# block 1

**Block 1: routed metal per tile**

35 x 35 tiles, from white (low) to dark blue (high), scaled to the fullest tile. Values are wire area over tile area, all layers added.
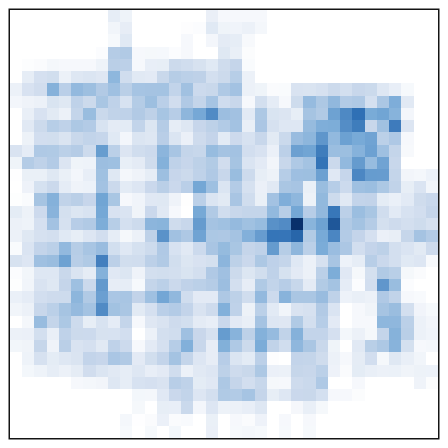
**Block 1: selected gate families**

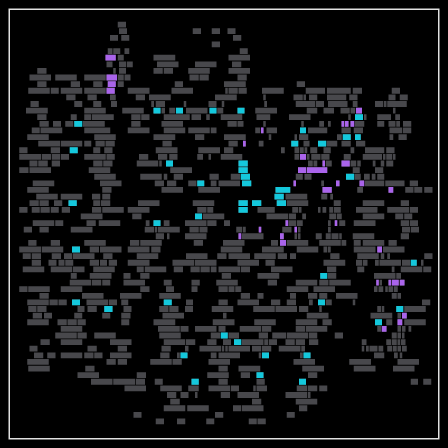
$ cat config.mk
export PLATFORM = sky130hd
export DESIGN_NAME = qda_dac_update_sched
export DESIGN_NICKNAME = d
export VERILOG_FILES = /design/src/rtl/qda_dac_update_sched.sv
export SDC_FILE = /design/constraint.sdc
export NUM_CORES = 1
export LEC_CHECK = 0
export CORE_MARGIN = 2
export CORE_UTILIZATION = 30
export CTS_CLUSTER_DIAMETER = 120
export CTS_CLUSTER_SIZE = 16
export DETAILED_ROUTE_END_ITERATION = 16
export PLACE_DENSITY = 0.43
export SLEW_MARGIN = 10
export SYNTH_ARGS = -nofsm -noshare
export SYNTH_HDL_FRONTEND = slang
export SYNTH_SLANG_ARGS = --single-unit
$ cat constraint.sdc
create_clock -name clk -period 7.76 [get_ports clk]
set_clock_uncertainty 0.05 [all_clocks]
set_input_delay 1.94 -clock clk [delete_from_list [all_inputs] [get_ports clk]]
set_output_delay 1.94 -clock clk [all_outputs]
set_load 0.005 [all_outputs]
$ cat src/rtl/qda_dac_update_sched.sv
// Round-robin update scheduler for the QDA serial DAC loaders: per-channel setpoint
// shadows with pending flags, one loader transaction at a time with ack timeout and gap.
module qda_dac_update_sched #(
  parameter int unsigned N_CH        = 8,
  parameter int unsigned ACK_TIMEOUT = 64,
  parameter int unsigned GAP_CYCLES  = 4,
  localparam int unsigned CHW        = $clog2(N_CH)
) (
  input  logic            clk,
  input  logic            rst,
  input  logic            wr_en,
  input  logic [CHW-1:0]  wr_addr,
  input  logic [15:0]     wr_data,
  input  logic            update_all,
  input  logic            err_clr,
  input  logic            dac_busy,
  output logic            dac_update,
  output logic [15:0]     dac_data,
  output logic [CHW-1:0]  dac_sel,
  output logic            sched_busy,
  output logic [N_CH-1:0] pending,
  output logic            err_timeout
);

  localparam int unsigned CNT_MAX = (ACK_TIMEOUT > GAP_CYCLES) ? ACK_TIMEOUT : GAP_CYCLES;
  localparam int unsigned CNTW    = $clog2(CNT_MAX + 1);
  localparam logic [N_CH-1:0] ONE = N_CH'(1);

  typedef enum logic [2:0] {
    ST_IDLE,
    ST_ISSUE,
    ST_WAIT_ACK,
    ST_WAIT_DONE,
    ST_GAP
  } state_e;

  state_e            state_q;
  logic [15:0]       shadow_q [N_CH];
  logic [N_CH-1:0]   pending_q;
  logic [CHW-1:0]    rr_ptr_q;
  logic [CNTW-1:0]   cnt_q;
  logic [CHW-1:0]    sel_q;
  logic [15:0]       data_q;
  logic              update_q;
  logic              busy_q;
  logic              err_q;

  logic              found_c;
  logic [CHW-1:0]    pick_c;
  logic [CHW-1:0]    idx_c;
  logic              grant_c;
  logic              ack_to_c;
  logic              gap_done_c;
  logic [N_CH-1:0]   wr_oh_c;
  logic [N_CH-1:0]   set_c;
  logic [N_CH-1:0]   clr_c;

  // First pending channel at or above rr_ptr, wrapping modulo N_CH
  always_comb begin
    found_c = 1'b0;
    pick_c  = '0;
    idx_c   = '0;
    for (int unsigned i = 0; i < N_CH; i++) begin
      idx_c = CHW'((32'(rr_ptr_q) + i) % N_CH);
      if (!found_c && pending_q[idx_c]) begin
        found_c = 1'b1;
        pick_c  = idx_c;
      end
    end
  end

  // Set events are OR-ed in after the grant clear so they always win
  always_comb begin
    grant_c    = (state_q == ST_IDLE) && found_c;
    ack_to_c   = (state_q == ST_WAIT_ACK) && !dac_busy && (cnt_q == CNTW'(ACK_TIMEOUT - 1));
    gap_done_c = (GAP_CYCLES <= 1) || (cnt_q == CNTW'(GAP_CYCLES - 1));
    wr_oh_c    = wr_en ? (ONE << wr_addr) : '0;
    set_c      = wr_oh_c | {N_CH{update_all}} | (ack_to_c ? (ONE << sel_q) : '0);
    clr_c      = grant_c ? (ONE << pick_c) : '0;
  end

  always_ff @(posedge clk or posedge rst) begin
    if (rst) begin
      state_q   <= ST_IDLE;
      pending_q <= '0;
      rr_ptr_q  <= '0;
      cnt_q     <= '0;
      sel_q     <= '0;
      data_q    <= '0;
      update_q  <= 1'b0;
      busy_q    <= 1'b0;
      err_q     <= 1'b0;
      for (int unsigned i = 0; i < N_CH; i++) shadow_q[i] <= '0;
    end else begin
      pending_q <= (pending_q & ~clr_c) | set_c;
      for (int unsigned i = 0; i < N_CH; i++) begin
        if (wr_oh_c[i]) shadow_q[i] <= wr_data;
      end
      if (ack_to_c)     err_q <= 1'b1;
      else if (err_clr) err_q <= 1'b0;
      update_q <= 1'b0;

      case (state_q)
        ST_IDLE: begin
          if (found_c) begin
            sel_q    <= pick_c;
            data_q   <= shadow_q[pick_c];
            rr_ptr_q <= (32'(pick_c) == N_CH - 1) ? '0 : pick_c + CHW'(1);
            update_q <= 1'b1;
            busy_q   <= 1'b1;
            state_q  <= ST_ISSUE;
          end
        end
        ST_ISSUE: begin
          cnt_q   <= '0;
          state_q <= ST_WAIT_ACK;
        end
        ST_WAIT_ACK: begin
          if (dac_busy) begin
            state_q <= ST_WAIT_DONE;
          end else if (ack_to_c) begin
            cnt_q   <= '0;
            state_q <= ST_GAP;
          end else begin
            cnt_q <= cnt_q + CNTW'(1);
          end
        end
        ST_WAIT_DONE: begin
          if (!dac_busy) begin
            cnt_q   <= '0;
            state_q <= ST_GAP;
          end
        end
        ST_GAP: begin
          if (gap_done_c) begin
            busy_q  <= 1'b0;
            state_q <= ST_IDLE;
          end else begin
            cnt_q <= cnt_q + CNTW'(1);
          end
        end
        default: begin
          busy_q  <= 1'b0;
          state_q <= ST_IDLE;
        end
      endcase
    end
  end

  assign dac_update  = update_q;
  assign dac_data    = data_q;
  assign dac_sel     = sel_q;
  assign sched_busy  = busy_q;
  assign pending     = pending_q;
  assign err_timeout = err_q;

endmodule
==> results.txt <==
yosys + openroad results -> dpl ws=1.753 ns, CTS root buffer=clkbuf_16, crit end category=flip-flop, post-synthesis chip area from yosys=8876 um^2, crit-path leading delay family=buffers and inverters, Commonest cells post-synth=171 x dfrtp_1, 137 x mux2_2, 67 x mux2i_1, setup ws final=1.787 ns, CP Class=reg2reg, Internal=2361 uW, M1 GR Usage=0.2145, Cell Type Count=72, Synth Area per Inst=12.57 um^2, wire length on met2=11.59 mm, Logic family by area=multiplexers, CP max-delay cell=dfrtp_1, Comb area=4330 um^2, post-route ant nets=0, crit path max fanout=29, status=finished, final reports clean
## Picture notes: 'routed metal per tile' of block 1
- nearly empty tiles: 23%
- fullest tile: 0.65
- tiles over half the peak: 4.4%

## Picture notes: 'selected gate families' of block 1
- cyan: AND-OR and OR-AND gates (cells 45; most used a22o_1)
- purple: NOR gates (cells 35; most used nor2_1)
Layout Cells excl Fill: 1144
Comb area share: 0.4168
most frequent logic cell in the layout: dfrtp_1


# block 2

### src/rtl/axi_lite_slave_adapter_if.sv
// AXI4-Lite slave-side bus plus the simple valid/ready memory port of axi_lite_slave_adapter.
interface axi_lite_slave_adapter_if #(
  parameter int ADDR_W = 32,
  parameter int DATA_W = 32
);
  localparam int STRB_W = DATA_W / 8;

  logic [ADDR_W-1:0] AWADDR_i;
  logic              AWVALID_i;
  logic              AWREADY_o;
  logic [DATA_W-1:0] WDATA_i;
  logic [STRB_W-1:0] WSTRB_i;
  logic              WVALID_i;
  logic              WREADY_o;
  logic [1:0]        BRESP_o;
  logic              BVALID_o;
  logic              BREADY_i;
  logic [ADDR_W-1:0] ARADDR_i;
  logic              ARVALID_i;
  logic              ARREADY_o;
  logic [DATA_W-1:0] RDATA_o;
  logic [1:0]        RRESP_o;
  logic              RVALID_o;
  logic              RREADY_i;
  logic              mem_valid_o;
  logic [ADDR_W-1:0] mem_addr_o;
  logic [DATA_W-1:0] mem_wdata_o;
  logic [STRB_W-1:0] mem_wstrb_o;
  logic              mem_ready_i;
  logic [DATA_W-1:0] mem_rdata_i;

  modport slave (
    input  AWADDR_i, AWVALID_i, WDATA_i, WSTRB_i, WVALID_i, BREADY_i,
    input  ARADDR_i, ARVALID_i, RREADY_i, mem_ready_i, mem_rdata_i,
    output AWREADY_o, WREADY_o, BRESP_o, BVALID_o, ARREADY_o, RDATA_o, RRESP_o, RVALID_o,
    output mem_valid_o, mem_addr_o, mem_wdata_o, mem_wstrb_o
  );

  modport master (
    output AWADDR_i, AWVALID_i, WDATA_i, WSTRB_i, WVALID_i, BREADY_i,
    output ARADDR_i, ARVALID_i, RREADY_i, mem_ready_i, mem_rdata_i,
    input  AWREADY_o, WREADY_o, BRESP_o, BVALID_o, ARREADY_o, RDATA_o, RRESP_o, RVALID_o,
    input  mem_valid_o, mem_addr_o, mem_wdata_o, mem_wstrb_o
  );
endinterface

### src/rtl/axi_lite_slave_adapter.sv
// AXI4-Lite slave that replays one transaction at a time onto a simple valid/ready memory port.
// Optional memory wait timeout with SLVERR response: define AXIL_SLV_TIMEOUT_EN.
module axi_lite_slave_adapter #(
  parameter int ADDR_W         = 32,
  parameter int DATA_W         = 32,
  parameter int TIMEOUT_CYCLES = 256
) (
  input logic                    clk_i,
  input logic                    rst_i,
  axi_lite_slave_adapter_if.slave bus
);
  localparam int STRB_W = DATA_W / 8;
  localparam int LSB_W  = $clog2(STRB_W);

  localparam logic [2:0] S_IDLE       = 3'd0;
  localparam logic [2:0] S_WR_COLLECT = 3'd1;
  localparam logic [2:0] S_MEM_WR     = 3'd2;
  localparam logic [2:0] S_WR_RESP    = 3'd3;
  localparam logic [2:0] S_MEM_RD     = 3'd4;
  localparam logic [2:0] S_RD_RESP    = 3'd5;

  if (DATA_W != 32 && DATA_W != 64) begin : g_bad_data_w
    $error("axi_lite_slave_adapter: DATA_W must be 32 or 64");
  end
  if (TIMEOUT_CYCLES < 1) begin : g_bad_timeout
    $error("axi_lite_slave_adapter: TIMEOUT_CYCLES must be at least 1");
  end

  function automatic logic [ADDR_W-1:0] word_align(input logic [ADDR_W-1:0] a);
    word_align = a & ({ADDR_W{1'b1}} << LSB_W);
  endfunction

  logic [2:0]        state_r;
  logic              last_wr_r, aw_got_r, w_got_r;
  logic [ADDR_W-1:0] awaddr_r;
  logic [DATA_W-1:0] wdata_r;
  logic [STRB_W-1:0] wstrb_r;
  logic              bvalid_r, rvalid_r, mem_valid_r;
  logic [1:0]        bresp_r, rresp_r;
  logic [DATA_W-1:0] rdata_r, mem_wdata_r;
  logic [ADDR_W-1:0] mem_addr_r;
  logic [STRB_W-1:0] mem_wstrb_r;

  logic              grant_wr_s, grant_rd_s, aw_hs_s, w_hs_s, wr_done_s, timeout_s;
  logic [ADDR_W-1:0] awaddr_s;
  logic [DATA_W-1:0] wdata_s;
  logic [STRB_W-1:0] wstrb_s;

`ifdef AXIL_SLV_TIMEOUT_EN
  localparam int CNT_W = $clog2(TIMEOUT_CYCLES + 1);
  logic [CNT_W-1:0] wait_cnt_r;

  // Memory wait counter, cleared outside the memory states
  always_ff @(posedge clk_i) begin
    if (rst_i || !(state_r == S_MEM_WR || state_r == S_MEM_RD)) begin
      wait_cnt_r <= {CNT_W{1'b0}};
    end else if (!bus.mem_ready_i) begin
      wait_cnt_r <= wait_cnt_r + CNT_W'(1);
    end else begin
      wait_cnt_r <= wait_cnt_r;
    end
  end

  assign timeout_s = !bus.mem_ready_i && (wait_cnt_r == CNT_W'(TIMEOUT_CYCLES - 1));
`else
  assign timeout_s = 1'b0;
`endif

  // IDLE arbitration, AW/W capture qualifiers and merged write payload
  always_comb begin
    grant_wr_s = 1'b0;
    grant_rd_s = 1'b0;
    if (state_r == S_IDLE) begin
      grant_wr_s = (bus.AWVALID_i | bus.WVALID_i) & (!bus.ARVALID_i | !last_wr_r);
      grant_rd_s = bus.ARVALID_i & !grant_wr_s;
    end else begin
      grant_wr_s = 1'b0;
      grant_rd_s = 1'b0;
    end
    aw_hs_s   = (state_r == S_WR_COLLECT) & !aw_got_r & bus.AWVALID_i;
    w_hs_s    = (state_r == S_WR_COLLECT) & !w_got_r & bus.WVALID_i;
    wr_done_s = (aw_got_r | aw_hs_s) & (w_got_r | w_hs_s);
    awaddr_s  = aw_got_r ? awaddr_r : bus.AWADDR_i;
    wdata_s   = w_got_r ? wdata_r : bus.WDATA_i;
    wstrb_s   = w_got_r ? wstrb_r : bus.WSTRB_i;
  end

  assign bus.ARREADY_o  = grant_rd_s;
  assign bus.AWREADY_o  = (state_r == S_WR_COLLECT) & !aw_got_r;
  assign bus.WREADY_o   = (state_r == S_WR_COLLECT) & !w_got_r;
  assign bus.BVALID_o   = bvalid_r;
  assign bus.BRESP_o    = bresp_r;
  assign bus.RVALID_o   = rvalid_r;
  assign bus.RRESP_o    = rresp_r;
  assign bus.RDATA_o    = rdata_r;
  assign bus.mem_valid_o = mem_valid_r;
  assign bus.mem_addr_o  = mem_addr_r;
  assign bus.mem_wdata_o = mem_wdata_r;
  assign bus.mem_wstrb_o = mem_wstrb_r;

  // Transaction FSM; memory request outputs are loaded on the edge that enters MEM_WR/MEM_RD
  always_ff @(posedge clk_i) begin
    if (rst_i) begin
      state_r <= S_IDLE;    last_wr_r <= 1'b0;   aw_got_r <= 1'b0;  w_got_r <= 1'b0;
      awaddr_r <= '0;       wdata_r <= '0;       wstrb_r <= '0;
      bvalid_r <= 1'b0;     bresp_r <= 2'b00;    rvalid_r <= 1'b0;  rresp_r <= 2'b00;
      rdata_r <= '0;        mem_valid_r <= 1'b0; mem_addr_r <= '0;
      mem_wdata_r <= '0;    mem_wstrb_r <= '0;
    end else begin
      case (state_r)
        S_IDLE: begin
          if (grant_wr_s) begin
            state_r <= S_WR_COLLECT;
          end else if (grant_rd_s) begin
            mem_valid_r <= 1'b1;
            mem_addr_r  <= word_align(bus.ARADDR_i);
            mem_wdata_r <= '0;
            mem_wstrb_r <= '0;
            state_r     <= S_MEM_RD;
          end
        end
        S_WR_COLLECT: begin
          if (aw_hs_s) begin
            aw_got_r <= 1'b1;
            awaddr_r <= bus.AWADDR_i;
          end
          if (w_hs_s) begin
            w_got_r <= 1'b1;
            wdata_r <= bus.WDATA_i;
            wstrb_r <= bus.WSTRB_i;
          end
          if (wr_done_s) begin
            aw_got_r    <= 1'b0;
            w_got_r     <= 1'b0;
            mem_valid_r <= 1'b1;
            mem_addr_r  <= word_align(awaddr_s);
            mem_wdata_r <= wdata_s;
            mem_wstrb_r <= wstrb_s;
            state_r     <= S_MEM_WR;
          end
        end
        S_MEM_WR: begin
          if (bus.mem_ready_i || timeout_s) begin
            mem_valid_r <= 1'b0; mem_addr_r <= '0; mem_wdata_r <= '0; mem_wstrb_r <= '0;
            bvalid_r    <= 1'b1;
            bresp_r     <= bus.mem_ready_i ? 2'b00 : 2'b10;
            state_r     <= S_WR_RESP;
          end
        end
        S_MEM_RD: begin
          if (bus.mem_ready_i || timeout_s) begin
            mem_valid_r <= 1'b0; mem_addr_r <= '0; mem_wdata_r <= '0; mem_wstrb_r <= '0;
            rvalid_r    <= 1'b1;
            rresp_r     <= bus.mem_ready_i ? 2'b00 : 2'b10;
            rdata_r     <= bus.mem_ready_i ? bus.mem_rdata_i : '0;
            state_r     <= S_RD_RESP;
          end
        end
        S_WR_RESP: begin
          if (bus.BREADY_i) begin
            bvalid_r  <= 1'b0;
            bresp_r   <= 2'b00;
            last_wr_r <= 1'b1;
            state_r   <= S_IDLE;
          end
        end
        S_RD_RESP: begin
          if (bus.RREADY_i) begin
            rvalid_r  <= 1'b0;
            rresp_r   <= 2'b00;
            rdata_r   <= '0;
            last_wr_r <= 1'b0;
            state_r   <= S_IDLE;
          end
        end
        default: begin
          state_r <= S_IDLE;    last_wr_r <= 1'b0;   aw_got_r <= 1'b0;  w_got_r <= 1'b0;
          awaddr_r <= '0;       wdata_r <= '0;       wstrb_r <= '0;
          bvalid_r <= 1'b0;     bresp_r <= 2'b00;    rvalid_r <= 1'b0;  rresp_r <= 2'b00;
          rdata_r <= '0;        mem_valid_r <= 1'b0; mem_addr_r <= '0;
          mem_wdata_r <= '0;    mem_wstrb_r <= '0;
        end
      endcase
    end
  end
endmodule

### src/flat_wrapper.sv
// flat-port wrapper written by rule: the top's interface ports become plain ports
module axi_lite_slave_adapter_flat 
#(
  parameter int ADDR_W         = 32,
  parameter int DATA_W         = 32,
  parameter int TIMEOUT_CYCLES = 256
)
  (clk_i, rst_i, bus_AWADDR_i, bus_AWVALID_i, bus_WDATA_i, bus_WSTRB_i, bus_WVALID_i, bus_BREADY_i, bus_ARADDR_i, bus_ARVALID_i, bus_RREADY_i, bus_mem_ready_i, bus_mem_rdata_i, bus_AWREADY_o, bus_WREADY_o, bus_BRESP_o, bus_BVALID_o, bus_ARREADY_o, bus_RDATA_o, bus_RRESP_o, bus_RVALID_o, bus_mem_valid_o, bus_mem_addr_o, bus_mem_wdata_o, bus_mem_wstrb_o);
  axi_lite_slave_adapter_if #(.ADDR_W(ADDR_W), .DATA_W(DATA_W)) bus_i ();
  input logic clk_i;
  input logic rst_i;
  input wire logic [$bits(bus_i.AWADDR_i)-1:0] bus_AWADDR_i;
  input wire logic [$bits(bus_i.AWVALID_i)-1:0] bus_AWVALID_i;
  input wire logic [$bits(bus_i.WDATA_i)-1:0] bus_WDATA_i;
  input wire logic [$bits(bus_i.WSTRB_i)-1:0] bus_WSTRB_i;
  input wire logic [$bits(bus_i.WVALID_i)-1:0] bus_WVALID_i;
  input wire logic [$bits(bus_i.BREADY_i)-1:0] bus_BREADY_i;
  input wire logic [$bits(bus_i.ARADDR_i)-1:0] bus_ARADDR_i;
  input wire logic [$bits(bus_i.ARVALID_i)-1:0] bus_ARVALID_i;
  input wire logic [$bits(bus_i.RREADY_i)-1:0] bus_RREADY_i;
  input wire logic [$bits(bus_i.mem_ready_i)-1:0] bus_mem_ready_i;
  input wire logic [$bits(bus_i.mem_rdata_i)-1:0] bus_mem_rdata_i;
  output wire logic [$bits(bus_i.AWREADY_o)-1:0] bus_AWREADY_o;
  output wire logic [$bits(bus_i.WREADY_o)-1:0] bus_WREADY_o;
  output wire logic [$bits(bus_i.BRESP_o)-1:0] bus_BRESP_o;
  output wire logic [$bits(bus_i.BVALID_o)-1:0] bus_BVALID_o;
  output wire logic [$bits(bus_i.ARREADY_o)-1:0] bus_ARREADY_o;
  output wire logic [$bits(bus_i.RDATA_o)-1:0] bus_RDATA_o;
  output wire logic [$bits(bus_i.RRESP_o)-1:0] bus_RRESP_o;
  output wire logic [$bits(bus_i.RVALID_o)-1:0] bus_RVALID_o;
  output wire logic [$bits(bus_i.mem_valid_o)-1:0] bus_mem_valid_o;
  output wire logic [$bits(bus_i.mem_addr_o)-1:0] bus_mem_addr_o;
  output wire logic [$bits(bus_i.mem_wdata_o)-1:0] bus_mem_wdata_o;
  output wire logic [$bits(bus_i.mem_wstrb_o)-1:0] bus_mem_wstrb_o;
  assign bus_i.AWADDR_i = bus_AWADDR_i;
  assign bus_i.AWVALID_i = bus_AWVALID_i;
  assign bus_i.WDATA_i = bus_WDATA_i;
  assign bus_i.WSTRB_i = bus_WSTRB_i;
  assign bus_i.WVALID_i = bus_WVALID_i;
  assign bus_i.BREADY_i = bus_BREADY_i;
  assign bus_i.ARADDR_i = bus_ARADDR_i;
  assign bus_i.ARVALID_i = bus_ARVALID_i;
  assign bus_i.RREADY_i = bus_RREADY_i;
  assign bus_i.mem_ready_i = bus_mem_ready_i;
  assign bus_i.mem_rdata_i = bus_mem_rdata_i;
  assign bus_AWREADY_o = bus_i.AWREADY_o;
  assign bus_WREADY_o = bus_i.WREADY_o;
  assign bus_BRESP_o = bus_i.BRESP_o;
  assign bus_BVALID_o = bus_i.BVALID_o;
  assign bus_ARREADY_o = bus_i.ARREADY_o;
  assign bus_RDATA_o = bus_i.RDATA_o;
  assign bus_RRESP_o = bus_i.RRESP_o;
  assign bus_RVALID_o = bus_i.RVALID_o;
  assign bus_mem_valid_o = bus_i.mem_valid_o;
  assign bus_mem_addr_o = bus_i.mem_addr_o;
  assign bus_mem_wdata_o = bus_i.mem_wdata_o;
  assign bus_mem_wstrb_o = bus_i.mem_wstrb_o;
  axi_lite_slave_adapter #(.ADDR_W(ADDR_W), .DATA_W(DATA_W), .TIMEOUT_CYCLES(TIMEOUT_CYCLES)) u_core (.clk_i(clk_i), .rst_i(rst_i), .bus(bus_i));
endmodule
### config.mk
export PLATFORM = sky130hd
export DESIGN_NAME = axi_lite_slave_adapter_flat
export DESIGN_NICKNAME = d
export VERILOG_FILES = /design/src/rtl/axi_lite_slave_adapter_if.sv /design/src/rtl/axi_lite_slave_adapter.sv /design/src/flat_wrapper.sv
export SDC_FILE = /design/constraint.sdc
export NUM_CORES = 1
export LEC_CHECK = 0
export CORE_ASPECT_RATIO = 1.4
export CORE_MARGIN = 1.5
export CORE_UTILIZATION = 35
export CTS_BUF_LIST = sky130_fd_sc_hd__clkbuf_8
export CTS_CLUSTER_SIZE = 10
export DETAILED_ROUTE_END_ITERATION = 12
export PLACE_DENSITY = 0.71
export SLEW_MARGIN = 20
export SYNTH_ARGS = -nofsm -noshare
export SYNTH_HDL_FRONTEND = slang
export SYNTH_SLANG_ARGS = --single-unit
### constraint.sdc
create_clock -name clk_i -period 2.71 [get_ports clk_i]
set_clock_uncertainty 0.15 [all_clocks]
set_input_delay 0.4065 -clock clk_i [delete_from_list [all_inputs] [get_ports clk_i]]
set_output_delay 0.4065 -clock clk_i [all_outputs]
set_load 0.01 [all_outputs]
**Block 2: I/O pins on the die edge**

Bar = 50 um. Pins as bars across the die edge, other pins in grey.
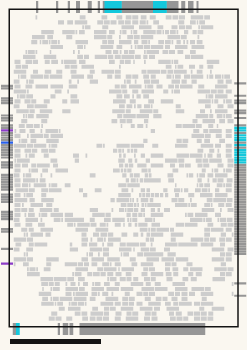
- blue: bus_AWREADY_o (pins 1; direction output; edge left)
- cyan: bus_AWADDR_i (pins 32; direction input; edge 18 top, 12 right, 2 bottom)
- purple: bus_RRESP_o (pins 2; direction output; edge left)
- all pins by edge: 85 bottom, 62 right, 59 top, 44 left
port bufs: 239
die width: 125.2 um
die y size: 174.1 um

**Block 2: the clock network**

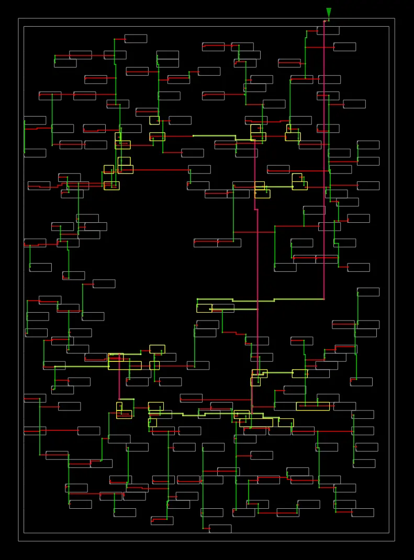
sequential cell count: 173
clock network power: 1940 uW
CLK BUF: 17
worst skew pair latency: 0.45 ns
CTS sink cnt: 173

==> results.txt <==
yosys + openroad results -> WL final=19.98 mm, top power group=registers, Final Hold Fails=0, routed vias/inst=5.076, Routed wire per std cell=16.61 um, Top cells by area=dfxtp_1 47%, mux2i_1 14%, a22o_1 12%, tapcell count=256, status=finished, final reports clean, Power Dens Cells=792.8 nW/um^2, simple share=0.09885, Crit. path cell count=3, top-area cell type share of the netlist area=0.4734, tool warnings=32, placed instance count=1169, WP buf/inv=1, Max Slew Vio Count=0, Tot Pwr=8204 uW, worst r2r src=u_core.state_r[1], CTS Hold Bufs=0, Clk pin slew, worst setup/hold paths=0.09 ns, HP Class=reg2reg, Logic family by area=multiplexers, Min Hold Slack=0.3119 ns, FF/Latch Area=3467 um^2, top sig layer=met4, largest net degree at the start of global routing=55, CP Class=reg2out, final setup fails=0

# block 3

<file path="src/rtl/pwm_duty_meter.sv">
// PWM duty meter: measures high time and period of each complete PWM cycle
// in clk cycles and flags a line that stops toggling for CNT_MAX cycles.
module pwm_duty_meter #(
    parameter int CNT_W = 8
) (
    input  logic             clk,
    input  logic             rst,
    input  logic             en,
    input  logic             pwm_in,
    output logic [CNT_W-1:0] high_cnt,
    output logic [CNT_W-1:0] period_cnt,
    output logic             meas_valid,
    output logic             stuck_high,
    output logic             stuck_low
);

    localparam logic [CNT_W-1:0] CNT_MAX  = '1;
    localparam logic [CNT_W-1:0] CNT_ZERO = '0;
    localparam logic [CNT_W-1:0] CNT_ONE  = {{(CNT_W-1){1'b0}}, 1'b1};

    typedef enum logic [1:0] {
        IDLE,
        ARM,
        MEASURE
    } state_t;

    state_t           state;
    logic             s1, s2, s3;
    logic             rise;
    logic [CNT_W-1:0] period_acc;
    logic [CNT_W-1:0] high_acc;
    logic [CNT_W-1:0] cap_period;
    logic [CNT_W-1:0] cap_high;
    logic             cap_valid;

    assign rise = s2 & ~s3;

    always_ff @(posedge clk) begin
        if (rst) begin
            s1 <= 1'b0;
            s2 <= 1'b0;
            s3 <= 1'b0;
        end else begin
            s1 <= pwm_in;
            s2 <= s1;
            s3 <= s2;
        end
    end

    // A finished cycle is captured on its closing rise and published one clock
    // later, which keeps valid latency constant from the sampled edge.
    always_ff @(posedge clk) begin
        if (rst) begin
            state      <= IDLE;
            period_acc <= CNT_ZERO;
            high_acc   <= CNT_ZERO;
            cap_period <= CNT_ZERO;
            cap_high   <= CNT_ZERO;
            cap_valid  <= 1'b0;
            high_cnt   <= CNT_ZERO;
            period_cnt <= CNT_ZERO;
            meas_valid <= 1'b0;
            stuck_high <= 1'b0;
            stuck_low  <= 1'b0;
        end else begin
            cap_valid  <= 1'b0;
            meas_valid <= cap_valid & en;
            if (cap_valid && en) begin
                high_cnt   <= cap_high;
                period_cnt <= cap_period;
                stuck_high <= 1'b0;
                stuck_low  <= 1'b0;
            end

            if (!en) begin
                state      <= IDLE;
                period_acc <= CNT_ZERO;
                high_acc   <= CNT_ZERO;
            end else begin
                case (state)
                    IDLE: begin
                        period_acc <= CNT_ZERO;
                        high_acc   <= CNT_ZERO;
                        state      <= ARM;
                    end
                    ARM: begin
                        if (rise) begin
                            period_acc <= CNT_ONE;
                            high_acc   <= CNT_ONE;
                            state      <= MEASURE;
                        end
                    end
                    MEASURE: begin
                        // Rise wins over timeout so a period of exactly CNT_MAX is reported.
                        if (rise) begin
                            cap_period <= period_acc;
                            cap_high   <= high_acc;
                            cap_valid  <= 1'b1;
                            period_acc <= CNT_ONE;
                            high_acc   <= CNT_ONE;
                        end else if (period_acc == CNT_MAX) begin
                            stuck_high <= s2;
                            stuck_low  <= ~s2;
                            period_acc <= CNT_ZERO;
                            high_acc   <= CNT_ZERO;
                            state      <= ARM;
                        end else begin
                            period_acc <= period_acc + CNT_ONE;
                            if (s2) begin
                                high_acc <= high_acc + CNT_ONE;
                            end
                        end
                    end
                    default: begin
                        state <= IDLE;
                    end
                endcase
            end
        end
    end

endmodule

</file>
<file path="config.mk">
export PLATFORM = sky130hd
export DESIGN_NAME = pwm_duty_meter
export DESIGN_NICKNAME = d
export VERILOG_FILES = /design/src/rtl/pwm_duty_meter.sv
export SDC_FILE = /design/constraint.sdc
export NUM_CORES = 1
export LEC_CHECK = 0
export ABC_AREA = 1
export CAP_MARGIN = 10
export CORE_MARGIN = 5
export CORE_UTILIZATION = 38
export DETAILED_ROUTE_END_ITERATION = 7
export SLEW_MARGIN = 30
export SYNTH_ARGS = -nofsm -noshare
export SYNTH_HDL_FRONTEND = slang
export SYNTH_SLANG_ARGS = --single-unit
export TNS_END_PERCENT = 30
</file>
<file path="constraint.sdc">
create_clock -name clk -period 1.9 [get_ports clk]
set_clock_uncertainty 0.15 [all_clocks]
set_input_delay 0.285 -clock clk [delete_from_list [all_inputs] [get_ports clk]]
set_output_delay 0.285 -clock clk [all_outputs]
set_load 0.05 [all_outputs]
</file>
**Block 3: routed metal per tile**

18 x 18 tiles, from white (low) to dark blue (high), scaled to the fullest tile. Values are wire area over tile area, all layers added.
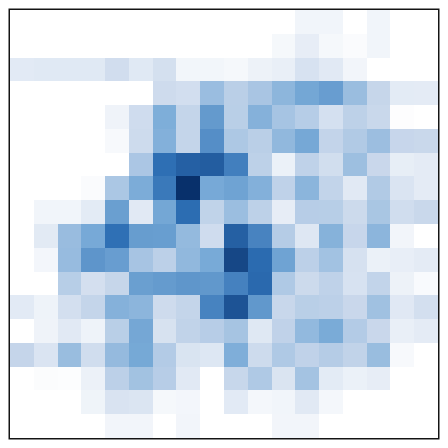
- emptiest ninth of the die: top left
- densest ninth of the die: middle
- mean over tiles: 0.090
- nearly empty tiles: 28%
- tiles over half the peak: 12%

**Block 3: I/O pins on the die edge**

Bar = 20 um. Pins as bars across the die edge, other pins in grey.
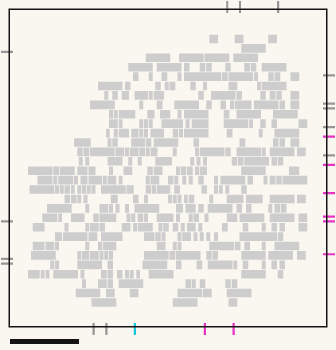
- cyan: stuck_high (pins 1; direction output; edge bottom)
- magenta: high_cnt (pins 8; direction output; edge 6 right, 2 bottom)
- all pins by edge: 11 right, 5 bottom, 4 left, 3 top

==> results.txt <==
yosys + openroad results -> simple share=0.2354, post-route cell area=3023 um^2, met1 WL=2.365 mm, crit-path leading delay family=flip-flops, die area=8341 um^2, crit path max fanout=10, placed instance count=420, Commonest cells post-synth=57 x dfxtp_1, 43 x inv_1, 43 x nand2_1, top sig layer=met4, status=finished, final reports clean, yosys aoi share=0.1767, Clk pin slew, worst setup/hold paths=0.07 ns, most numerous cell in the Yosys netlist=dfxtp_1, Logic family by area=simple AND/OR/NAND/NOR gates, Synth Area per Inst=7.782 um^2
**Block 3: selected gate families**

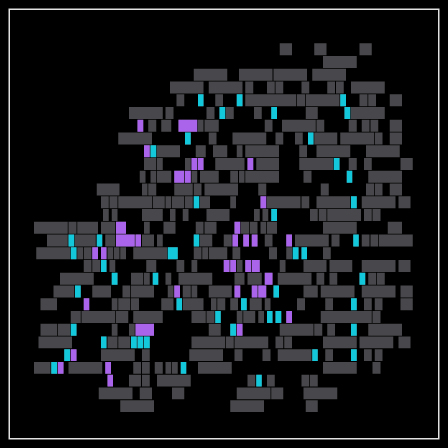
- cyan: inverters (cells 47; most used inv_1)
- purple: NOR gates (cells 36; most used nor2_1)


# block 4

**Block 4: I/O pins on the die edge**

Bar = 20 um. Pins as bars across the die edge, other pins in grey.
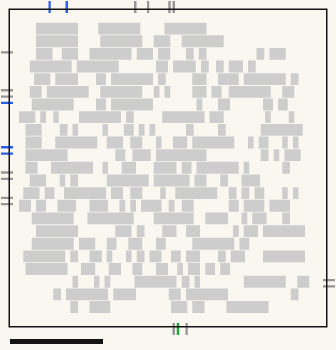
**Block 4: the clock network**

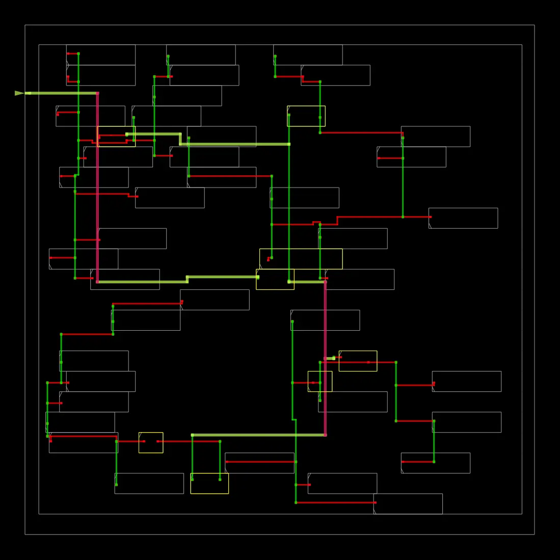
**Block 4: layout detail**

Bar = 5 um. Region (24, 38) to (44, 58) um. Cells in grey, sequential cells in the stronger grey; small squares are vias.
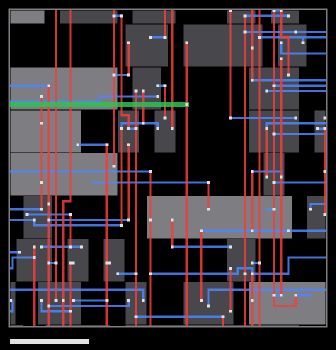
===== src/rtl/amcxfif_pkg.sv =====
// Shared definitions for the FIFO clock/reset soft-reset path.
package amcxfif_pkg;

   // State encodings. IDLE must stay zero so a cleared register means idle.
   localparam logic [2:0] ST_IDLE     = 3'd0;
   localparam logic [2:0] ST_WAIT_SET = 3'd1;
   localparam logic [2:0] ST_HOLD     = 3'd2;
   localparam logic [2:0] ST_WAIT_CLR = 3'd3;
   localparam logic [2:0] ST_DONE     = 3'd4;

   typedef enum logic [2:0] {
      IDLE     = ST_IDLE,
      WAIT_SET = ST_WAIT_SET,
      HOLD     = ST_HOLD,
      WAIT_CLR = ST_WAIT_CLR,
      DONE     = ST_DONE
   } rstseq_state_e;

   // Default sequencing parameters.
   localparam int DEF_NUM_DOM     = 5;
   localparam int DEF_HOLD_CYC    = 16;
   localparam int DEF_TIMEOUT_CYC = 1023;
   localparam int DEF_SYNC_STAGES = 2;

   // Bit positions of the reset domains when NUM_DOM is 5.
   localparam int DOM_RX_SYS = 0;
   localparam int DOM_TX_SYS = 1;
   localparam int DOM_RX_FAB = 2;
   localparam int DOM_TX_FAB = 3;
   localparam int DOM_STATS  = 4;

   // Bits needed to hold values 0..max_val, never less than one.
   function automatic int cnt_width(input int max_val);
      int w;
      w = $clog2(max_val + 1);
      return (w < 1) ? 1 : w;
   endfunction

endpackage


===== src/rtl/amcxfif_sync.sv =====
// Multi-flop vector synchronizer bringing the domain reset echoes onto hclk.
module amcxfif_sync
   import amcxfif_pkg::*;
#(
   parameter int WIDTH  = DEF_NUM_DOM,
   parameter int STAGES = DEF_SYNC_STAGES
) (
   input  logic             hclk,
   input  logic             hresetn,
   input  logic [WIDTH-1:0] d_i,
   output logic [WIDTH-1:0] q_o
);

   logic [STAGES-1:0][WIDTH-1:0] sync_q;
   logic [STAGES-1:0][WIDTH-1:0] sync_d;

   // Shift the raw input one stage deeper every cycle; stage 0 takes the input.
   always_comb begin
      sync_d = {sync_q[STAGES-2:0], d_i};
   end

   // Synchronizer flops, cleared by the host reset.
   always_ff @(posedge hclk or negedge hresetn) begin
      if (!hresetn) begin
         sync_q <= '0;
      end else begin
         sync_q <= sync_d;
      end
   end

   assign q_o = sync_q[STAGES-1];

endmodule


===== src/rtl/amcxfif_rstseq.sv =====
// Soft-reset sequencer: asserts per-domain soft resets, waits for each domain's
// synchronized reset to echo asserted and then released, and reports completion
// or timeout to the host.
module amcxfif_rstseq
   import amcxfif_pkg::*;
#(
   parameter int NUM_DOM     = DEF_NUM_DOM,
   parameter int HOLD_CYC    = DEF_HOLD_CYC,
   parameter int TIMEOUT_CYC = DEF_TIMEOUT_CYC,
   parameter int SYNC_STAGES = DEF_SYNC_STAGES
) (
   input  logic               hclk,
   input  logic               hresetn,
   input  logic               rst_req,
   input  logic [NUM_DOM-1:0] rst_mask,
   output logic [NUM_DOM-1:0] soft_rst_o,
   input  logic [NUM_DOM-1:0] dom_rst_ack,
   output logic               busy,
   output logic               done,
   output logic               timeout_err
);

   localparam int HOLD_W = cnt_width(HOLD_CYC - 1);
   localparam int TMO_W  = cnt_width(TIMEOUT_CYC);

   localparam logic [HOLD_W-1:0] HOLD_LOAD = HOLD_W'(HOLD_CYC - 1);
   localparam logic [TMO_W-1:0]  TMO_MAX   = TMO_W'(TIMEOUT_CYC);
   localparam logic [TMO_W-1:0]  TMO_LAST  = TMO_W'(TIMEOUT_CYC - 1);

   rstseq_state_e      state_q, state_d;
   logic [NUM_DOM-1:0] mask_q, mask_d;
   logic [HOLD_W-1:0]  hold_q, hold_d;
   logic [TMO_W-1:0]   tmo_q, tmo_d;
   logic [NUM_DOM-1:0] soft_rst_q, soft_rst_d;
   logic               busy_q, busy_d;
   logic               done_q, done_d;
   logic               tmo_err_q, tmo_err_d;

   logic [NUM_DOM-1:0] ack_sync;
   logic               set_met;
   logic               clr_met;
   logic               tmo_hit;
   logic               in_wait;
   logic               enter_wait;

   amcxfif_sync #(
      .WIDTH  (NUM_DOM),
      .STAGES (SYNC_STAGES)
   ) u_ack_sync (
      .hclk    (hclk),
      .hresetn (hresetn),
      .d_i     (dom_rst_ack),
      .q_o     (ack_sync)
   );

   // Next-state logic; only masked ack bits take part in any decision.
   always_comb begin
      state_d   = state_q;
      mask_d    = mask_q;
      hold_d    = hold_q;
      tmo_err_d = tmo_err_q;
      set_met   = ((ack_sync & mask_q) == mask_q);
      clr_met   = ((ack_sync & mask_q) == '0);
      tmo_hit   = (tmo_q >= TMO_LAST);
      case (state_q)
         IDLE: begin
            if (rst_req) begin
               mask_d    = rst_mask;
               tmo_err_d = 1'b0;
               state_d   = WAIT_SET;
            end
         end
         WAIT_SET: begin
            if (mask_q == '0) begin
               state_d = DONE;
            end else if (set_met) begin
               state_d = HOLD;
               hold_d  = HOLD_LOAD;
            end else if (tmo_hit) begin
               tmo_err_d = 1'b1;
               state_d   = WAIT_CLR;
            end
         end
         HOLD: begin
            if (hold_q == '0) begin
               state_d = WAIT_CLR;
            end else begin
               hold_d = hold_q - HOLD_W'(1);
            end
         end
         WAIT_CLR: begin
            if (clr_met) begin
               state_d = DONE;
            end else if (tmo_hit) begin
               tmo_err_d = 1'b1;
               state_d   = DONE;
            end
         end
         DONE: begin
            state_d = IDLE;
         end
         default: begin
            state_d = IDLE;
         end
      endcase
   end

   // Shared wait timer: cleared whenever a wait state is entered, counts while
   // waiting and parks at TIMEOUT_CYC instead of wrapping.
   always_comb begin
      in_wait    = (state_q == WAIT_SET) || (state_q == WAIT_CLR);
      enter_wait = ((state_d == WAIT_SET) || (state_d == WAIT_CLR)) && (state_d != state_q);
      tmo_d      = tmo_q;
      if (enter_wait) begin
         tmo_d = '0;
      end else if (in_wait && (tmo_q != TMO_MAX)) begin
         tmo_d = tmo_q + TMO_W'(1);
      end
   end

   // Moore outputs decoded from the upcoming state so they leave a flop.
   always_comb begin
      soft_rst_d = '0;
      busy_d     = (state_d != IDLE);
      done_d     = (state_d == DONE);
      if ((state_d == WAIT_SET) || (state_d == HOLD)) begin
         soft_rst_d = mask_d;
      end
   end

   // State, counters, mask and output registers.
   always_ff @(posedge hclk or negedge hresetn) begin
      if (!hresetn) begin
         state_q    <= IDLE;
         mask_q     <= '0;
         hold_q     <= '0;
         tmo_q      <= '0;
         soft_rst_q <= '0;
         busy_q     <= 1'b0;
         done_q     <= 1'b0;
         tmo_err_q  <= 1'b0;
      end else begin
         state_q    <= state_d;
         mask_q     <= mask_d;
         hold_q     <= hold_d;
         tmo_q      <= tmo_d;
         soft_rst_q <= soft_rst_d;
         busy_q     <= busy_d;
         done_q     <= done_d;
         tmo_err_q  <= tmo_err_d;
      end
   end

   assign soft_rst_o  = soft_rst_q;
   assign busy        = busy_q;
   assign done        = done_q;
   assign timeout_err = tmo_err_q;

endmodule


===== config.mk =====
export PLATFORM = sky130hd
export DESIGN_NAME = amcxfif_rstseq
export DESIGN_NICKNAME = d
export VERILOG_FILES = /design/src/rtl/amcxfif_pkg.sv /design/src/rtl/amcxfif_sync.sv /design/src/rtl/amcxfif_rstseq.sv
export SDC_FILE = /design/constraint.sdc
export NUM_CORES = 1
export LEC_CHECK = 0
export ABC_CLOCK_PERIOD_IN_PS = 2400
export CELL_PAD_IN_SITES_DETAIL_PLACEMENT = 1
export CELL_PAD_IN_SITES_GLOBAL_PLACEMENT = 1
export CORE_MARGIN = 1.5
export CORE_UTILIZATION = 43
export DETAILED_ROUTE_END_ITERATION = 6
export PLACE_DENSITY_LB_ADDON = 0.12
export SYNTH_ARGS = -nofsm -noshare
export SYNTH_HDL_FRONTEND = slang
export SYNTH_HIERARCHICAL = 1
export SYNTH_SLANG_ARGS = --single-unit

===== constraint.sdc =====
create_clock -name hclk -period 2.4 [get_ports hclk]
set_input_delay 0.36 -clock hclk [delete_from_list [all_inputs] [get_ports hclk]]
set_output_delay 0.36 -clock hclk [all_outputs]
set_load 0.1 [all_outputs]

==> results.txt <==
yosys + openroad results -> status=finished, final reports clean, Placed Area=2047 um^2, Starting DRT DRC Count=28, WL final=3.915 mm, #FFs+latches synth=40, GRT overflow=0, Crit. path cell count=5, Tot Pwr=2839 uW, Max Slew Vio Count=0, TritonCTS buffer count=5, Adders+Majority by Area=0.02072, crit end category=flip-flop, tool warnings=27, FFs w/ async S/R, synth=1.000, Final Hold Fails=0, top-area cell type share of the netlist area=0.5525, mux share=0.01727, Min Hold Slack=0.1787 ns, skew final=0.006010 ns, CP Class=reg2reg
About 'I/O pins on the die edge' of block 4:
- green: rst_req (pins 1; direction input; edge bottom)
- blue: dom_rst_ack (pins 5; direction input; edge 3 left, 2 top)
port bufs: 20
die y size: 67.91 um
die width: 67.91 um

About 'the clock network' of block 4:
clock network power: 562 uW
CLK BUF: 5

About 'layout detail' of block 4:
- green: met3
- blue: met1
- red: met2
- cells with their middle in the window: 21
- sequential cells in the window: 4
- most frequent: nand2_1 (4), dfrtp_1 (4), xnor2_1 (3)
- netlist names of flops here include: soft_rst_o (2), tmo_q (2)


# block 5

**Block 5: the clock network**

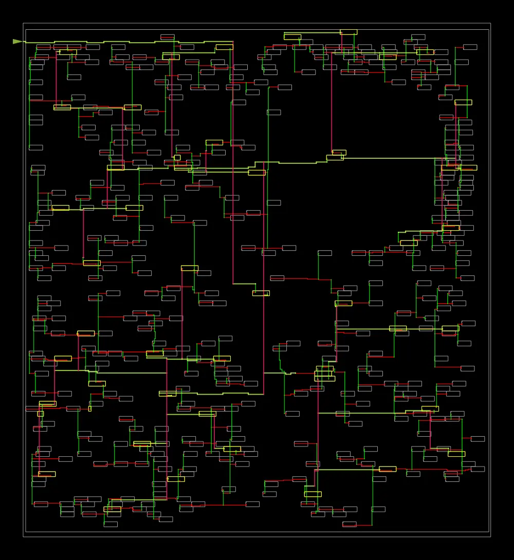
**Block 5: routed metal per tile**

25 x 28 tiles, from white (low) to dark blue (high), scaled to the fullest tile. Values are wire area over tile area, all layers added.
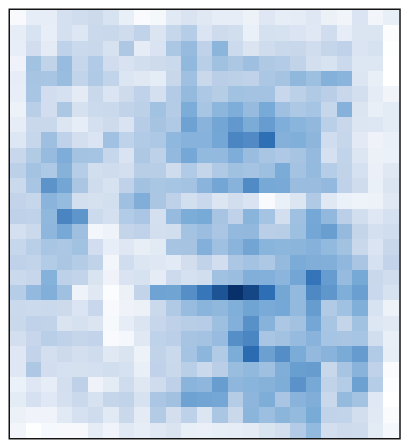
`src/rtl/lsu_mem_port.sv`:
```
// lsu_mem_port: initiator side of the core's data-memory port.
// Takes one load/store from execute, drives a 64-bit, 8-byte aligned word
// interface with byte strobes and 1-cycle read latency, splits accesses that
// cross an 8-byte boundary into two beats and merges/extends load data.
//
// Ports:
//   i_Clock, i_Reset      rising-edge clock, synchronous active-low reset
//   i_Valid / o_Ready     request handshake (accept on i_Valid & o_Ready)
//   i_MemWrite, i_Funct3  store/load select and RISC-V size/sign code
//   i_Address, i_Data     byte address (any alignment), right-justified store data
//   o_Done, o_Data        completion pulse and load result
//   o_Error               pulses with o_Done for an illegal funct3
//   o_MemReq, o_MemWrite, o_MemAddr, o_MemWData, o_MemWStrb   memory beat
//   i_MemRData            read data, valid the cycle after a read beat
module lsu_mem_port #(
    parameter int unsigned XLEN = 64
) (
    input  logic              i_Clock,
    input  logic              i_Reset,
    input  logic              i_Valid,
    output logic              o_Ready,
    input  logic              i_MemWrite,
    input  logic [2:0]        i_Funct3,
    input  logic [XLEN-1:0]   i_Address,
    input  logic [XLEN-1:0]   i_Data,
    output logic              o_Done,
    output logic [XLEN-1:0]   o_Data,
    output logic              o_Error,
    output logic              o_MemReq,
    output logic              o_MemWrite,
    output logic [XLEN-1:0]   o_MemAddr,
    output logic [XLEN-1:0]   o_MemWData,
    output logic [XLEN/8-1:0] o_MemWStrb,
    input  logic [XLEN-1:0]   i_MemRData
);

    localparam int unsigned STRB_W = XLEN / 8;
    localparam int unsigned SPAN_W = 2 * XLEN;

    typedef enum logic [2:0] {
        S_IDLE,
        S_REQ0,
        S_REQ1,
        S_WAIT,
        S_DONE
    } state_t;

    state_t            r_State, n_State;
    logic              r_IsStore;
    logic [2:0]        r_Funct3;
    logic [XLEN-1:0]   r_Addr;
    logic [XLEN-1:0]   r_Data;
    logic [XLEN-1:0]   r_Beat0;

    logic              w_Idle, w_Accept, w_IsStore, w_Illegal, w_Split;
    logic [2:0]        w_Funct3, w_Offset;
    logic [3:0]        w_Size;
    logic [XLEN-1:0]   w_Addr, w_Data, w_BeatAddr0;
    logic [STRB_W-1:0] w_SizeMask;
    logic [XLEN-1:0]   w_DataMask;
    logic [SPAN_W-1:0] w_StoreSpan;
    logic [2*STRB_W-1:0] w_StrbSpan;
    logic [XLEN-1:0]   w_LoadLo, w_LoadHi, w_LoadRaw, w_LoadResult;

    logic              n_Ready, n_Done, n_Error, n_MemReq, n_MemWrite;
    logic [XLEN-1:0]   n_Data, n_MemAddr, n_MemWData;
    logic [STRB_W-1:0] n_MemWStrb;

    // Request view: live inputs while idle (accept edge), latched copy otherwise
    always_comb begin
        w_Idle    = (r_State == S_IDLE);
        w_Accept  = w_Idle & i_Valid;
        w_IsStore = w_Idle ? i_MemWrite : r_IsStore;
        w_Funct3  = w_Idle ? i_Funct3   : r_Funct3;
        w_Addr    = w_Idle ? i_Address  : r_Addr;
        w_Data    = w_Idle ? i_Data     : r_Data;
        w_Illegal = w_IsStore ? w_Funct3[2] : (w_Funct3 == 3'b111);
        w_Offset  = w_Addr[2:0];
        w_BeatAddr0 = {w_Addr[XLEN-1:3], 3'b000};
    end

    // Access size, lane masks and boundary-crossing detection
    always_comb begin
        w_Size     = 4'd1;
        w_SizeMask = 8'h01;
        case (w_Funct3[1:0])
            2'b00: begin w_Size = 4'd1; w_SizeMask = 8'h01; end
            2'b01: begin w_Size = 4'd2; w_SizeMask = 8'h03; end
            2'b10: begin w_Size = 4'd4; w_SizeMask = 8'h0F; end
            default: begin w_Size = 4'd8; w_SizeMask = 8'hFF; end
        endcase
        w_Split = (4'(w_Offset) + w_Size) > 4'd8;
        w_DataMask = '0;
        for (int i = 0; i < STRB_W; i++) begin
            w_DataMask[8*i +: 8] = {8{w_SizeMask[i]}};
        end
    end

    // Store lane alignment across the two-beat span
    always_comb begin
        w_StoreSpan = {{XLEN{1'b0}}, w_Data & w_DataMask} << {w_Offset, 3'b000};
        w_StrbSpan  = {{STRB_W{1'b0}}, w_SizeMask} << w_Offset;
    end

    // Load merge: beat0 was captured in REQ1 for split loads, live data is the last beat
    always_comb begin
        w_LoadLo  = w_Split ? r_Beat0 : i_MemRData;
        w_LoadHi  = w_Split ? i_MemRData : {XLEN{1'b0}};
        w_LoadRaw = XLEN'({w_LoadHi, w_LoadLo} >> {w_Offset, 3'b000});
        case (r_Funct3)
            3'b000:  w_LoadResult = {{(XLEN-8){w_LoadRaw[7]}},   w_LoadRaw[7:0]};
            3'b001:  w_LoadResult = {{(XLEN-16){w_LoadRaw[15]}}, w_LoadRaw[15:0]};
            3'b010:  w_LoadResult = {{(XLEN-32){w_LoadRaw[31]}}, w_LoadRaw[31:0]};
            3'b011:  w_LoadResult = w_LoadRaw;
            3'b100:  w_LoadResult = {{(XLEN-8){1'b0}},  w_LoadRaw[7:0]};
            3'b101:  w_LoadResult = {{(XLEN-16){1'b0}}, w_LoadRaw[15:0]};
            3'b110:  w_LoadResult = {{(XLEN-32){1'b0}}, w_LoadRaw[31:0]};
            default: w_LoadResult = {XLEN{1'b0}};
        endcase
    end

    // Next state and next registered outputs
    always_comb begin
        n_State    = r_State;
        n_Ready    = 1'b0;
        n_Done     = 1'b0;
        n_Error    = 1'b0;
        n_MemReq   = 1'b0;
        n_MemWrite = 1'b0;
        n_MemAddr  = {XLEN{1'b0}};
        n_MemWData = {XLEN{1'b0}};
        n_MemWStrb = {STRB_W{1'b0}};
        n_Data     = o_Data;

        case (r_State)
            S_IDLE: if (i_Valid) n_State = w_Illegal ? S_DONE : S_REQ0;
            S_REQ0: begin
                if (w_Split)        n_State = S_REQ1;
                else if (w_IsStore) n_State = S_DONE;
                else                n_State = S_WAIT;
            end
            S_REQ1:  n_State = w_IsStore ? S_DONE : S_WAIT;
            S_WAIT:  n_State = S_DONE;
            S_DONE:  n_State = S_IDLE;
            default: n_State = S_IDLE;
        endcase

        n_Ready = (n_State == S_IDLE);
        n_Done  = (n_State == S_DONE);
        n_Error = w_Accept & w_Illegal;

        case (n_State)
            S_REQ0: begin
                n_MemReq  = 1'b1;
                n_MemAddr = w_BeatAddr0;
                if (w_IsStore) begin
                    n_MemWrite = 1'b1;
                    n_MemWData = w_StoreSpan[XLEN-1:0];
                    n_MemWStrb = w_StrbSpan[STRB_W-1:0];
                end
            end
            S_REQ1: begin
                n_MemReq  = 1'b1;
                n_MemAddr = w_BeatAddr0 + XLEN'(8);
                if (w_IsStore) begin
                    n_MemWrite = 1'b1;
                    n_MemWData = w_StoreSpan[SPAN_W-1:XLEN];
                    n_MemWStrb = w_StrbSpan[2*STRB_W-1:STRB_W];
                end
            end
            default: ;
        endcase

        if (n_Error)               n_Data = {XLEN{1'b0}};
        else if (r_State == S_WAIT) n_Data = w_LoadResult;
    end

    // State, request latch and output registers
    always_ff @(posedge i_Clock) begin
        if (!i_Reset) begin
            r_State    <= S_IDLE;
            r_IsStore  <= 1'b0;
            r_Funct3   <= 3'b000;
            r_Addr     <= {XLEN{1'b0}};
            r_Data     <= {XLEN{1'b0}};
            r_Beat0    <= {XLEN{1'b0}};
            o_Ready    <= 1'b1;
            o_Done     <= 1'b0;
            o_Error    <= 1'b0;
            o_Data     <= {XLEN{1'b0}};
            o_MemReq   <= 1'b0;
            o_MemWrite <= 1'b0;
            o_MemAddr  <= {XLEN{1'b0}};
            o_MemWData <= {XLEN{1'b0}};
            o_MemWStrb <= {STRB_W{1'b0}};
        end else begin
            r_State <= n_State;
            if (w_Accept) begin
                r_IsStore <= i_MemWrite;
                r_Funct3  <= i_Funct3;
                r_Addr    <= i_Address;
                r_Data    <= i_Data;
            end
            // First beat's read data arrives while the second beat is issued
            if ((r_State == S_REQ1) && !r_IsStore) r_Beat0 <= i_MemRData;
            o_Ready    <= n_Ready;
            o_Done     <= n_Done;
            o_Error    <= n_Error;
            o_Data     <= n_Data;
            o_MemReq   <= n_MemReq;
            o_MemWrite <= n_MemWrite;
            o_MemAddr  <= n_MemAddr;
            o_MemWData <= n_MemWData;
            o_MemWStrb <= n_MemWStrb;
        end
    end

endmodule
```
`config.mk`:
```
export PLATFORM = sky130hd
export DESIGN_NAME = lsu_mem_port
export DESIGN_NICKNAME = d
export VERILOG_FILES = /design/src/rtl/lsu_mem_port.sv
export SDC_FILE = /design/constraint.sdc
export NUM_CORES = 1
export LEC_CHECK = 0
export ABC_CLOCK_PERIOD_IN_PS = 15400
export CAP_MARGIN = 20
export CELL_PAD_IN_SITES_DETAIL_PLACEMENT = 0
export CELL_PAD_IN_SITES_GLOBAL_PLACEMENT = 2
export CORE_ASPECT_RATIO = 1.1
export CORE_UTILIZATION = 33
export CTS_CLUSTER_DIAMETER = 120
export CTS_CLUSTER_SIZE = 10
export DETAILED_ROUTE_END_ITERATION = 10
export PLACE_DENSITY_LB_ADDON = 0.2
export SETUP_SLACK_MARGIN = 0.3
export SYNTH_ARGS = -nofsm -noshare
export SYNTH_HDL_FRONTEND = slang
export SYNTH_SLANG_ARGS = --single-unit
```
`constraint.sdc`:
```
create_clock -name i_Clock -period 15.4 [get_ports i_Clock]
set_clock_uncertainty 0.1 [all_clocks]
set_input_delay 3.08 -clock i_Clock [delete_from_list [all_inputs] [get_ports i_Clock]]
set_output_delay 3.08 -clock i_Clock [all_outputs]
set_load 0.03 [all_outputs]
```
==> results.txt <==
yosys + openroad results -> FFs w/ async S/R, synth=0, FF-to-FF setup slack=8.12 ns, Internal=2967 uW, Hold Path Sink=r_Addr[59], DRT Pass-1 Iters=6, Top cells by area=dfxtp_1 35%, nand2_1 13%, a21oi_1 8.9%, post-synthesis chip area from yosys=22890 um^2, hold_sp=r_Addr[59], vias=24430, Logic family by area=simple AND/OR/NAND/NOR gates, port bufs=400, top sig layer=met5, Most Crowded Layer GR=met2, number of top-level pins=404, Tot Pwr=6258 uW, #FFs+latches synth=401, Top cells excl fill/tap=783 x nand2_1, 406 x a21oi_1, 401 x dfxtp_1, crit path max fanout=84, Layout Cells excl Fill=4237, fin util=0.4193, status=finished, final reports clean, met1 WL=47.56 mm, worst setup path endpoint=o_Data[59], post-CTS sizing=0, GRT met2 Usage=0.4384, # DRC=0, routed vias/inst=5.765, final setup TNS=0 ns
## Picture notes: 'the clock network' of block 5
TritonCTS buffer count: 46
worst skew pair latency: 0.60 ns

## Picture notes: 'routed metal per tile' of block 5
- tiles over half the peak: 8.1%
- nearly empty tiles: 1.1%
- fullest tile: 0.91
- mean over tiles: 0.26
- emptiest ninth of the die: bottom left
GRT Overall Usage: 0.2991
WL final: 108.5 mm


# block 6

## src/rtl/av_mailbox_slave.sv

```systemverilog
// av_mailbox_slave: Avalon-MM mailbox between a Qsys master and the MCU.
// Ports: sysclk/sysreset; av_* Avalon-MM slave (2-cycle transfers);
// data_in/data_load push m2a, data_out/data_read pop a2m (show-ahead);
// status_out/status_read give MCU status; rx_event = a2m not empty.
module av_mailbox_slave #(
  parameter int DEPTH = 8,
  parameter int CW    = $clog2(DEPTH) + 1
) (
  input  logic        sysclk,
  input  logic        sysreset,
  input  logic [1:0]  av_address,
  input  logic        av_read,
  input  logic        av_write,
  input  logic [15:0] av_writedata,
  output logic [15:0] av_readdata,
  output logic        av_waitrequest,
  input  logic [15:0] data_in,
  input  logic        data_load,
  output logic [15:0] data_out,
  input  logic        data_read,
  output logic [15:0] status_out,
  input  logic        status_read,
  output logic        rx_event
);
  localparam int AW = $clog2(DEPTH);
  localparam logic [CW-1:0] FULL = CW'(DEPTH);

  typedef enum logic {IDLE, ACK} state_t;
  state_t state_q, state_d;

  logic [1:0]  cmd_addr_q;
  logic        cmd_rd_q, cmd_wr_q, cmd_empty_q;
  logic [15:0] cmd_wdata_q;
  logic [15:0] rdata_q, rdata_d, rd_mux;
  logic [15:0] scratch_q, scratch_d;
  logic        a2m_ovf_q, a2m_ovf_d;
  logic        m2a_ovf_q, m2a_ovf_d;
  logic        av_unf_q, av_unf_d;

  logic [15:0]   a2m_mem [DEPTH];
  logic [15:0]   m2a_mem [DEPTH];
  logic [AW-1:0] a2m_wp_q, a2m_rp_q;
  logic [AW-1:0] m2a_wp_q, m2a_rp_q;
  logic [CW-1:0] a2m_cnt_q, a2m_cnt_d;
  logic [CW-1:0] m2a_cnt_q, m2a_cnt_d;

  logic a2m_full, a2m_empty, m2a_full, m2a_empty;
  logic a2m_push_req, a2m_push, a2m_pop;
  logic m2a_pop_req, m2a_push, m2a_pop;
  logic start, commit, unf_set, w1c, scr_we;

  assign start  = (state_q == IDLE) & (av_read | av_write);
  assign commit = (state_q == ACK);

  assign av_waitrequest =
    sysreset | ((av_read | av_write) & (state_q != ACK));

  always_comb begin
    state_d = state_q;
    unique case (state_q)
      IDLE:    if (av_read | av_write) state_d = ACK;
      ACK:     state_d = IDLE;
      default: state_d = IDLE;
    endcase
  end

  assign a2m_full  = (a2m_cnt_q == FULL);
  assign a2m_empty = (a2m_cnt_q == '0);
  assign m2a_full  = (m2a_cnt_q == FULL);
  assign m2a_empty = (m2a_cnt_q == '0);

  // Commit uses the command captured in IDLE, not the live bus.
  // cmd_empty_q remembers an empty m2a at capture so the returned 0
  // and the underflow flag stay consistent even if the MCU loads
  // a word during ACK.
  assign a2m_push_req = commit & cmd_wr_q & (cmd_addr_q == 2'd0);
  assign m2a_pop_req  = commit & cmd_rd_q & (cmd_addr_q == 2'd0);
  assign unf_set      = m2a_pop_req & cmd_empty_q;
  assign w1c          = commit & cmd_wr_q & (cmd_addr_q == 2'd1);
  assign scr_we       = commit & cmd_wr_q & (cmd_addr_q == 2'd2);

  assign a2m_push = a2m_push_req & ~a2m_full;
  assign a2m_pop  = data_read & ~a2m_empty;
  assign m2a_push = data_load & ~m2a_full;
  assign m2a_pop  = m2a_pop_req & ~cmd_empty_q & ~m2a_empty;

  always_comb begin
    rd_mux = '0;
    case (av_address)
      2'd0: if (!m2a_empty) rd_mux = m2a_mem[m2a_rp_q];
      2'd1: begin
        rd_mux[CW-1:0] = m2a_cnt_q;
        rd_mux[5]      = a2m_full;
        rd_mux[6]      = a2m_ovf_q;
        rd_mux[7]      = av_unf_q;
      end
      2'd2:    rd_mux = scratch_q;
      default: rd_mux = '0;
    endcase
  end

  // Clears are applied before sets so a same-cycle set wins.
  always_comb begin
    rdata_d   = start & av_read ? rd_mux : rdata_q;
    scratch_d = scr_we ? cmd_wdata_q : scratch_q;
    a2m_ovf_d = a2m_ovf_q;
    av_unf_d  = av_unf_q;
    m2a_ovf_d = m2a_ovf_q;
    if (w1c & cmd_wdata_q[6]) a2m_ovf_d = 1'b0;
    if (w1c & cmd_wdata_q[7]) av_unf_d = 1'b0;
    if (status_read) m2a_ovf_d = 1'b0;
    if (a2m_push_req & a2m_full) a2m_ovf_d = 1'b1;
    if (unf_set) av_unf_d = 1'b1;
    if (data_load & m2a_full) m2a_ovf_d = 1'b1;
    a2m_cnt_d = a2m_cnt_q + CW'(a2m_push) - CW'(a2m_pop);
    m2a_cnt_d = m2a_cnt_q + CW'(m2a_push) - CW'(m2a_pop);
  end

  always_ff @(posedge sysclk or posedge sysreset) begin
    if (sysreset) begin
      state_q     <= IDLE;
      cmd_addr_q  <= '0;
      cmd_rd_q    <= 1'b0;
      cmd_wr_q    <= 1'b0;
      cmd_empty_q <= 1'b0;
      cmd_wdata_q <= '0;
      rdata_q     <= '0;
      scratch_q   <= '0;
      a2m_ovf_q   <= 1'b0;
      m2a_ovf_q   <= 1'b0;
      av_unf_q    <= 1'b0;
      a2m_wp_q    <= '0;
      a2m_rp_q    <= '0;
      m2a_wp_q    <= '0;
      m2a_rp_q    <= '0;
      a2m_cnt_q   <= '0;
      m2a_cnt_q   <= '0;
    end else begin
      state_q   <= state_d;
      rdata_q   <= rdata_d;
      scratch_q <= scratch_d;
      a2m_ovf_q <= a2m_ovf_d;
      m2a_ovf_q <= m2a_ovf_d;
      av_unf_q  <= av_unf_d;
      a2m_cnt_q <= a2m_cnt_d;
      m2a_cnt_q <= m2a_cnt_d;
      if (start) begin
        cmd_addr_q  <= av_address;
        cmd_rd_q    <= av_read;
        cmd_wr_q    <= av_write;
        cmd_empty_q <= m2a_empty;
        cmd_wdata_q <= av_writedata;
      end
      if (a2m_push) a2m_wp_q <= a2m_wp_q + 1'b1;
      if (a2m_pop)  a2m_rp_q <= a2m_rp_q + 1'b1;
      if (m2a_push) m2a_wp_q <= m2a_wp_q + 1'b1;
      if (m2a_pop)  m2a_rp_q <= m2a_rp_q + 1'b1;
    end
  end

  always_ff @(posedge sysclk) begin
    if (a2m_push) a2m_mem[a2m_wp_q] <= cmd_wdata_q;
    if (m2a_push) m2a_mem[m2a_wp_q] <= data_in;
  end

  assign av_readdata = rdata_q;
  assign data_out    = a2m_empty ? '0 : a2m_mem[a2m_rp_q];
  assign rx_event    = ~a2m_empty;

  always_comb begin
    status_out            = '0;
    status_out[CW-1:0]    = a2m_cnt_q;
    status_out[5]         = a2m_ovf_q;
    status_out[CW+7:8]    = m2a_cnt_q;
    status_out[13]        = m2a_ovf_q;
    status_out[14]        = m2a_full;
    status_out[15]        = ~a2m_empty;
  end

endmodule

```

## config.mk

```make
export PLATFORM = sky130hd
export DESIGN_NAME = av_mailbox_slave
export DESIGN_NICKNAME = d
export VERILOG_FILES = /design/src/rtl/av_mailbox_slave.sv
export SDC_FILE = /design/constraint.sdc
export NUM_CORES = 1
export LEC_CHECK = 0
export CORE_MARGIN = 3
export CORE_UTILIZATION = 63
export DETAILED_ROUTE_END_ITERATION = 10
export PLACE_DENSITY = 0.95
export SYNTH_ARGS = -nofsm -noshare
export SYNTH_HDL_FRONTEND = slang
export SYNTH_SLANG_ARGS = --single-unit
```

## constraint.sdc

```tcl
create_clock -name sysclk -period 11.1 [get_ports sysclk]
set_input_delay 2.22 -clock sysclk [delete_from_list [all_inputs] [get_ports sysclk]]
set_output_delay 2.22 -clock sysclk [all_outputs]
set_load 0.05 [all_outputs]
```

**Block 6: the clock network**

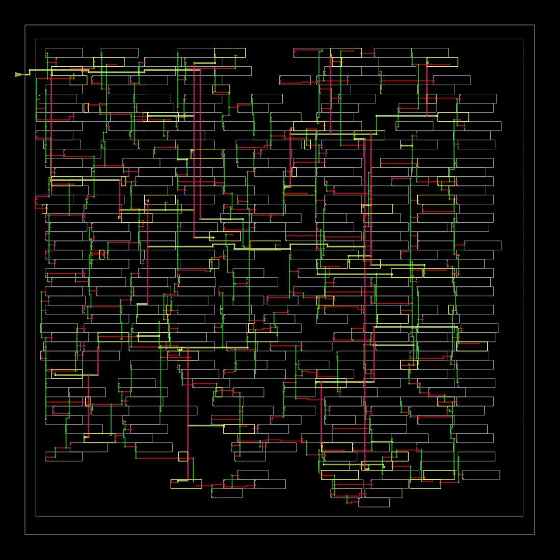
clock network power: 1160 uW
sequential cell count: 333
CTS sink cnt: 333
worst skew pair latency: 0.52 ns

**Block 6: I/O pins on the die edge**

Bar = 50 um. Pins as bars across the die edge, other pins in grey.
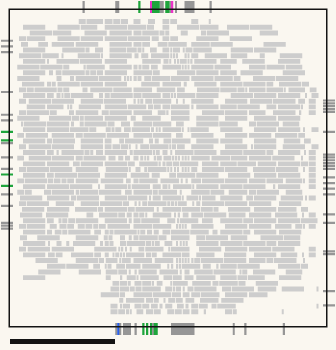
- magenta: av_address (pins 2; direction input; edge top)
- green: av_readdata (pins 16; direction output; edge 7 top, 5 bottom, 4 left)
- blue: status_read (pins 1; direction input; edge bottom)
- all pins by edge: 29 bottom, 22 top, 22 right, 18 left
port bufs: 86
die y size: 151.0 um
die width: 151.0 um

**Block 6: selected gate families**

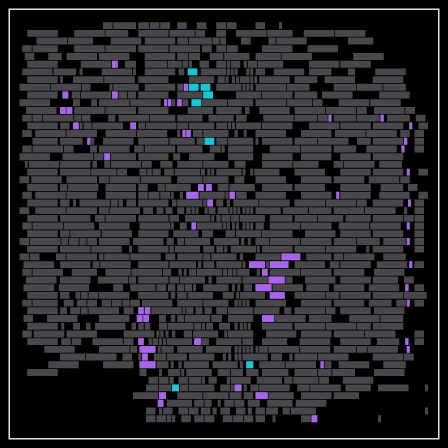
- cyan: AND-OR and OR-AND gates (cells 8; most used a221o_1)
- purple: NOR gates (cells 59; most used nor2_1; where spread over the die)
Comb area share: 0.2215
most frequent logic cell in the layout: edfxtp_1
Layout Cells excl Fill: 1172

==> results.txt <==
yosys + openroad results -> synthesized cell area=13250 um^2, post-route ant nets=0, GP Congestion=0.8005, status=finished, final reports clean, Core ar.=20430 um^2, Clk pin slew, worst setup/hold paths=0.05 ns, FF/Latch Area=9617 um^2, Initial Utilization=0.6488, die area=22810 um^2, Antenna diodes=1, Combinational Power Share=0.312, clk tree area frac=0.07454, ys cells=789, final setup fails=0, M1 GR Usage=0.3252, simple share=0.06108, crit-path max cell delay=0.73 ns, CLK BUF=51, Hold Path Sink=scratch_q[7], most numerous cell in the Yosys netlist=edfxtp_1, yosys warns=0, worst setup path endpoint=av_waitrequest, EDFF count, synth=256, CP arrival=4.21 ns, Placed Area=14400 um^2, hold_sp=scratch_q[7], Regs by FF count=a2m_mem: 128 flops, m2a_mem: 128 flops, Adders+Majority by Area=0.01813

# block 7

**Block 7: routed metal per tile**

23 x 28 tiles, from white (low) to dark blue (high), scaled to the fullest tile. Values are wire area over tile area, all layers added.
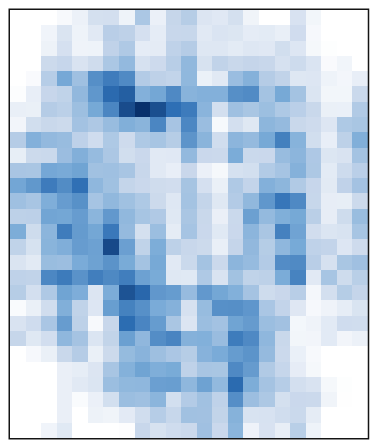
File: src/rtl/axil_pkg.sv
// Shared types and response codes for the AXI4-Lite write-only register bank.
package axil_pkg;

  typedef enum logic [1:0] {
    IDLE,
    WAIT_W,
    WAIT_A,
    RESP
  } wr_state_e;

  localparam logic [1:0] RESP_OKAY   = 2'b00;
  localparam logic [1:0] RESP_SLVERR = 2'b10;

endpackage

File: src/rtl/axil_wr_ctrl.sv
// AXI4-Lite write channel FSM: joins AW/W in either order and issues one write + B response.
// Optional byte strobes are enabled with the AXIL_WSTRB_EN macro.
module axil_wr_ctrl #(
  parameter int unsigned C_S_AXI_DATA_WIDTH = 32,
  parameter int unsigned C_S_AXI_ADDR_WIDTH = 4,
  parameter int unsigned NUM_REGS           = 4,
  localparam int unsigned IDX_W             = C_S_AXI_ADDR_WIDTH - 2,
  localparam int unsigned STRB_W            = C_S_AXI_DATA_WIDTH / 8
) (
  input  logic                          clk_i,
  input  logic                          rst_i,
  input  logic [C_S_AXI_ADDR_WIDTH-1:0] awaddr_i,
  input  logic                          awvalid_i,
  output logic                          awready_o,
  input  logic [C_S_AXI_DATA_WIDTH-1:0] wdata_i,
`ifdef AXIL_WSTRB_EN
  input  logic [STRB_W-1:0]             wstrb_i,
`endif
  input  logic                          wvalid_i,
  output logic                          wready_o,
  output logic [1:0]                    bresp_o,
  output logic                          bvalid_o,
  input  logic                          bready_i,
  output logic                          wr_en_o,
  output logic [IDX_W-1:0]              wr_idx_o,
  output logic [C_S_AXI_DATA_WIDTH-1:0] wr_data_o,
  output logic [STRB_W-1:0]             wr_strb_o
);
  import axil_pkg::*;

  wr_state_e                     state_q;
  logic [C_S_AXI_ADDR_WIDTH-1:0] awaddr_q;
  logic [C_S_AXI_DATA_WIDTH-1:0] wdata_q;
  logic                          bvalid_q;
  logic [1:0]                    bresp_q;
`ifdef AXIL_WSTRB_EN
  logic [STRB_W-1:0]             wstrb_q;
`endif

  logic [C_S_AXI_ADDR_WIDTH-1:0] addr_sel;
  logic [IDX_W-1:0]              idx;
  logic                          in_range;
  logic                          complete;
  logic                          unused_addr_lsb;

  // The second handshake uses the live bus for that channel and the latched copy for the other.
  always_comb begin
    addr_sel = (state_q == WAIT_W) ? awaddr_q : awaddr_i;
    idx      = addr_sel[C_S_AXI_ADDR_WIDTH-1:2];
    in_range = {1'b0, idx} < (IDX_W + 1)'(NUM_REGS);
    complete = 1'b0;
    case (state_q)
      IDLE:    complete = awvalid_i && wvalid_i;
      WAIT_W:  complete = wvalid_i;
      WAIT_A:  complete = awvalid_i;
      default: complete = 1'b0;
    endcase
    complete = complete && !rst_i;
  end

  assign unused_addr_lsb = ^addr_sel[1:0];

  assign awready_o = !rst_i && (state_q == IDLE || state_q == WAIT_A);
  assign wready_o  = !rst_i && (state_q == IDLE || state_q == WAIT_W);
  assign bvalid_o  = bvalid_q;
  assign bresp_o   = bresp_q;

  assign wr_en_o   = complete && in_range;
  assign wr_idx_o  = idx;
  assign wr_data_o = (state_q == WAIT_A) ? wdata_q : wdata_i;
`ifdef AXIL_WSTRB_EN
  assign wr_strb_o = (state_q == WAIT_A) ? wstrb_q : wstrb_i;
`else
  assign wr_strb_o = '1;
`endif

  always_ff @(posedge clk_i) begin
    if (rst_i) begin
      state_q  <= IDLE;
      awaddr_q <= '0;
      wdata_q  <= '0;
      bvalid_q <= 1'b0;
      bresp_q  <= RESP_OKAY;
`ifdef AXIL_WSTRB_EN
      wstrb_q  <= '0;
`endif
    end else begin
      case (state_q)
        IDLE, WAIT_W, WAIT_A: begin
          if (complete) begin
            state_q  <= RESP;
            bvalid_q <= 1'b1;
            bresp_q  <= in_range ? RESP_OKAY : RESP_SLVERR;
          end else if (state_q == IDLE && awvalid_i) begin
            awaddr_q <= awaddr_i;
            state_q  <= WAIT_W;
          end else if (state_q == IDLE && wvalid_i) begin
            wdata_q  <= wdata_i;
`ifdef AXIL_WSTRB_EN
            wstrb_q  <= wstrb_i;
`endif
            state_q  <= WAIT_A;
          end
        end
        RESP: begin
          if (bready_i) begin
            state_q  <= IDLE;
            bvalid_q <= 1'b0;
            bresp_q  <= RESP_OKAY;
          end
        end
        default: state_q <= IDLE;
      endcase
    end
  end

endmodule

File: src/rtl/axil_wr_regbank.sv
// AXI4-Lite write-only register bank with flattened register outputs and per-register update strobes.
// Define AXIL_WSTRB_EN to add the s_wstrb port and byte-lane masking.
module axil_wr_regbank #(
  parameter int unsigned C_S_AXI_DATA_WIDTH = 32,
  parameter int unsigned C_S_AXI_ADDR_WIDTH = 4,
  parameter int unsigned NUM_REGS           = 4
) (
  input  logic                                   s_aclk,
  input  logic                                   s_areset,
  input  logic [C_S_AXI_ADDR_WIDTH-1:0]          s_awaddr,
  input  logic [2:0]                             s_awprot,
  input  logic                                   s_awvalid,
  output logic                                   s_awready,
  input  logic [C_S_AXI_DATA_WIDTH-1:0]          s_wdata,
`ifdef AXIL_WSTRB_EN
  input  logic [C_S_AXI_DATA_WIDTH/8-1:0]        s_wstrb,
`endif
  input  logic                                   s_wvalid,
  output logic                                   s_wready,
  output logic [1:0]                             s_bresp,
  output logic                                   s_bvalid,
  input  logic                                   s_bready,
  output logic [NUM_REGS*C_S_AXI_DATA_WIDTH-1:0] regs_out,
  output logic [NUM_REGS-1:0]                    wr_pulse
);
  localparam int unsigned DW     = C_S_AXI_DATA_WIDTH;
  localparam int unsigned IDX_W  = C_S_AXI_ADDR_WIDTH - 2;
  localparam int unsigned STRB_W = DW / 8;

  logic [DW-1:0]       regs_q [NUM_REGS];
  logic [NUM_REGS-1:0] wr_pulse_q;

  logic                wr_en;
  logic [IDX_W-1:0]    wr_idx;
  logic [DW-1:0]       wr_data;
  logic [STRB_W-1:0]   wr_strb;
  logic                unused_awprot;

  assign unused_awprot = ^s_awprot;

  axil_wr_ctrl #(
    .C_S_AXI_DATA_WIDTH(C_S_AXI_DATA_WIDTH),
    .C_S_AXI_ADDR_WIDTH(C_S_AXI_ADDR_WIDTH),
    .NUM_REGS          (NUM_REGS)
  ) u_ctrl (
    .clk_i    (s_aclk),
    .rst_i    (s_areset),
    .awaddr_i (s_awaddr),
    .awvalid_i(s_awvalid),
    .awready_o(s_awready),
    .wdata_i  (s_wdata),
`ifdef AXIL_WSTRB_EN
    .wstrb_i  (s_wstrb),
`endif
    .wvalid_i (s_wvalid),
    .wready_o (s_wready),
    .bresp_o  (s_bresp),
    .bvalid_o (s_bvalid),
    .bready_i (s_bready),
    .wr_en_o  (wr_en),
    .wr_idx_o (wr_idx),
    .wr_data_o(wr_data),
    .wr_strb_o(wr_strb)
  );

  always_ff @(posedge s_aclk) begin
    if (s_areset) begin
      for (int unsigned i = 0; i < NUM_REGS; i++) regs_q[i] <= '0;
      wr_pulse_q <= '0;
    end else begin
      for (int unsigned i = 0; i < NUM_REGS; i++) begin
        wr_pulse_q[i] <= wr_en && (wr_idx == IDX_W'(i));
        if (wr_en && (wr_idx == IDX_W'(i))) begin
          for (int unsigned b = 0; b < STRB_W; b++) begin
            if (wr_strb[b]) regs_q[i][b*8 +: 8] <= wr_data[b*8 +: 8];
          end
        end
      end
    end
  end

  always_comb begin
    for (int unsigned i = 0; i < NUM_REGS; i++) regs_out[i*DW +: DW] = regs_q[i];
  end

  assign wr_pulse = wr_pulse_q;

endmodule

File: config.mk
export PLATFORM = sky130hd
export DESIGN_NAME = axil_wr_regbank
export DESIGN_NICKNAME = d
export VERILOG_FILES = /design/src/rtl/axil_pkg.sv /design/src/rtl/axil_wr_ctrl.sv /design/src/rtl/axil_wr_regbank.sv
export SDC_FILE = /design/constraint.sdc
export NUM_CORES = 1
export LEC_CHECK = 0
export CORE_ASPECT_RATIO = 1.2
export CORE_UTILIZATION = 43
export CTS_CLUSTER_DIAMETER = 60
export DETAILED_ROUTE_END_ITERATION = 8
export GPL_TIMING_DRIVEN = 0
export PLACE_DENSITY = 0.74
export SYNTH_ARGS = -nofsm -noshare
export SYNTH_HDL_FRONTEND = slang
export SYNTH_SLANG_ARGS = --single-unit
File: constraint.sdc
create_clock -name s_aclk -period 4 [get_ports s_aclk]
set_input_delay 0.6 -clock s_aclk [delete_from_list [all_inputs] [get_ports s_aclk]]
set_output_delay 0.6 -clock s_aclk [all_outputs]
set_load 0.005 [all_outputs]
==> results.txt <==
yosys + openroad results -> Setup crit start=s_wvalid, vias in the first global route=4917, Logic family by area=simple AND/OR/NAND/NOR gates, synthesized cell area=6641 um^2, clk tree area frac=0.06744, Adders+Majority by Area=0, simple share=0.1539, top-area cell type share of the netlist area=0.5787, nonclk buf count=223, yosys warns=0, H-tree Lvls=4, hold_sp=u_ctrl.wdata_q[3], Synth Instances=511, tapcell count=204, status=finished, final reports clean, Flop pwr share=0.471, measured slew at the worst slew-check pin=1.014 ns, GP Congestion=0.8024, Internal=3296 uW, DRT Pass-1 Iters=5, Top cells by area=edfxtp_1 58%, dfxtp_1 12%, nor3_1 9.6%, M1 GR Usage=0.2898, CP Launch Type=input pin
Notes on 'routed metal per tile' of block 7 above:
- mean over tiles: 0.18
- fullest tile: 0.61
- nearly empty tiles: 9.2%
vias: 4928
WL final: 17.85 mm
Routed wire per std cell: 19.32 um
GRT Overall Usage: 0.2334


# block 8

**Block 8: the clock network**

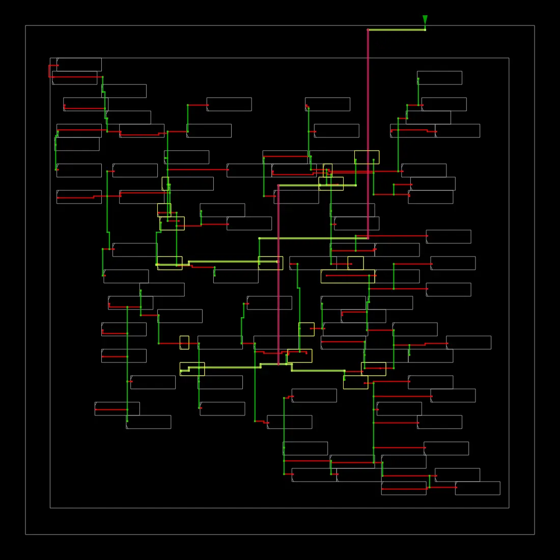
**Block 8: selected gate families**

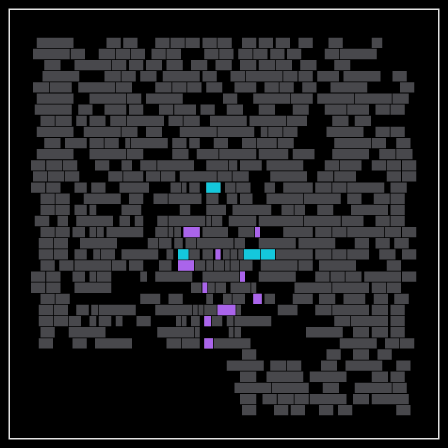
**config.mk**
```make
export PLATFORM = sky130hd
export DESIGN_NAME = fx_arb
export DESIGN_NICKNAME = d
export VERILOG_FILES = /design/src/rtl/fx_arb.sv
export SDC_FILE = /design/constraint.sdc
export NUM_CORES = 1
export LEC_CHECK = 0
export ABC_CLOCK_PERIOD_IN_PS = 2200
export CORE_MARGIN = 5
export CORE_UTILIZATION = 42
export CTS_CLUSTER_SIZE = 8
export DETAILED_ROUTE_END_ITERATION = 16
export MAX_ROUTING_LAYER = met4
export PLACE_DENSITY = 0.78
export SYNTH_ARGS = -nofsm -noshare
export SYNTH_HDL_FRONTEND = slang
export SYNTH_SLANG_ARGS = --single-unit
```
**constraint.sdc**
```tcl
create_clock -name clk_sys -period 2.2 [get_ports clk_sys]
set_clock_uncertainty 0.15 [all_clocks]
set_input_delay 0.55 -clock clk_sys [delete_from_list [all_inputs] [get_ports clk_sys]]
set_output_delay 0.55 -clock clk_sys [all_outputs]
set_load 0.03 [all_outputs]
```
**src/rtl/fx_arb.sv**
```systemverilog
`default_nettype none
// ============================================================================
// Module   : fx_arb
// Purpose  : Two-master round-robin arbiter for the fx register bus. It shares
//            one fx slave bus between m0 (UART) and m1 (on-chip master),
//            issues one-cycle fx_wr / fx_rd strobes, and returns read data
//            RD_LAT cycles after the read strobe.
// Ports    : clk_sys, rst_n (async, active low)
//            m0_*/m1_*  : req/we/addr/data/lock in, ack/q out
//            fx_wr, fx_data, fx_waddr : write strobe and payload
//            fx_rd, fx_raddr          : read strobe and address
//            fx_q       : OR-combined slave read data
//            busy       : high whenever the FSM is not in IDLE
// Options  : FX_ARB_LOCK_EN - honour m0_lock / m1_lock grant locking.
//            Without it the lock ports are ignored (pure round-robin).
// Revision : 1.0 - initial release
// ============================================================================
module fx_arb #(
    parameter int RD_LAT = 1
) (
    input  logic        clk_sys,
    input  logic        rst_n,
    input  logic        m0_req,
    input  logic        m1_req,
    input  logic        m0_we,
    input  logic        m1_we,
    input  logic [21:0] m0_addr,
    input  logic [21:0] m1_addr,
    input  logic [7:0]  m0_data,
    input  logic [7:0]  m1_data,
    input  logic        m0_lock,
    input  logic        m1_lock,
    output logic        m0_ack,
    output logic        m1_ack,
    output logic [7:0]  m0_q,
    output logic [7:0]  m1_q,
    output logic        fx_wr,
    output logic [7:0]  fx_data,
    output logic [21:0] fx_waddr,
    output logic        fx_rd,
    output logic [21:0] fx_raddr,
    input  logic [7:0]  fx_q,
    output logic        busy
);

    typedef enum logic [2:0] {
        S_IDLE  = 3'd0,
        S_WR    = 3'd1,
        S_RD    = 3'd2,
        S_RWAIT = 3'd3,
        S_RACK  = 3'd4
    } state_t;

    // Counter load so that fx_q is sampled exactly RD_LAT edges after fx_rd.
    localparam logic [3:0] LAT_LOAD = 4'(RD_LAT - 1);

    state_t      state_q;
    logic        gnt_q;        // 0 = m0, 1 = m1
    logic        last_gnt_q;
    logic [3:0]  cnt_q;
    logic        fx_wr_q;
    logic        fx_rd_q;
    logic [7:0]  fx_data_q;
    logic [21:0] fx_waddr_q;
    logic [21:0] fx_raddr_q;
    logic        m0_ack_q;
    logic        m1_ack_q;
    logic [7:0]  m0_rdata_q;
    logic [7:0]  m1_rdata_q;
    logic        busy_q;

    logic        req0_d;
    logic        req1_d;
    logic        gnt_valid_d;
    logic        gnt_d;
    logic        sel_we_d;
    logic [21:0] sel_addr_d;
    logic [7:0]  sel_data_d;

`ifdef FX_ARB_LOCK_EN
    logic lock_q;
    logic lock_owner_q;
    logic owner_lock_d;

    assign owner_lock_d = lock_owner_q ? m1_lock : m0_lock;
`else
    logic unused_lock;

    assign unused_lock = m0_lock ^ m1_lock;
`endif

    // Arbitration: a held lock masks the other master; otherwise a tie goes
    // to the master that was not served last.
    always_comb begin
        req0_d = m0_req;
        req1_d = m1_req;
`ifdef FX_ARB_LOCK_EN
        if (lock_q && owner_lock_d) begin
            req0_d = m0_req & ~lock_owner_q;
            req1_d = m1_req &  lock_owner_q;
        end
`endif
        gnt_valid_d = req0_d | req1_d;
        gnt_d       = (req0_d && req1_d) ? ~last_gnt_q : req1_d;
        sel_we_d    = gnt_d ? m1_we   : m0_we;
        sel_addr_d  = gnt_d ? m1_addr : m0_addr;
        sel_data_d  = gnt_d ? m1_data : m0_data;
    end

    always_ff @(posedge clk_sys or negedge rst_n) begin
        if (!rst_n) begin
            state_q      <= S_IDLE;
            gnt_q        <= 1'b0;
            last_gnt_q   <= 1'b1;
            cnt_q        <= 4'd0;
            fx_wr_q      <= 1'b0;
            fx_rd_q      <= 1'b0;
            fx_data_q    <= 8'd0;
            fx_waddr_q   <= 22'd0;
            fx_raddr_q   <= 22'd0;
            m0_ack_q     <= 1'b0;
            m1_ack_q     <= 1'b0;
            m0_rdata_q   <= 8'd0;
            m1_rdata_q   <= 8'd0;
            busy_q       <= 1'b0;
`ifdef FX_ARB_LOCK_EN
            lock_q       <= 1'b0;
            lock_owner_q <= 1'b0;
`endif
        end else begin
            case (state_q)
                S_IDLE: begin
`ifdef FX_ARB_LOCK_EN
                    // Lock is released for good once the owner drops it in IDLE.
                    if (lock_q && !owner_lock_d) begin
                        lock_q <= 1'b0;
                    end
`endif
                    if (gnt_valid_d) begin
                        gnt_q  <= gnt_d;
                        busy_q <= 1'b1;
                        if (sel_we_d) begin
                            // Strobe and ack are registered so they appear in
                            // the WR cycle itself.
                            fx_wr_q    <= 1'b1;
                            fx_waddr_q <= sel_addr_d;
                            fx_data_q  <= sel_data_d;
                            m0_ack_q   <= ~gnt_d;
                            m1_ack_q   <= gnt_d;
                            state_q    <= S_WR;
                        end else begin
                            fx_rd_q    <= 1'b1;
                            fx_raddr_q <= sel_addr_d;
                            state_q    <= S_RD;
                        end
                    end
                end
                S_WR: begin
                    fx_wr_q    <= 1'b0;
                    m0_ack_q   <= 1'b0;
                    m1_ack_q   <= 1'b0;
                    busy_q     <= 1'b0;
                    last_gnt_q <= gnt_q;
`ifdef FX_ARB_LOCK_EN
                    lock_q       <= gnt_q ? m1_lock : m0_lock;
                    lock_owner_q <= gnt_q;
`endif
                    state_q    <= S_IDLE;
                end
                S_RD: begin
                    fx_rd_q <= 1'b0;
                    cnt_q   <= LAT_LOAD;
                    state_q <= S_RWAIT;
                end
                S_RWAIT: begin
                    if (cnt_q == 4'd0) begin
                        if (gnt_q) begin
                            m1_rdata_q <= fx_q;
                            m1_ack_q   <= 1'b1;
                        end else begin
                            m0_rdata_q <= fx_q;
                            m0_ack_q   <= 1'b1;
                        end
                        state_q <= S_RACK;
                    end else begin
                        cnt_q <= cnt_q - 4'd1;
                    end
                end
                S_RACK: begin
                    m0_ack_q   <= 1'b0;
                    m1_ack_q   <= 1'b0;
                    busy_q     <= 1'b0;
                    last_gnt_q <= gnt_q;
`ifdef FX_ARB_LOCK_EN
                    lock_q       <= gnt_q ? m1_lock : m0_lock;
                    lock_owner_q <= gnt_q;
`endif
                    state_q    <= S_IDLE;
                end
                default: begin
                    state_q <= S_IDLE;
                    busy_q  <= 1'b0;
                end
            endcase
        end
    end

    assign m0_ack   = m0_ack_q;
    assign m1_ack   = m1_ack_q;
    assign m0_q     = m0_rdata_q;
    assign m1_q     = m1_rdata_q;
    assign fx_wr    = fx_wr_q;
    assign fx_data  = fx_data_q;
    assign fx_waddr = fx_waddr_q;
    assign fx_rd    = fx_rd_q;
    assign fx_raddr = fx_raddr_q;
    assign busy     = busy_q;

endmodule
`default_nettype wire
```
==> results.txt <==
yosys + openroad results -> Top cells excl fill/tap=145 x clkdlybuf4s50_1, 81 x dfrtp_1, 65 x mux2_2, Filler Cell Count=663, vias in the first global route=2937, initial antenna violation count=0, Internal=5154 uW, EDFF count, synth=0, cell taking the most area after synthesis=dfrtp_1, Worst EP required=2.28 ns, Max Slew Vio Count=0, Mapped Nets=340, fraction of layout cells with a size suffix above 1=0.3226, TritonCTS buffer count=9, Max-area cell class=flip-flops and latches, Seq area share=0.3613, Reg2Reg Depth=7, status=finished, final reports clean, measured slew at the worst slew-check pin=0.4836 ns, ys cells=263, site row count=34, final setup fails=0, Most Crowded Layer GR=met2
## Picture notes: 'the clock network' of block 8
CLK BUF: 10
sequential cell count: 82
CTS sink cnt: 82

## Picture notes: 'selected gate families' of block 8
- cyan: AND-OR and OR-AND gates (cells 4; where middle)
- purple: NOR gates (cells 10; most used nor2_1)


# block 9

<file path="src/rtl/pong_ball_sequencer.sv">
// -----------------------------------------------------------------------------
// pong_ball_sequencer
//
// Per-frame ball/game sequencer for the pong datapath. Once per video frame
// (rising edge of vblank) it waits SETTLE cycles for the collision detector's
// registered results, then performs one ball update: move, bounce off paddles
// and table edges, score and re-serve, and (optionally) ramp speed.
//
// Optional feature macro: PONG_SPEEDUP_EN
//   defined   : paddle hits are counted; every HITS_PER_STEP hits raise
//               ball_speed by one, saturating at SPEED_MAX.
//   undefined : no hit counter; ball_speed is the constant SPEED_INIT.
//
// Ports
//   clk          in   system clock (same domain as vblank)
//   rst          in   asynchronous, active-high reset
//   vblank       in   vertical blank level
//   start        in   one-cycle pulse, restarts the game from OVER
//   coll_wall    in   wall collision from the collision detector
//   coll_paddle  in   paddle collision from the collision detector
//   ball_h       out  ball column (11 bits)
//   ball_v       out  ball row (11 bits)
//   ball_dir     out  horizontal direction, `LEFT / `RIGHT
//   ball_vdir    out  vertical direction, 0 = up, 1 = down
//   ball_speed   out  pixels per frame on each axis (4 bits)
//   score_left   out  left player score (4 bits)
//   score_right  out  right player score (4 bits)
//   serving      out  high while the ball is parked before a serve
//   game_over    out  high once a player has reached WIN_SCORE
// -----------------------------------------------------------------------------

`ifndef LEFT
`define LEFT 1'b0
`endif
`ifndef RIGHT
`define RIGHT 1'b1
`endif

module pong_ball_sequencer #(
   parameter logic [10:0] H_CENTER      = 11'd316,
   parameter logic [10:0] V_CENTER      = 11'd236,
   parameter logic [10:0] TABLE_TOP     = 11'd8,
   parameter logic [10:0] TABLE_BOTTOM  = 11'd472,
   parameter logic [10:0] BALL_VSIZE    = 11'd8,
   parameter int unsigned SETTLE        = 3,
   parameter int unsigned SERVE_FRAMES  = 60,
   parameter logic [3:0]  SPEED_INIT    = 4'd2,
   parameter logic [3:0]  SPEED_MAX     = 4'd8,
   parameter int unsigned HITS_PER_STEP = 4,
   parameter logic [3:0]  WIN_SCORE     = 4'd9
) (
   input  logic        clk,
   input  logic        rst,
   input  logic        vblank,
   input  logic        start,
   input  logic        coll_wall,
   input  logic        coll_paddle,
   output logic [10:0] ball_h,
   output logic [10:0] ball_v,
   output logic        ball_dir,
   output logic        ball_vdir,
   output logic [3:0]  ball_speed,
   output logic [3:0]  score_left,
   output logic [3:0]  score_right,
   output logic        serving,
   output logic        game_over
);

   // SETTLE must cover the detector's vblank register plus a 2-flop margin,
   // so it is expected to be at least 2.
   localparam int unsigned SCW = $clog2(SERVE_FRAMES + 1);
   localparam int unsigned WCW = $clog2(SETTLE + 1);
   localparam logic [SCW-1:0] SERVE_LAST = SCW'(SERVE_FRAMES - 1);
   localparam logic [WCW-1:0] SETTLE_W   = WCW'(SETTLE);
   localparam logic [10:0]    V_FLOOR    = TABLE_BOTTOM - BALL_VSIZE;

   typedef enum logic [2:0] {
      ST_SERVE = 3'd0,
      ST_PLAY  = 3'd1,
      ST_WAIT  = 3'd2,
      ST_EVAL  = 3'd3,
      ST_OVER  = 3'd4
   } state_t;

   state_t         state_q;
   logic           vblank_dly_q;
   logic [SCW-1:0] serve_cnt_q;
   logic [WCW-1:0] wait_cnt_q;
   logic [10:0]    ball_h_q;
   logic [10:0]    ball_v_q;
   logic           ball_dir_q;
   logic           ball_vdir_q;
   logic [3:0]     score_left_q;
   logic [3:0]     score_right_q;
   logic           serving_q;
   logic           game_over_q;

   logic           tick_s;
   logic [3:0]     speed_s;
   logic [10:0]    v_next_s;
   logic           vdir_next_s;
   logic [10:0]    h_next_s;
   logic [11:0]    v_ext_s;
   logic [11:0]    spd_ext_s;

`ifdef PONG_SPEEDUP_EN
   localparam logic [3:0] HIT_LAST = 4'(HITS_PER_STEP - 1);
   logic [3:0] hit_cnt_q;
   logic [3:0] ball_speed_q;
   assign speed_s = ball_speed_q;
`else
   assign speed_s = SPEED_INIT;
`endif

   assign tick_s    = vblank & ~vblank_dly_q;
   assign v_ext_s   = {1'b0, ball_v_q};
   assign spd_ext_s = {8'd0, speed_s};

   // Vertical step with edge clamping; compared in 12 bits so the sums cannot wrap.
   always_comb begin
      v_next_s    = ball_v_q;
      vdir_next_s = ball_vdir_q;
      if (ball_vdir_q == 1'b0) begin
         if (v_ext_s < ({1'b0, TABLE_TOP} + spd_ext_s)) begin
            v_next_s    = TABLE_TOP;
            vdir_next_s = 1'b1;
         end else begin
            v_next_s    = ball_v_q - {7'd0, speed_s};
            vdir_next_s = 1'b0;
         end
      end else begin
         if ((v_ext_s + {1'b0, BALL_VSIZE} + spd_ext_s) >= {1'b0, TABLE_BOTTOM}) begin
            v_next_s    = V_FLOOR;
            vdir_next_s = 1'b0;
         end else begin
            v_next_s    = ball_v_q + {7'd0, speed_s};
            vdir_next_s = 1'b1;
         end
      end
   end

   // Horizontal step when no collision is present.
   always_comb begin
      h_next_s = ball_h_q;
      if (ball_dir_q == `LEFT) begin
         h_next_s = ball_h_q - {7'd0, speed_s};
      end else begin
         h_next_s = ball_h_q + {7'd0, speed_s};
      end
   end

   // Game FSM: frame tick, settle wait, ball evaluation and scoring.
   always_ff @(posedge clk or posedge rst) begin
      if (rst) begin
         state_q       <= ST_SERVE;
         vblank_dly_q  <= 1'b0;
         serve_cnt_q   <= {SCW{1'b0}};
         wait_cnt_q    <= {WCW{1'b0}};
         ball_h_q      <= H_CENTER;
         ball_v_q      <= V_CENTER;
         ball_dir_q    <= `RIGHT;
         ball_vdir_q   <= 1'b1;
         score_left_q  <= 4'd0;
         score_right_q <= 4'd0;
         serving_q     <= 1'b1;
         game_over_q   <= 1'b0;
`ifdef PONG_SPEEDUP_EN
         hit_cnt_q     <= 4'd0;
         ball_speed_q  <= SPEED_INIT;
`endif
      end else begin
         vblank_dly_q <= vblank;
         case (state_q)
            ST_SERVE: begin
               ball_h_q <= H_CENTER;
               ball_v_q <= V_CENTER;
               if (tick_s) begin
                  if (serve_cnt_q == SERVE_LAST) begin
                     serve_cnt_q <= {SCW{1'b0}};
                     state_q     <= ST_PLAY;
                     serving_q   <= 1'b0;
                  end else begin
                     serve_cnt_q <= serve_cnt_q + SCW'(1);
                  end
               end
            end
            ST_PLAY: begin
               if (tick_s) begin
                  wait_cnt_q <= SETTLE_W;
                  state_q    <= ST_WAIT;
               end
            end
            ST_WAIT: begin
               if (wait_cnt_q == {WCW{1'b0}}) begin
                  state_q <= ST_EVAL;
               end else begin
                  wait_cnt_q <= wait_cnt_q - WCW'(1);
               end
            end
            ST_EVAL: begin
               if (coll_paddle) begin
                  // Paddle wins over wall: the ball is returned, not scored.
                  ball_dir_q  <= ~ball_dir_q;
                  ball_v_q    <= v_next_s;
                  ball_vdir_q <= vdir_next_s;
                  state_q     <= ST_PLAY;
`ifdef PONG_SPEEDUP_EN
                  if (hit_cnt_q == HIT_LAST) begin
                     hit_cnt_q <= 4'd0;
                     if (ball_speed_q < SPEED_MAX) begin
                        ball_speed_q <= ball_speed_q + 4'd1;
                     end else begin
                        ball_speed_q <= SPEED_MAX;
                     end
                  end else begin
                     hit_cnt_q <= hit_cnt_q + 4'd1;
                  end
`endif
               end else if (coll_wall) begin
                  // A ball travelling left got past the left player: right scores,
                  // and the next serve heads toward the player who conceded.
                  ball_h_q <= H_CENTER;
                  ball_v_q <= V_CENTER;
`ifdef PONG_SPEEDUP_EN
                  hit_cnt_q    <= 4'd0;
                  ball_speed_q <= SPEED_INIT;
`endif
                  if (ball_dir_q == `LEFT) begin
                     score_right_q <= score_right_q + 4'd1;
                     ball_dir_q    <= `LEFT;
                     if ((score_right_q + 4'd1) == WIN_SCORE) begin
                        state_q     <= ST_OVER;
                        game_over_q <= 1'b1;
                     end else begin
                        state_q   <= ST_SERVE;
                        serving_q <= 1'b1;
                     end
                  end else begin
                     score_left_q <= score_left_q + 4'd1;
                     ball_dir_q   <= `RIGHT;
                     if ((score_left_q + 4'd1) == WIN_SCORE) begin
                        state_q     <= ST_OVER;
                        game_over_q <= 1'b1;
                     end else begin
                        state_q   <= ST_SERVE;
                        serving_q <= 1'b1;
                     end
                  end
               end else begin
                  ball_h_q    <= h_next_s;
                  ball_v_q    <= v_next_s;
                  ball_vdir_q <= vdir_next_s;
                  state_q     <= ST_PLAY;
               end
            end
            ST_OVER: begin
               ball_h_q <= H_CENTER;
               ball_v_q <= V_CENTER;
               if (start) begin
                  score_left_q  <= 4'd0;
                  score_right_q <= 4'd0;
                  serve_cnt_q   <= {SCW{1'b0}};
                  state_q       <= ST_SERVE;
                  serving_q     <= 1'b1;
                  game_over_q   <= 1'b0;
               end
            end
            default: begin
               state_q     <= ST_SERVE;
               serving_q   <= 1'b1;
               game_over_q <= 1'b0;
            end
         endcase
      end
   end

   assign ball_h      = ball_h_q;
   assign ball_v      = ball_v_q;
   assign ball_dir    = ball_dir_q;
   assign ball_vdir   = ball_vdir_q;
   assign ball_speed  = speed_s;
   assign score_left  = score_left_q;
   assign score_right = score_right_q;
   assign serving     = serving_q;
   assign game_over   = game_over_q;

endmodule

</file>
<file path="config.mk">
export PLATFORM = sky130hd
export DESIGN_NAME = pong_ball_sequencer
export DESIGN_NICKNAME = d
export VERILOG_FILES = /design/src/rtl/pong_ball_sequencer.sv
export SDC_FILE = /design/constraint.sdc
export NUM_CORES = 1
export LEC_CHECK = 0
export CORE_ASPECT_RATIO = 0.9
export CORE_MARGIN = 2
export CORE_UTILIZATION = 55
export DETAILED_ROUTE_END_ITERATION = 10
export GPL_TIMING_DRIVEN = 0
export PLACE_DENSITY_LB_ADDON = 0.08
export SYNTH_ARGS = -nofsm -noshare
export SYNTH_HDL_FRONTEND = slang
export SYNTH_SLANG_ARGS = --single-unit
</file>
<file path="constraint.sdc">
create_clock -name clk -period 2.9 [get_ports clk]
set_input_delay 0.58 -clock clk [delete_from_list [all_inputs] [get_ports clk]]
set_output_delay 0.58 -clock clk [all_outputs]
set_load 0.01 [all_outputs]
</file>
**Block 9: the clock network**

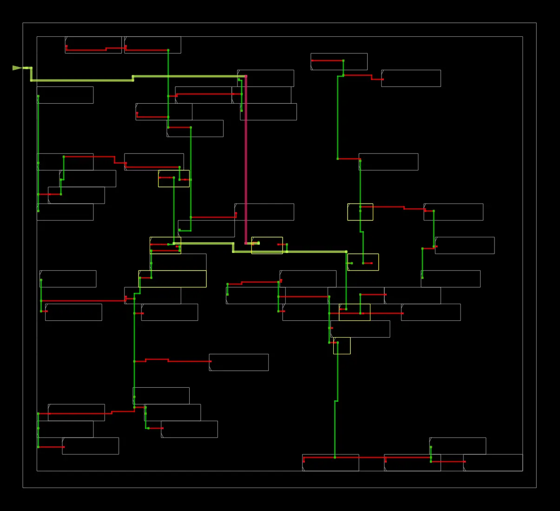
clock network power: 496 uW
CTS sink cnt: 45

**Block 9: routed metal per tile**

17 x 15 tiles, from white (low) to dark blue (high), scaled to the fullest tile. Values are wire area over tile area, all layers added.
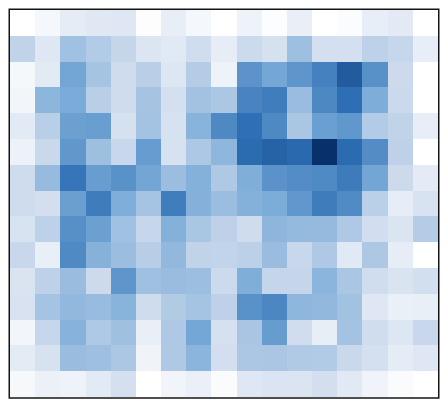
- tiles over half the peak: 19%
- fullest tile: 0.54
- emptiest ninth of the die: bottom right
- mean over tiles: 0.17
- nearly empty tiles: 5.1%

==> results.txt <==
yosys + openroad results -> CTS tree=built, clk tree area frac=0.03101, status=finished, final reports clean, clk buf depth=2, # DRC=0, Starting DRT DRC Count=151, skew final=0.009694 ns, max_slew headroom=0.6286, Crit. path cell count=8, GP Congestion=0.8282, Clock power frac=0.169, CLK BUF=5, GRT Overall Usage=0.2232, Initial Utilization=0.5613, CTS root buffer=clkbuf_8, top power group=combinational cells, Antenna diodes=0, port bufs=38, initial antenna violation count=0, Post-CTS Setup Inserts=0, FF-to-FF setup slack=0.30 ns

# block 10

**Block 10: I/O pins on the die edge**

Bar = 20 um. Pins as bars across the die edge, other pins in grey.
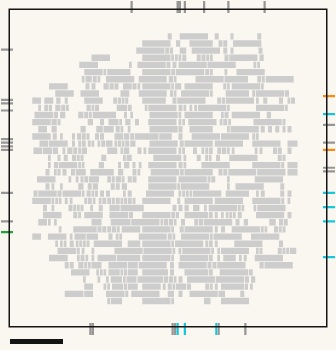
**Block 10: the clock network**

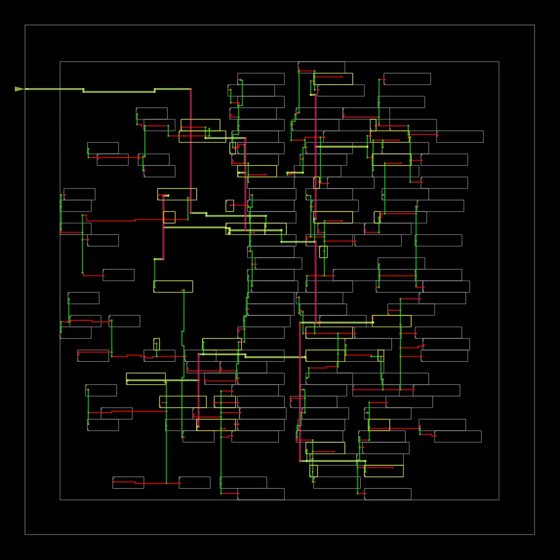
==> src/rtl/midi_pkg.sv <==
// Shared constants, message layout and length decode for the MIDI message parser.
package midi_pkg;

    localparam logic [3:0] NOTE_OFF = 4'h8;
    localparam logic [3:0] NOTE_ON  = 4'h9;
    localparam logic [3:0] POLY_AT  = 4'hA;
    localparam logic [3:0] CC       = 4'hB;
    localparam logic [3:0] PROG     = 4'hC;
    localparam logic [3:0] CH_AT    = 4'hD;
    localparam logic [3:0] PITCH    = 4'hE;

    localparam logic [7:0] SYSEX_START = 8'hF0;
    localparam logic [7:0] SYSEX_END   = 8'hF7;
    localparam logic [7:0] TUNE_REQ    = 8'hF6;
    localparam logic [7:0] RT_FIRST    = 8'hF8;
    localparam logic [7:0] RT_UNDEF    = 8'hFD;

    typedef enum logic [1:0] {IDLE, WAIT_D1, WAIT_D2, SYSEX} state_t;

    typedef struct packed {
        logic [7:0] status;
        logic [6:0] d1;
        logic [6:0] d2;
        logic [1:0] len;
    } msg_t;

    function automatic logic is_system(input logic [7:0] status);
        return status[7:4] == 4'hF;
    endfunction

    // Number of data bytes that follow a status byte; 0 for anything that carries none.
    function automatic logic [1:0] data_len(input logic [7:0] status);
        logic [1:0] len;
        len = 2'd0;
        case (status[7:4])
            NOTE_OFF, NOTE_ON, POLY_AT, CC, PITCH: len = 2'd2;
            PROG, CH_AT:                           len = 2'd1;
            4'hF: begin
                if (status == 8'hF1 || status == 8'hF3) len = 2'd1;
                else if (status == 8'hF2)               len = 2'd2;
            end
            default: len = 2'd0;
        endcase
        return len;
    endfunction

endpackage

==> src/rtl/midi_msg_fifo.sv <==
// Show-ahead valid/ready FIFO; a push into a full FIFO is accepted only alongside a pop.
module midi_msg_fifo #(
    parameter int WIDTH = 24,
    parameter int DEPTH = 4
) (
    input  logic             clk,
    input  logic             rst,
    input  logic             push,
    input  logic [WIDTH-1:0] push_data,
    output logic             push_accepted,
    output logic             out_valid,
    input  logic             out_ready,
    output logic [WIDTH-1:0] out_data,
    output logic             full
);
    localparam int AW = (DEPTH > 1) ? $clog2(DEPTH) : 1;
    localparam int CW = $clog2(DEPTH + 1);

    logic [WIDTH-1:0] mem [DEPTH];
    logic [AW-1:0]    rd_ptr, wr_ptr;
    logic [CW-1:0]    count;
    logic             pop;

    assign out_valid     = count != '0;
    assign full          = count == CW'(DEPTH);
    assign pop           = out_valid & out_ready;
    assign push_accepted = push & (~full | pop);
    assign out_data      = out_valid ? mem[rd_ptr] : '0;

    always_ff @(posedge clk) begin
        if (rst) begin
            rd_ptr <= '0;
            wr_ptr <= '0;
            count  <= '0;
        end else begin
            if (push_accepted) wr_ptr <= wr_ptr + AW'(1);
            if (pop)           rd_ptr <= rd_ptr + AW'(1);
            count <= count + CW'(push_accepted) - CW'(pop);
        end
    end

    // NOTE: storage is deliberately left unreset; out_data is masked while empty instead.
    always_ff @(posedge clk) begin
        if (push_accepted) mem[wr_ptr] <= push_data;
    end

endmodule

==> src/rtl/midi_msg_parser.sv <==
// Assembles MIDI bytes into status/data messages with running status, real-time
// interleave, SysEx discard and channel filtering, queued in a show-ahead FIFO.
module midi_msg_parser
    import midi_pkg::*;
#(
    parameter int          FIFO_DEPTH        = 4,
    parameter logic [15:0] CHANNEL_MASK      = 16'hFFFF,
    parameter int          RUNNING_STATUS_EN = 1,
    parameter int          NOTE_OFF_CONVERT  = 1
) (
    input  logic       sys_clk,
    input  logic       rst,
    input  logic [7:0] byte_in,
    input  logic       byte_strobe,
    output logic       msg_valid,
    input  logic       msg_ready,
    output logic [7:0] msg_status,
    output logic [6:0] msg_data1,
    output logic [6:0] msg_data2,
    output logic [1:0] msg_len,
    output logic       overflow
);
    state_t     state;
    logic [7:0] cur_status;
    logic [6:0] d1;
    logic [1:0] cur_len;
    logic       completes;
    logic       push_req;
    logic       push_accepted;
    logic       fifo_full;
    msg_t       push_msg;
    msg_t       head;

    assign cur_len = data_len(cur_status);

    // Push decision is combinational so the entry lands on the same edge as the final byte.
    always_comb begin
        push_req  = 1'b0;
        push_msg  = '0;
        completes = 1'b0;
        if (byte_strobe) begin
            if (byte_in >= RT_FIRST) begin
                push_req        = byte_in != RT_UNDEF;
                push_msg.status = byte_in;
            end else if (byte_in == TUNE_REQ) begin
                push_req        = 1'b1;
                push_msg.status = byte_in;
            end else if (!byte_in[7]) begin
                if (state == WAIT_D1 && cur_len == 2'd1) begin
                    completes   = 1'b1;
                    push_msg.d1 = byte_in[6:0];
                end else if (state == WAIT_D2) begin
                    completes   = 1'b1;
                    push_msg.d1 = d1;
                    push_msg.d2 = byte_in[6:0];
                end
            end
        end
        if (completes) begin
            push_msg.status = cur_status;
            push_msg.len    = cur_len;
            if (NOTE_OFF_CONVERT != 0 && cur_status[7:4] == NOTE_ON && push_msg.d2 == 7'd0)
                push_msg.status = {NOTE_OFF, cur_status[3:0]};
            push_req = is_system(cur_status) || CHANNEL_MASK[cur_status[3:0]];
        end
    end

    always_ff @(posedge sys_clk) begin
        if (rst) begin
            state      <= IDLE;
            cur_status <= '0;
            d1         <= '0;
        end else if (byte_strobe && byte_in < RT_FIRST) begin
            if (byte_in[7]) begin
                d1 <= '0;
                if (byte_in == SYSEX_START) begin
                    state      <= SYSEX;
                    cur_status <= '0;
                end else if (data_len(byte_in) == 2'd0) begin
                    state      <= IDLE;
                    cur_status <= '0;
                end else begin
                    state      <= WAIT_D1;
                    cur_status <= byte_in;
                end
            end else if (completes) begin
                if (RUNNING_STATUS_EN != 0 && !is_system(cur_status)) begin
                    state <= WAIT_D1;
                end else begin
                    state      <= IDLE;
                    cur_status <= '0;
                end
            end else if (state == WAIT_D1) begin
                d1    <= byte_in[6:0];
                state <= WAIT_D2;
            end
        end
    end

    always_ff @(posedge sys_clk) begin
        if (rst)                              overflow <= 1'b0;
        else if (push_req && !push_accepted && fifo_full) overflow <= 1'b1;
    end

    midi_msg_fifo #(
        .WIDTH ($bits(msg_t)),
        .DEPTH (FIFO_DEPTH)
    ) u_fifo (
        .clk           (sys_clk),
        .rst           (rst),
        .push          (push_req),
        .push_data     (push_msg),
        .push_accepted (push_accepted),
        .out_valid     (msg_valid),
        .out_ready     (msg_ready),
        .out_data      (head),
        .full          (fifo_full)
    );

    assign msg_status = head.status;
    assign msg_data1  = head.d1;
    assign msg_data2  = head.d2;
    assign msg_len    = head.len;

endmodule
==> config.mk <==
export PLATFORM = sky130hd
export DESIGN_NAME = midi_msg_parser
export DESIGN_NICKNAME = d
export VERILOG_FILES = /design/src/rtl/midi_pkg.sv /design/src/rtl/midi_msg_fifo.sv /design/src/rtl/midi_msg_parser.sv
export SDC_FILE = /design/constraint.sdc
export NUM_CORES = 1
export LEC_CHECK = 0
export ABC_AREA = 1
export CAP_MARGIN = 10
export CORE_MARGIN = 8
export CORE_UTILIZATION = 50
export CTS_CLUSTER_DIAMETER = 30
export CTS_CLUSTER_SIZE = 24
export DETAILED_ROUTE_END_ITERATION = 8
export GPL_TIMING_DRIVEN = 0
export PLACE_DENSITY = 0.71
export SLEW_MARGIN = 20
export SYNTH_ARGS = -nofsm -noshare
export SYNTH_HDL_FRONTEND = slang
export SYNTH_SLANG_ARGS = --single-unit
export TNS_END_PERCENT = 30
==> constraint.sdc <==
create_clock -name sys_clk -period 2.82 [get_ports sys_clk]
set_input_delay 0.564 -clock sys_clk [delete_from_list [all_inputs] [get_ports sys_clk]]
set_output_delay 0.564 -clock sys_clk [all_outputs]
set_load 0.05 [all_outputs]
==> results.txt <==
yosys + openroad results -> status=finished, final reports clean, H-tree Lvls=4, clk buf depth=2, nonclk buf count=62, Seq area share=0.5222, most numerous cell in the Yosys netlist=nor2_1, xor+xnor area frac=0, Commonest cells post-synth=126 x nor2_1, 96 x edfxtp_1, 60 x o21ai_0, Placed Area=6046 um^2, Synth Instances=545, number of top-level pins=38, Routed wire per std cell=16.80 um, GR met3 Demand/Resource=0.04885, WL final=12.65 mm, Comb gates=350, tapcell count=140, Comb area share=0.2656, CLK BUF=24
About 'I/O pins on the die edge' of block 10:
- orange: msg_len (pins 2; direction output; edge right)
- cyan: msg_status (pins 8; direction output; edge 5 right, 3 bottom)
- green: overflow (pins 1; direction output; edge left)
- all pins by edge: 11 left, 11 right, 9 bottom, 7 top

About 'the clock network' of block 10:
CTS sink cnt: 123
skew final: 0.01076 ns
TritonCTS buffer count: 17
worst skew pair latency: 0.52 ns


# block 11

**Block 11: I/O pins on the die edge**

Bar = 20 um. Pins as bars across the die edge, other pins in grey.
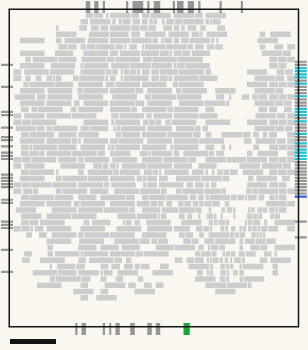
**Block 11: the clock network**

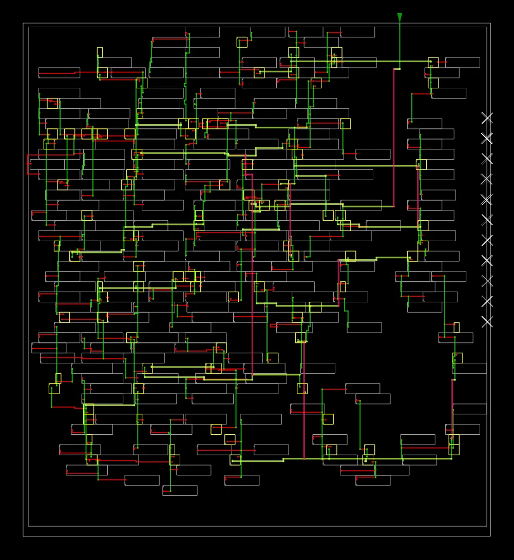
==> config.mk <==
export PLATFORM = sky130hd
export DESIGN_NAME = mem_bus_bridge
export DESIGN_NICKNAME = d
export VERILOG_FILES = /design/src/rtl/mem_bus_bridge.sv
export SDC_FILE = /design/constraint.sdc
export NUM_CORES = 1
export LEC_CHECK = 0
export CAP_MARGIN = 20
export CORE_ASPECT_RATIO = 1.1
export CORE_MARGIN = 1
export CORE_UTILIZATION = 52
export CTS_BUF_LIST = sky130_fd_sc_hd__clkbuf_4
export DETAILED_ROUTE_END_ITERATION = 6
export PLACE_DENSITY = 0.88
export SYNTH_ARGS = -nofsm -noshare
export SYNTH_HDL_FRONTEND = slang
export SYNTH_SLANG_ARGS = --single-unit
==> constraint.sdc <==
create_clock -name clk -period 3.25 [get_ports clk]
set_input_delay 0.975 -clock clk [delete_from_list [all_inputs] [get_ports clk]]
set_output_delay 0.975 -clock clk [all_outputs]
set_load 0.01 [all_outputs]
==> src/rtl/mem_bus_bridge.sv <==
// Bridges the CPU memory port to a variable-latency memory. CPU writes are posted into a
// circular write buffer, reads wait for all earlier writes, and stuck transactions are aborted.
//
// state  | meaning
// IDLE   | no memory transaction; picks the buffer head first, then a pending read
// WDRAIN | head write on the memory bus, waiting for mem_ack
// RREQ   | read request on the memory bus, waiting for mem_ack
// RWAIT  | read accepted, waiting for mem_rvalid
module mem_bus_bridge #(
  parameter int WIDTH   = 16,
  parameter int ADRBITS = 16,
  parameter int DEPTH   = 4,
  parameter int TIMEOUT = 255
) (
  input  logic                    clk,
  input  logic                    reset,
  input  logic                    cpu_read,
  input  logic                    cpu_write,
  input  logic [ADRBITS-1:0]      cpu_adr,
  input  logic [WIDTH-1:0]        cpu_wdata,
  output logic [WIDTH-1:0]        cpu_rdata,
  output logic                    cpu_ready,
  output logic                    cpu_err,
  output logic                    wr_err,
  output logic [$clog2(DEPTH):0]  wb_count,
  output logic                    mem_req,
  output logic                    mem_we,
  output logic [ADRBITS-1:0]      mem_adr,
  output logic [WIDTH-1:0]        mem_wdata,
  input  logic                    mem_ack,
  input  logic                    mem_rvalid,
  input  logic [WIDTH-1:0]        mem_rdata
);

  localparam int PW = $clog2(DEPTH);
  localparam int TW = $clog2(TIMEOUT + 1);
  localparam logic [TW-1:0] TLAST   = TW'(TIMEOUT - 1);
  localparam logic [PW:0]   FULLCNT = (PW + 1)'(DEPTH);

  typedef enum logic [1:0] {IDLE, WDRAIN, RREQ, RWAIT} stateType;

  stateType           state;
  logic [ADRBITS-1:0] adrBuf  [DEPTH];
  logic [WIDTH-1:0]   dataBuf [DEPTH];
  logic [PW-1:0]      headPtr;
  logic [PW-1:0]      tailPtr;
  logic [TW-1:0]      toCnt;
  logic               readPending;
  logic [ADRBITS-1:0] readAdr;

  logic cpuIdle;
  logic bufFull;
  logic bufEmpty;
  logic toHit;
  logic push;
  logic pop;

  // The cycle carrying cpu_ready ignores any still-held request.
  assign cpuIdle  = !readPending && !cpu_ready;
  assign bufFull  = (wb_count == FULLCNT);
  assign bufEmpty = (wb_count == '0);
  assign toHit    = (toCnt >= TLAST);
  assign pop      = (state == WDRAIN) && (mem_ack || toHit);
  assign push     = cpuIdle && cpu_write && !cpu_read && (!bufFull || pop);

  always_ff @(posedge clk) begin
    if (push) begin
      adrBuf[tailPtr]  <= cpu_adr;
      dataBuf[tailPtr] <= cpu_wdata;
    end
  end

  always_ff @(posedge clk or posedge reset) begin
    if (reset) begin
      state       <= IDLE;
      headPtr     <= '0;
      tailPtr     <= '0;
      wb_count    <= '0;
      toCnt       <= '0;
      readPending <= 1'b0;
      readAdr     <= '0;
      cpu_rdata   <= '0;
      cpu_ready   <= 1'b0;
      cpu_err     <= 1'b0;
      wr_err      <= 1'b0;
      mem_req     <= 1'b0;
      mem_we      <= 1'b0;
      mem_adr     <= '0;
      mem_wdata   <= '0;
    end else begin
      cpu_ready <= 1'b0;
      cpu_err   <= 1'b0;

      if (push) tailPtr <= tailPtr + 1'b1;
      if (pop)  headPtr <= headPtr + 1'b1;
      case ({push, pop})
        2'b10:   wb_count <= wb_count + 1'b1;
        2'b01:   wb_count <= wb_count - 1'b1;
        default: ;
      endcase

      if (cpuIdle) begin
        if (cpu_read && cpu_write) begin
          cpu_ready <= 1'b1;
          cpu_err   <= 1'b1;
        end else if (push) begin
          cpu_ready <= 1'b1;
        end else if (cpu_read) begin
          readPending <= 1'b1;
          readAdr     <= cpu_adr;
        end
      end

      case (state)
        IDLE: begin
          if (!bufEmpty) begin
            state     <= WDRAIN;
            mem_req   <= 1'b1;
            mem_we    <= 1'b1;
            mem_adr   <= adrBuf[headPtr];
            mem_wdata <= dataBuf[headPtr];
            toCnt     <= '0;
          end else if (readPending) begin
            state   <= RREQ;
            mem_req <= 1'b1;
            mem_we  <= 1'b0;
            mem_adr <= readAdr;
            toCnt   <= '0;
          end
        end
        WDRAIN: begin
          toCnt <= toCnt + 1'b1;
          if (mem_ack || toHit) begin
            state   <= IDLE;
            mem_req <= 1'b0;
            mem_we  <= 1'b0;
            if (!mem_ack) wr_err <= 1'b1;
          end
        end
        RREQ: begin
          toCnt <= toCnt + 1'b1;
          if (mem_ack) begin
            state   <= RWAIT;
            mem_req <= 1'b0;
          end else if (toHit) begin
            state       <= IDLE;
            mem_req     <= 1'b0;
            readPending <= 1'b0;
            cpu_ready   <= 1'b1;
            cpu_err     <= 1'b1;
          end
        end
        RWAIT: begin
          toCnt <= toCnt + 1'b1;
          if (mem_rvalid) begin
            state       <= IDLE;
            cpu_rdata   <= mem_rdata;
            cpu_ready   <= 1'b1;
            readPending <= 1'b0;
          end else if (toHit) begin
            state       <= IDLE;
            readPending <= 1'b0;
            cpu_ready   <= 1'b1;
            cpu_err     <= 1'b1;
          end
        end
        default: state <= IDLE;
      endcase
    end
  end

endmodule

==> results.txt <==
yosys + openroad results -> failing checks=design-rule violations, Mapped Nets=558, routed vias/inst=5.567, die width=124.8 um, top power group=registers, site row count=49, top sig layer=met4, status=complete, but fails checks, dpl ws=0.02519 ns, # DRC=23, Adders+Majority by Area=0.01974, CLK BUF=83, cell-by-cell trace of the critical path=clkdlybuf4s50_1, cell taking the most area after synthesis=edfxtp_1, vias in the first global route=5423, Antenna diodes=0, Area Growth Syn to Fin=24.58%, worst r2r src=state[1], met3 wire len=1.223 mm, ys cells=491, Nets=720, Most Crowded Layer GR=met2, FFs w/ async S/R, synth=0.4047, Min Hold Slack=0.4601 ns, WP buf/inv=1, Max-area cell class=flip-flops and latches
About 'I/O pins on the die edge' of block 11:
- blue: cpu_read (pins 1; direction input; edge right)
- cyan: mem_rdata (pins 16; direction input; edge right)
- green: wb_count (pins 3; direction output; edge bottom)

About 'the clock network' of block 11:
sequential cell count: 215
skew final: 0.05970 ns
TritonCTS buffer count: 54
clock network power: 2200 uW
worst skew pair latency: 0.67 ns



==> screenshots <==
Routed metal per tile.
shot_01.png
25 x 35 tiles, from white (low) to dark blue (high), scaled to the fullest tile. Values are wire area over tile area, all layers added.
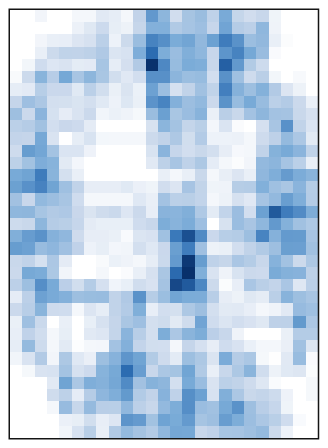
shot_02.png
30 x 30 tiles, from white (low) to dark blue (high), scaled to the fullest tile. Values are wire area over tile area, all layers added.
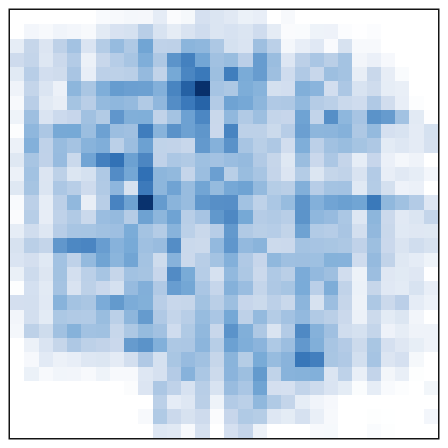
shot_03.png
25 x 27 tiles, from white (low) to dark blue (high), scaled to the fullest tile. Values are wire area over tile area, all layers added.
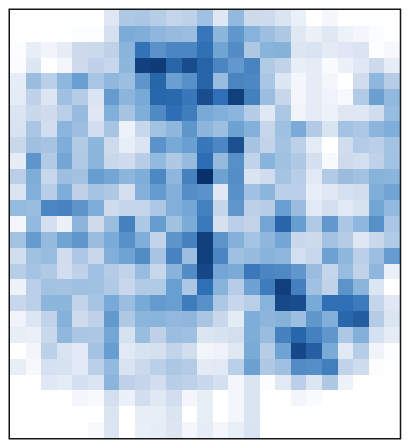
shot_04.png
21 x 21 tiles, from white (low) to dark blue (high), scaled to the fullest tile. Values are wire area over tile area, all layers added.
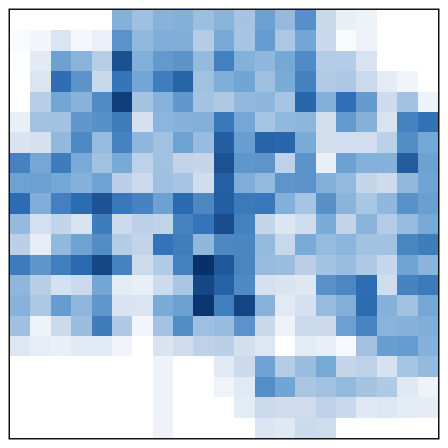
shot_05.png
24 x 24 tiles, from white (low) to dark blue (high), scaled to the fullest tile. Values are wire area over tile area, all layers added.
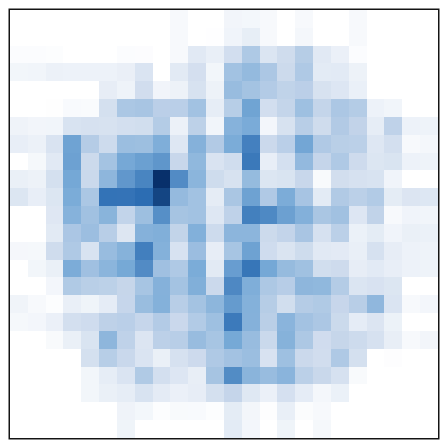
shot_06.png
14 x 14 tiles, from white (low) to dark blue (high), scaled to the fullest tile. Values are wire area over tile area, all layers added.
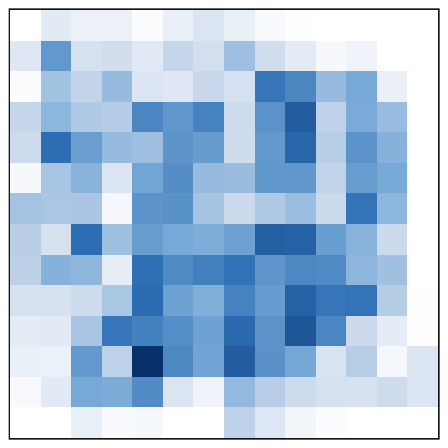
block 10 -> shot_05.png
block 2 -> shot_01.png
block 6 -> shot_02.png
block 11 -> shot_03.png
block 8 -> shot_04.png
block 4 -> shot_06.png

Key to shot_05.png:
- tiles over half the peak: 6.1%
- densest ninth of the die: middle
- mean over tiles: 0.14


==> screenshots <==
The clock network.
(a)
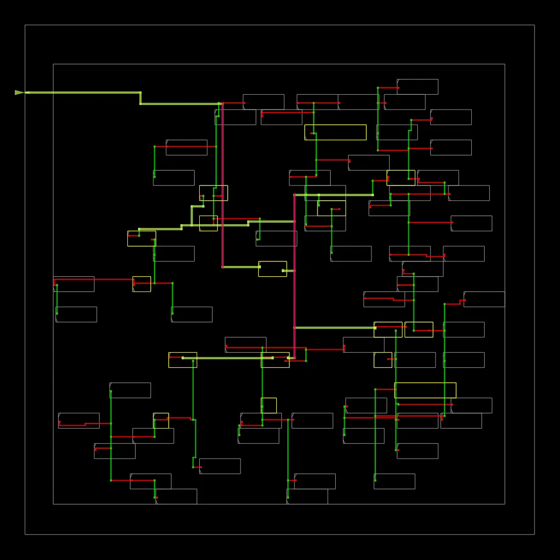
(b)
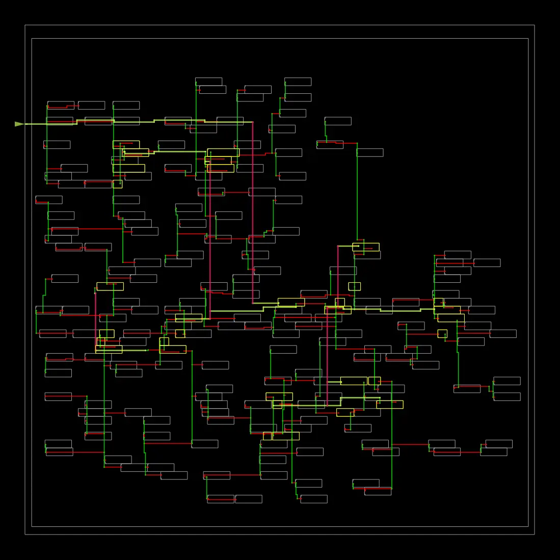
(c)
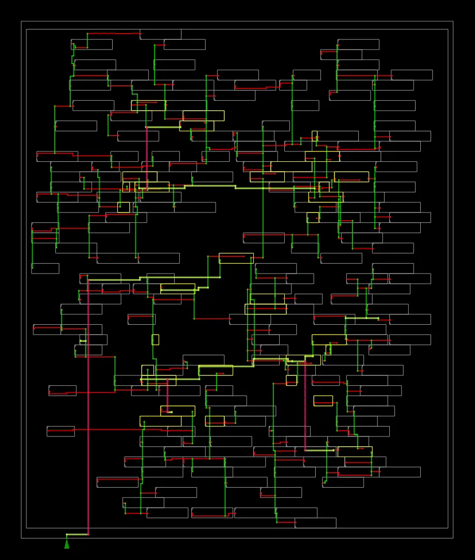
Of these, fewest clock buffers: (a)
Of these, fewest sequential cells: (a)
- block 3 = (a)
- block 7 = (c)
- block 1 = (b)

Power is estimated from default activity; no workload was simulated.
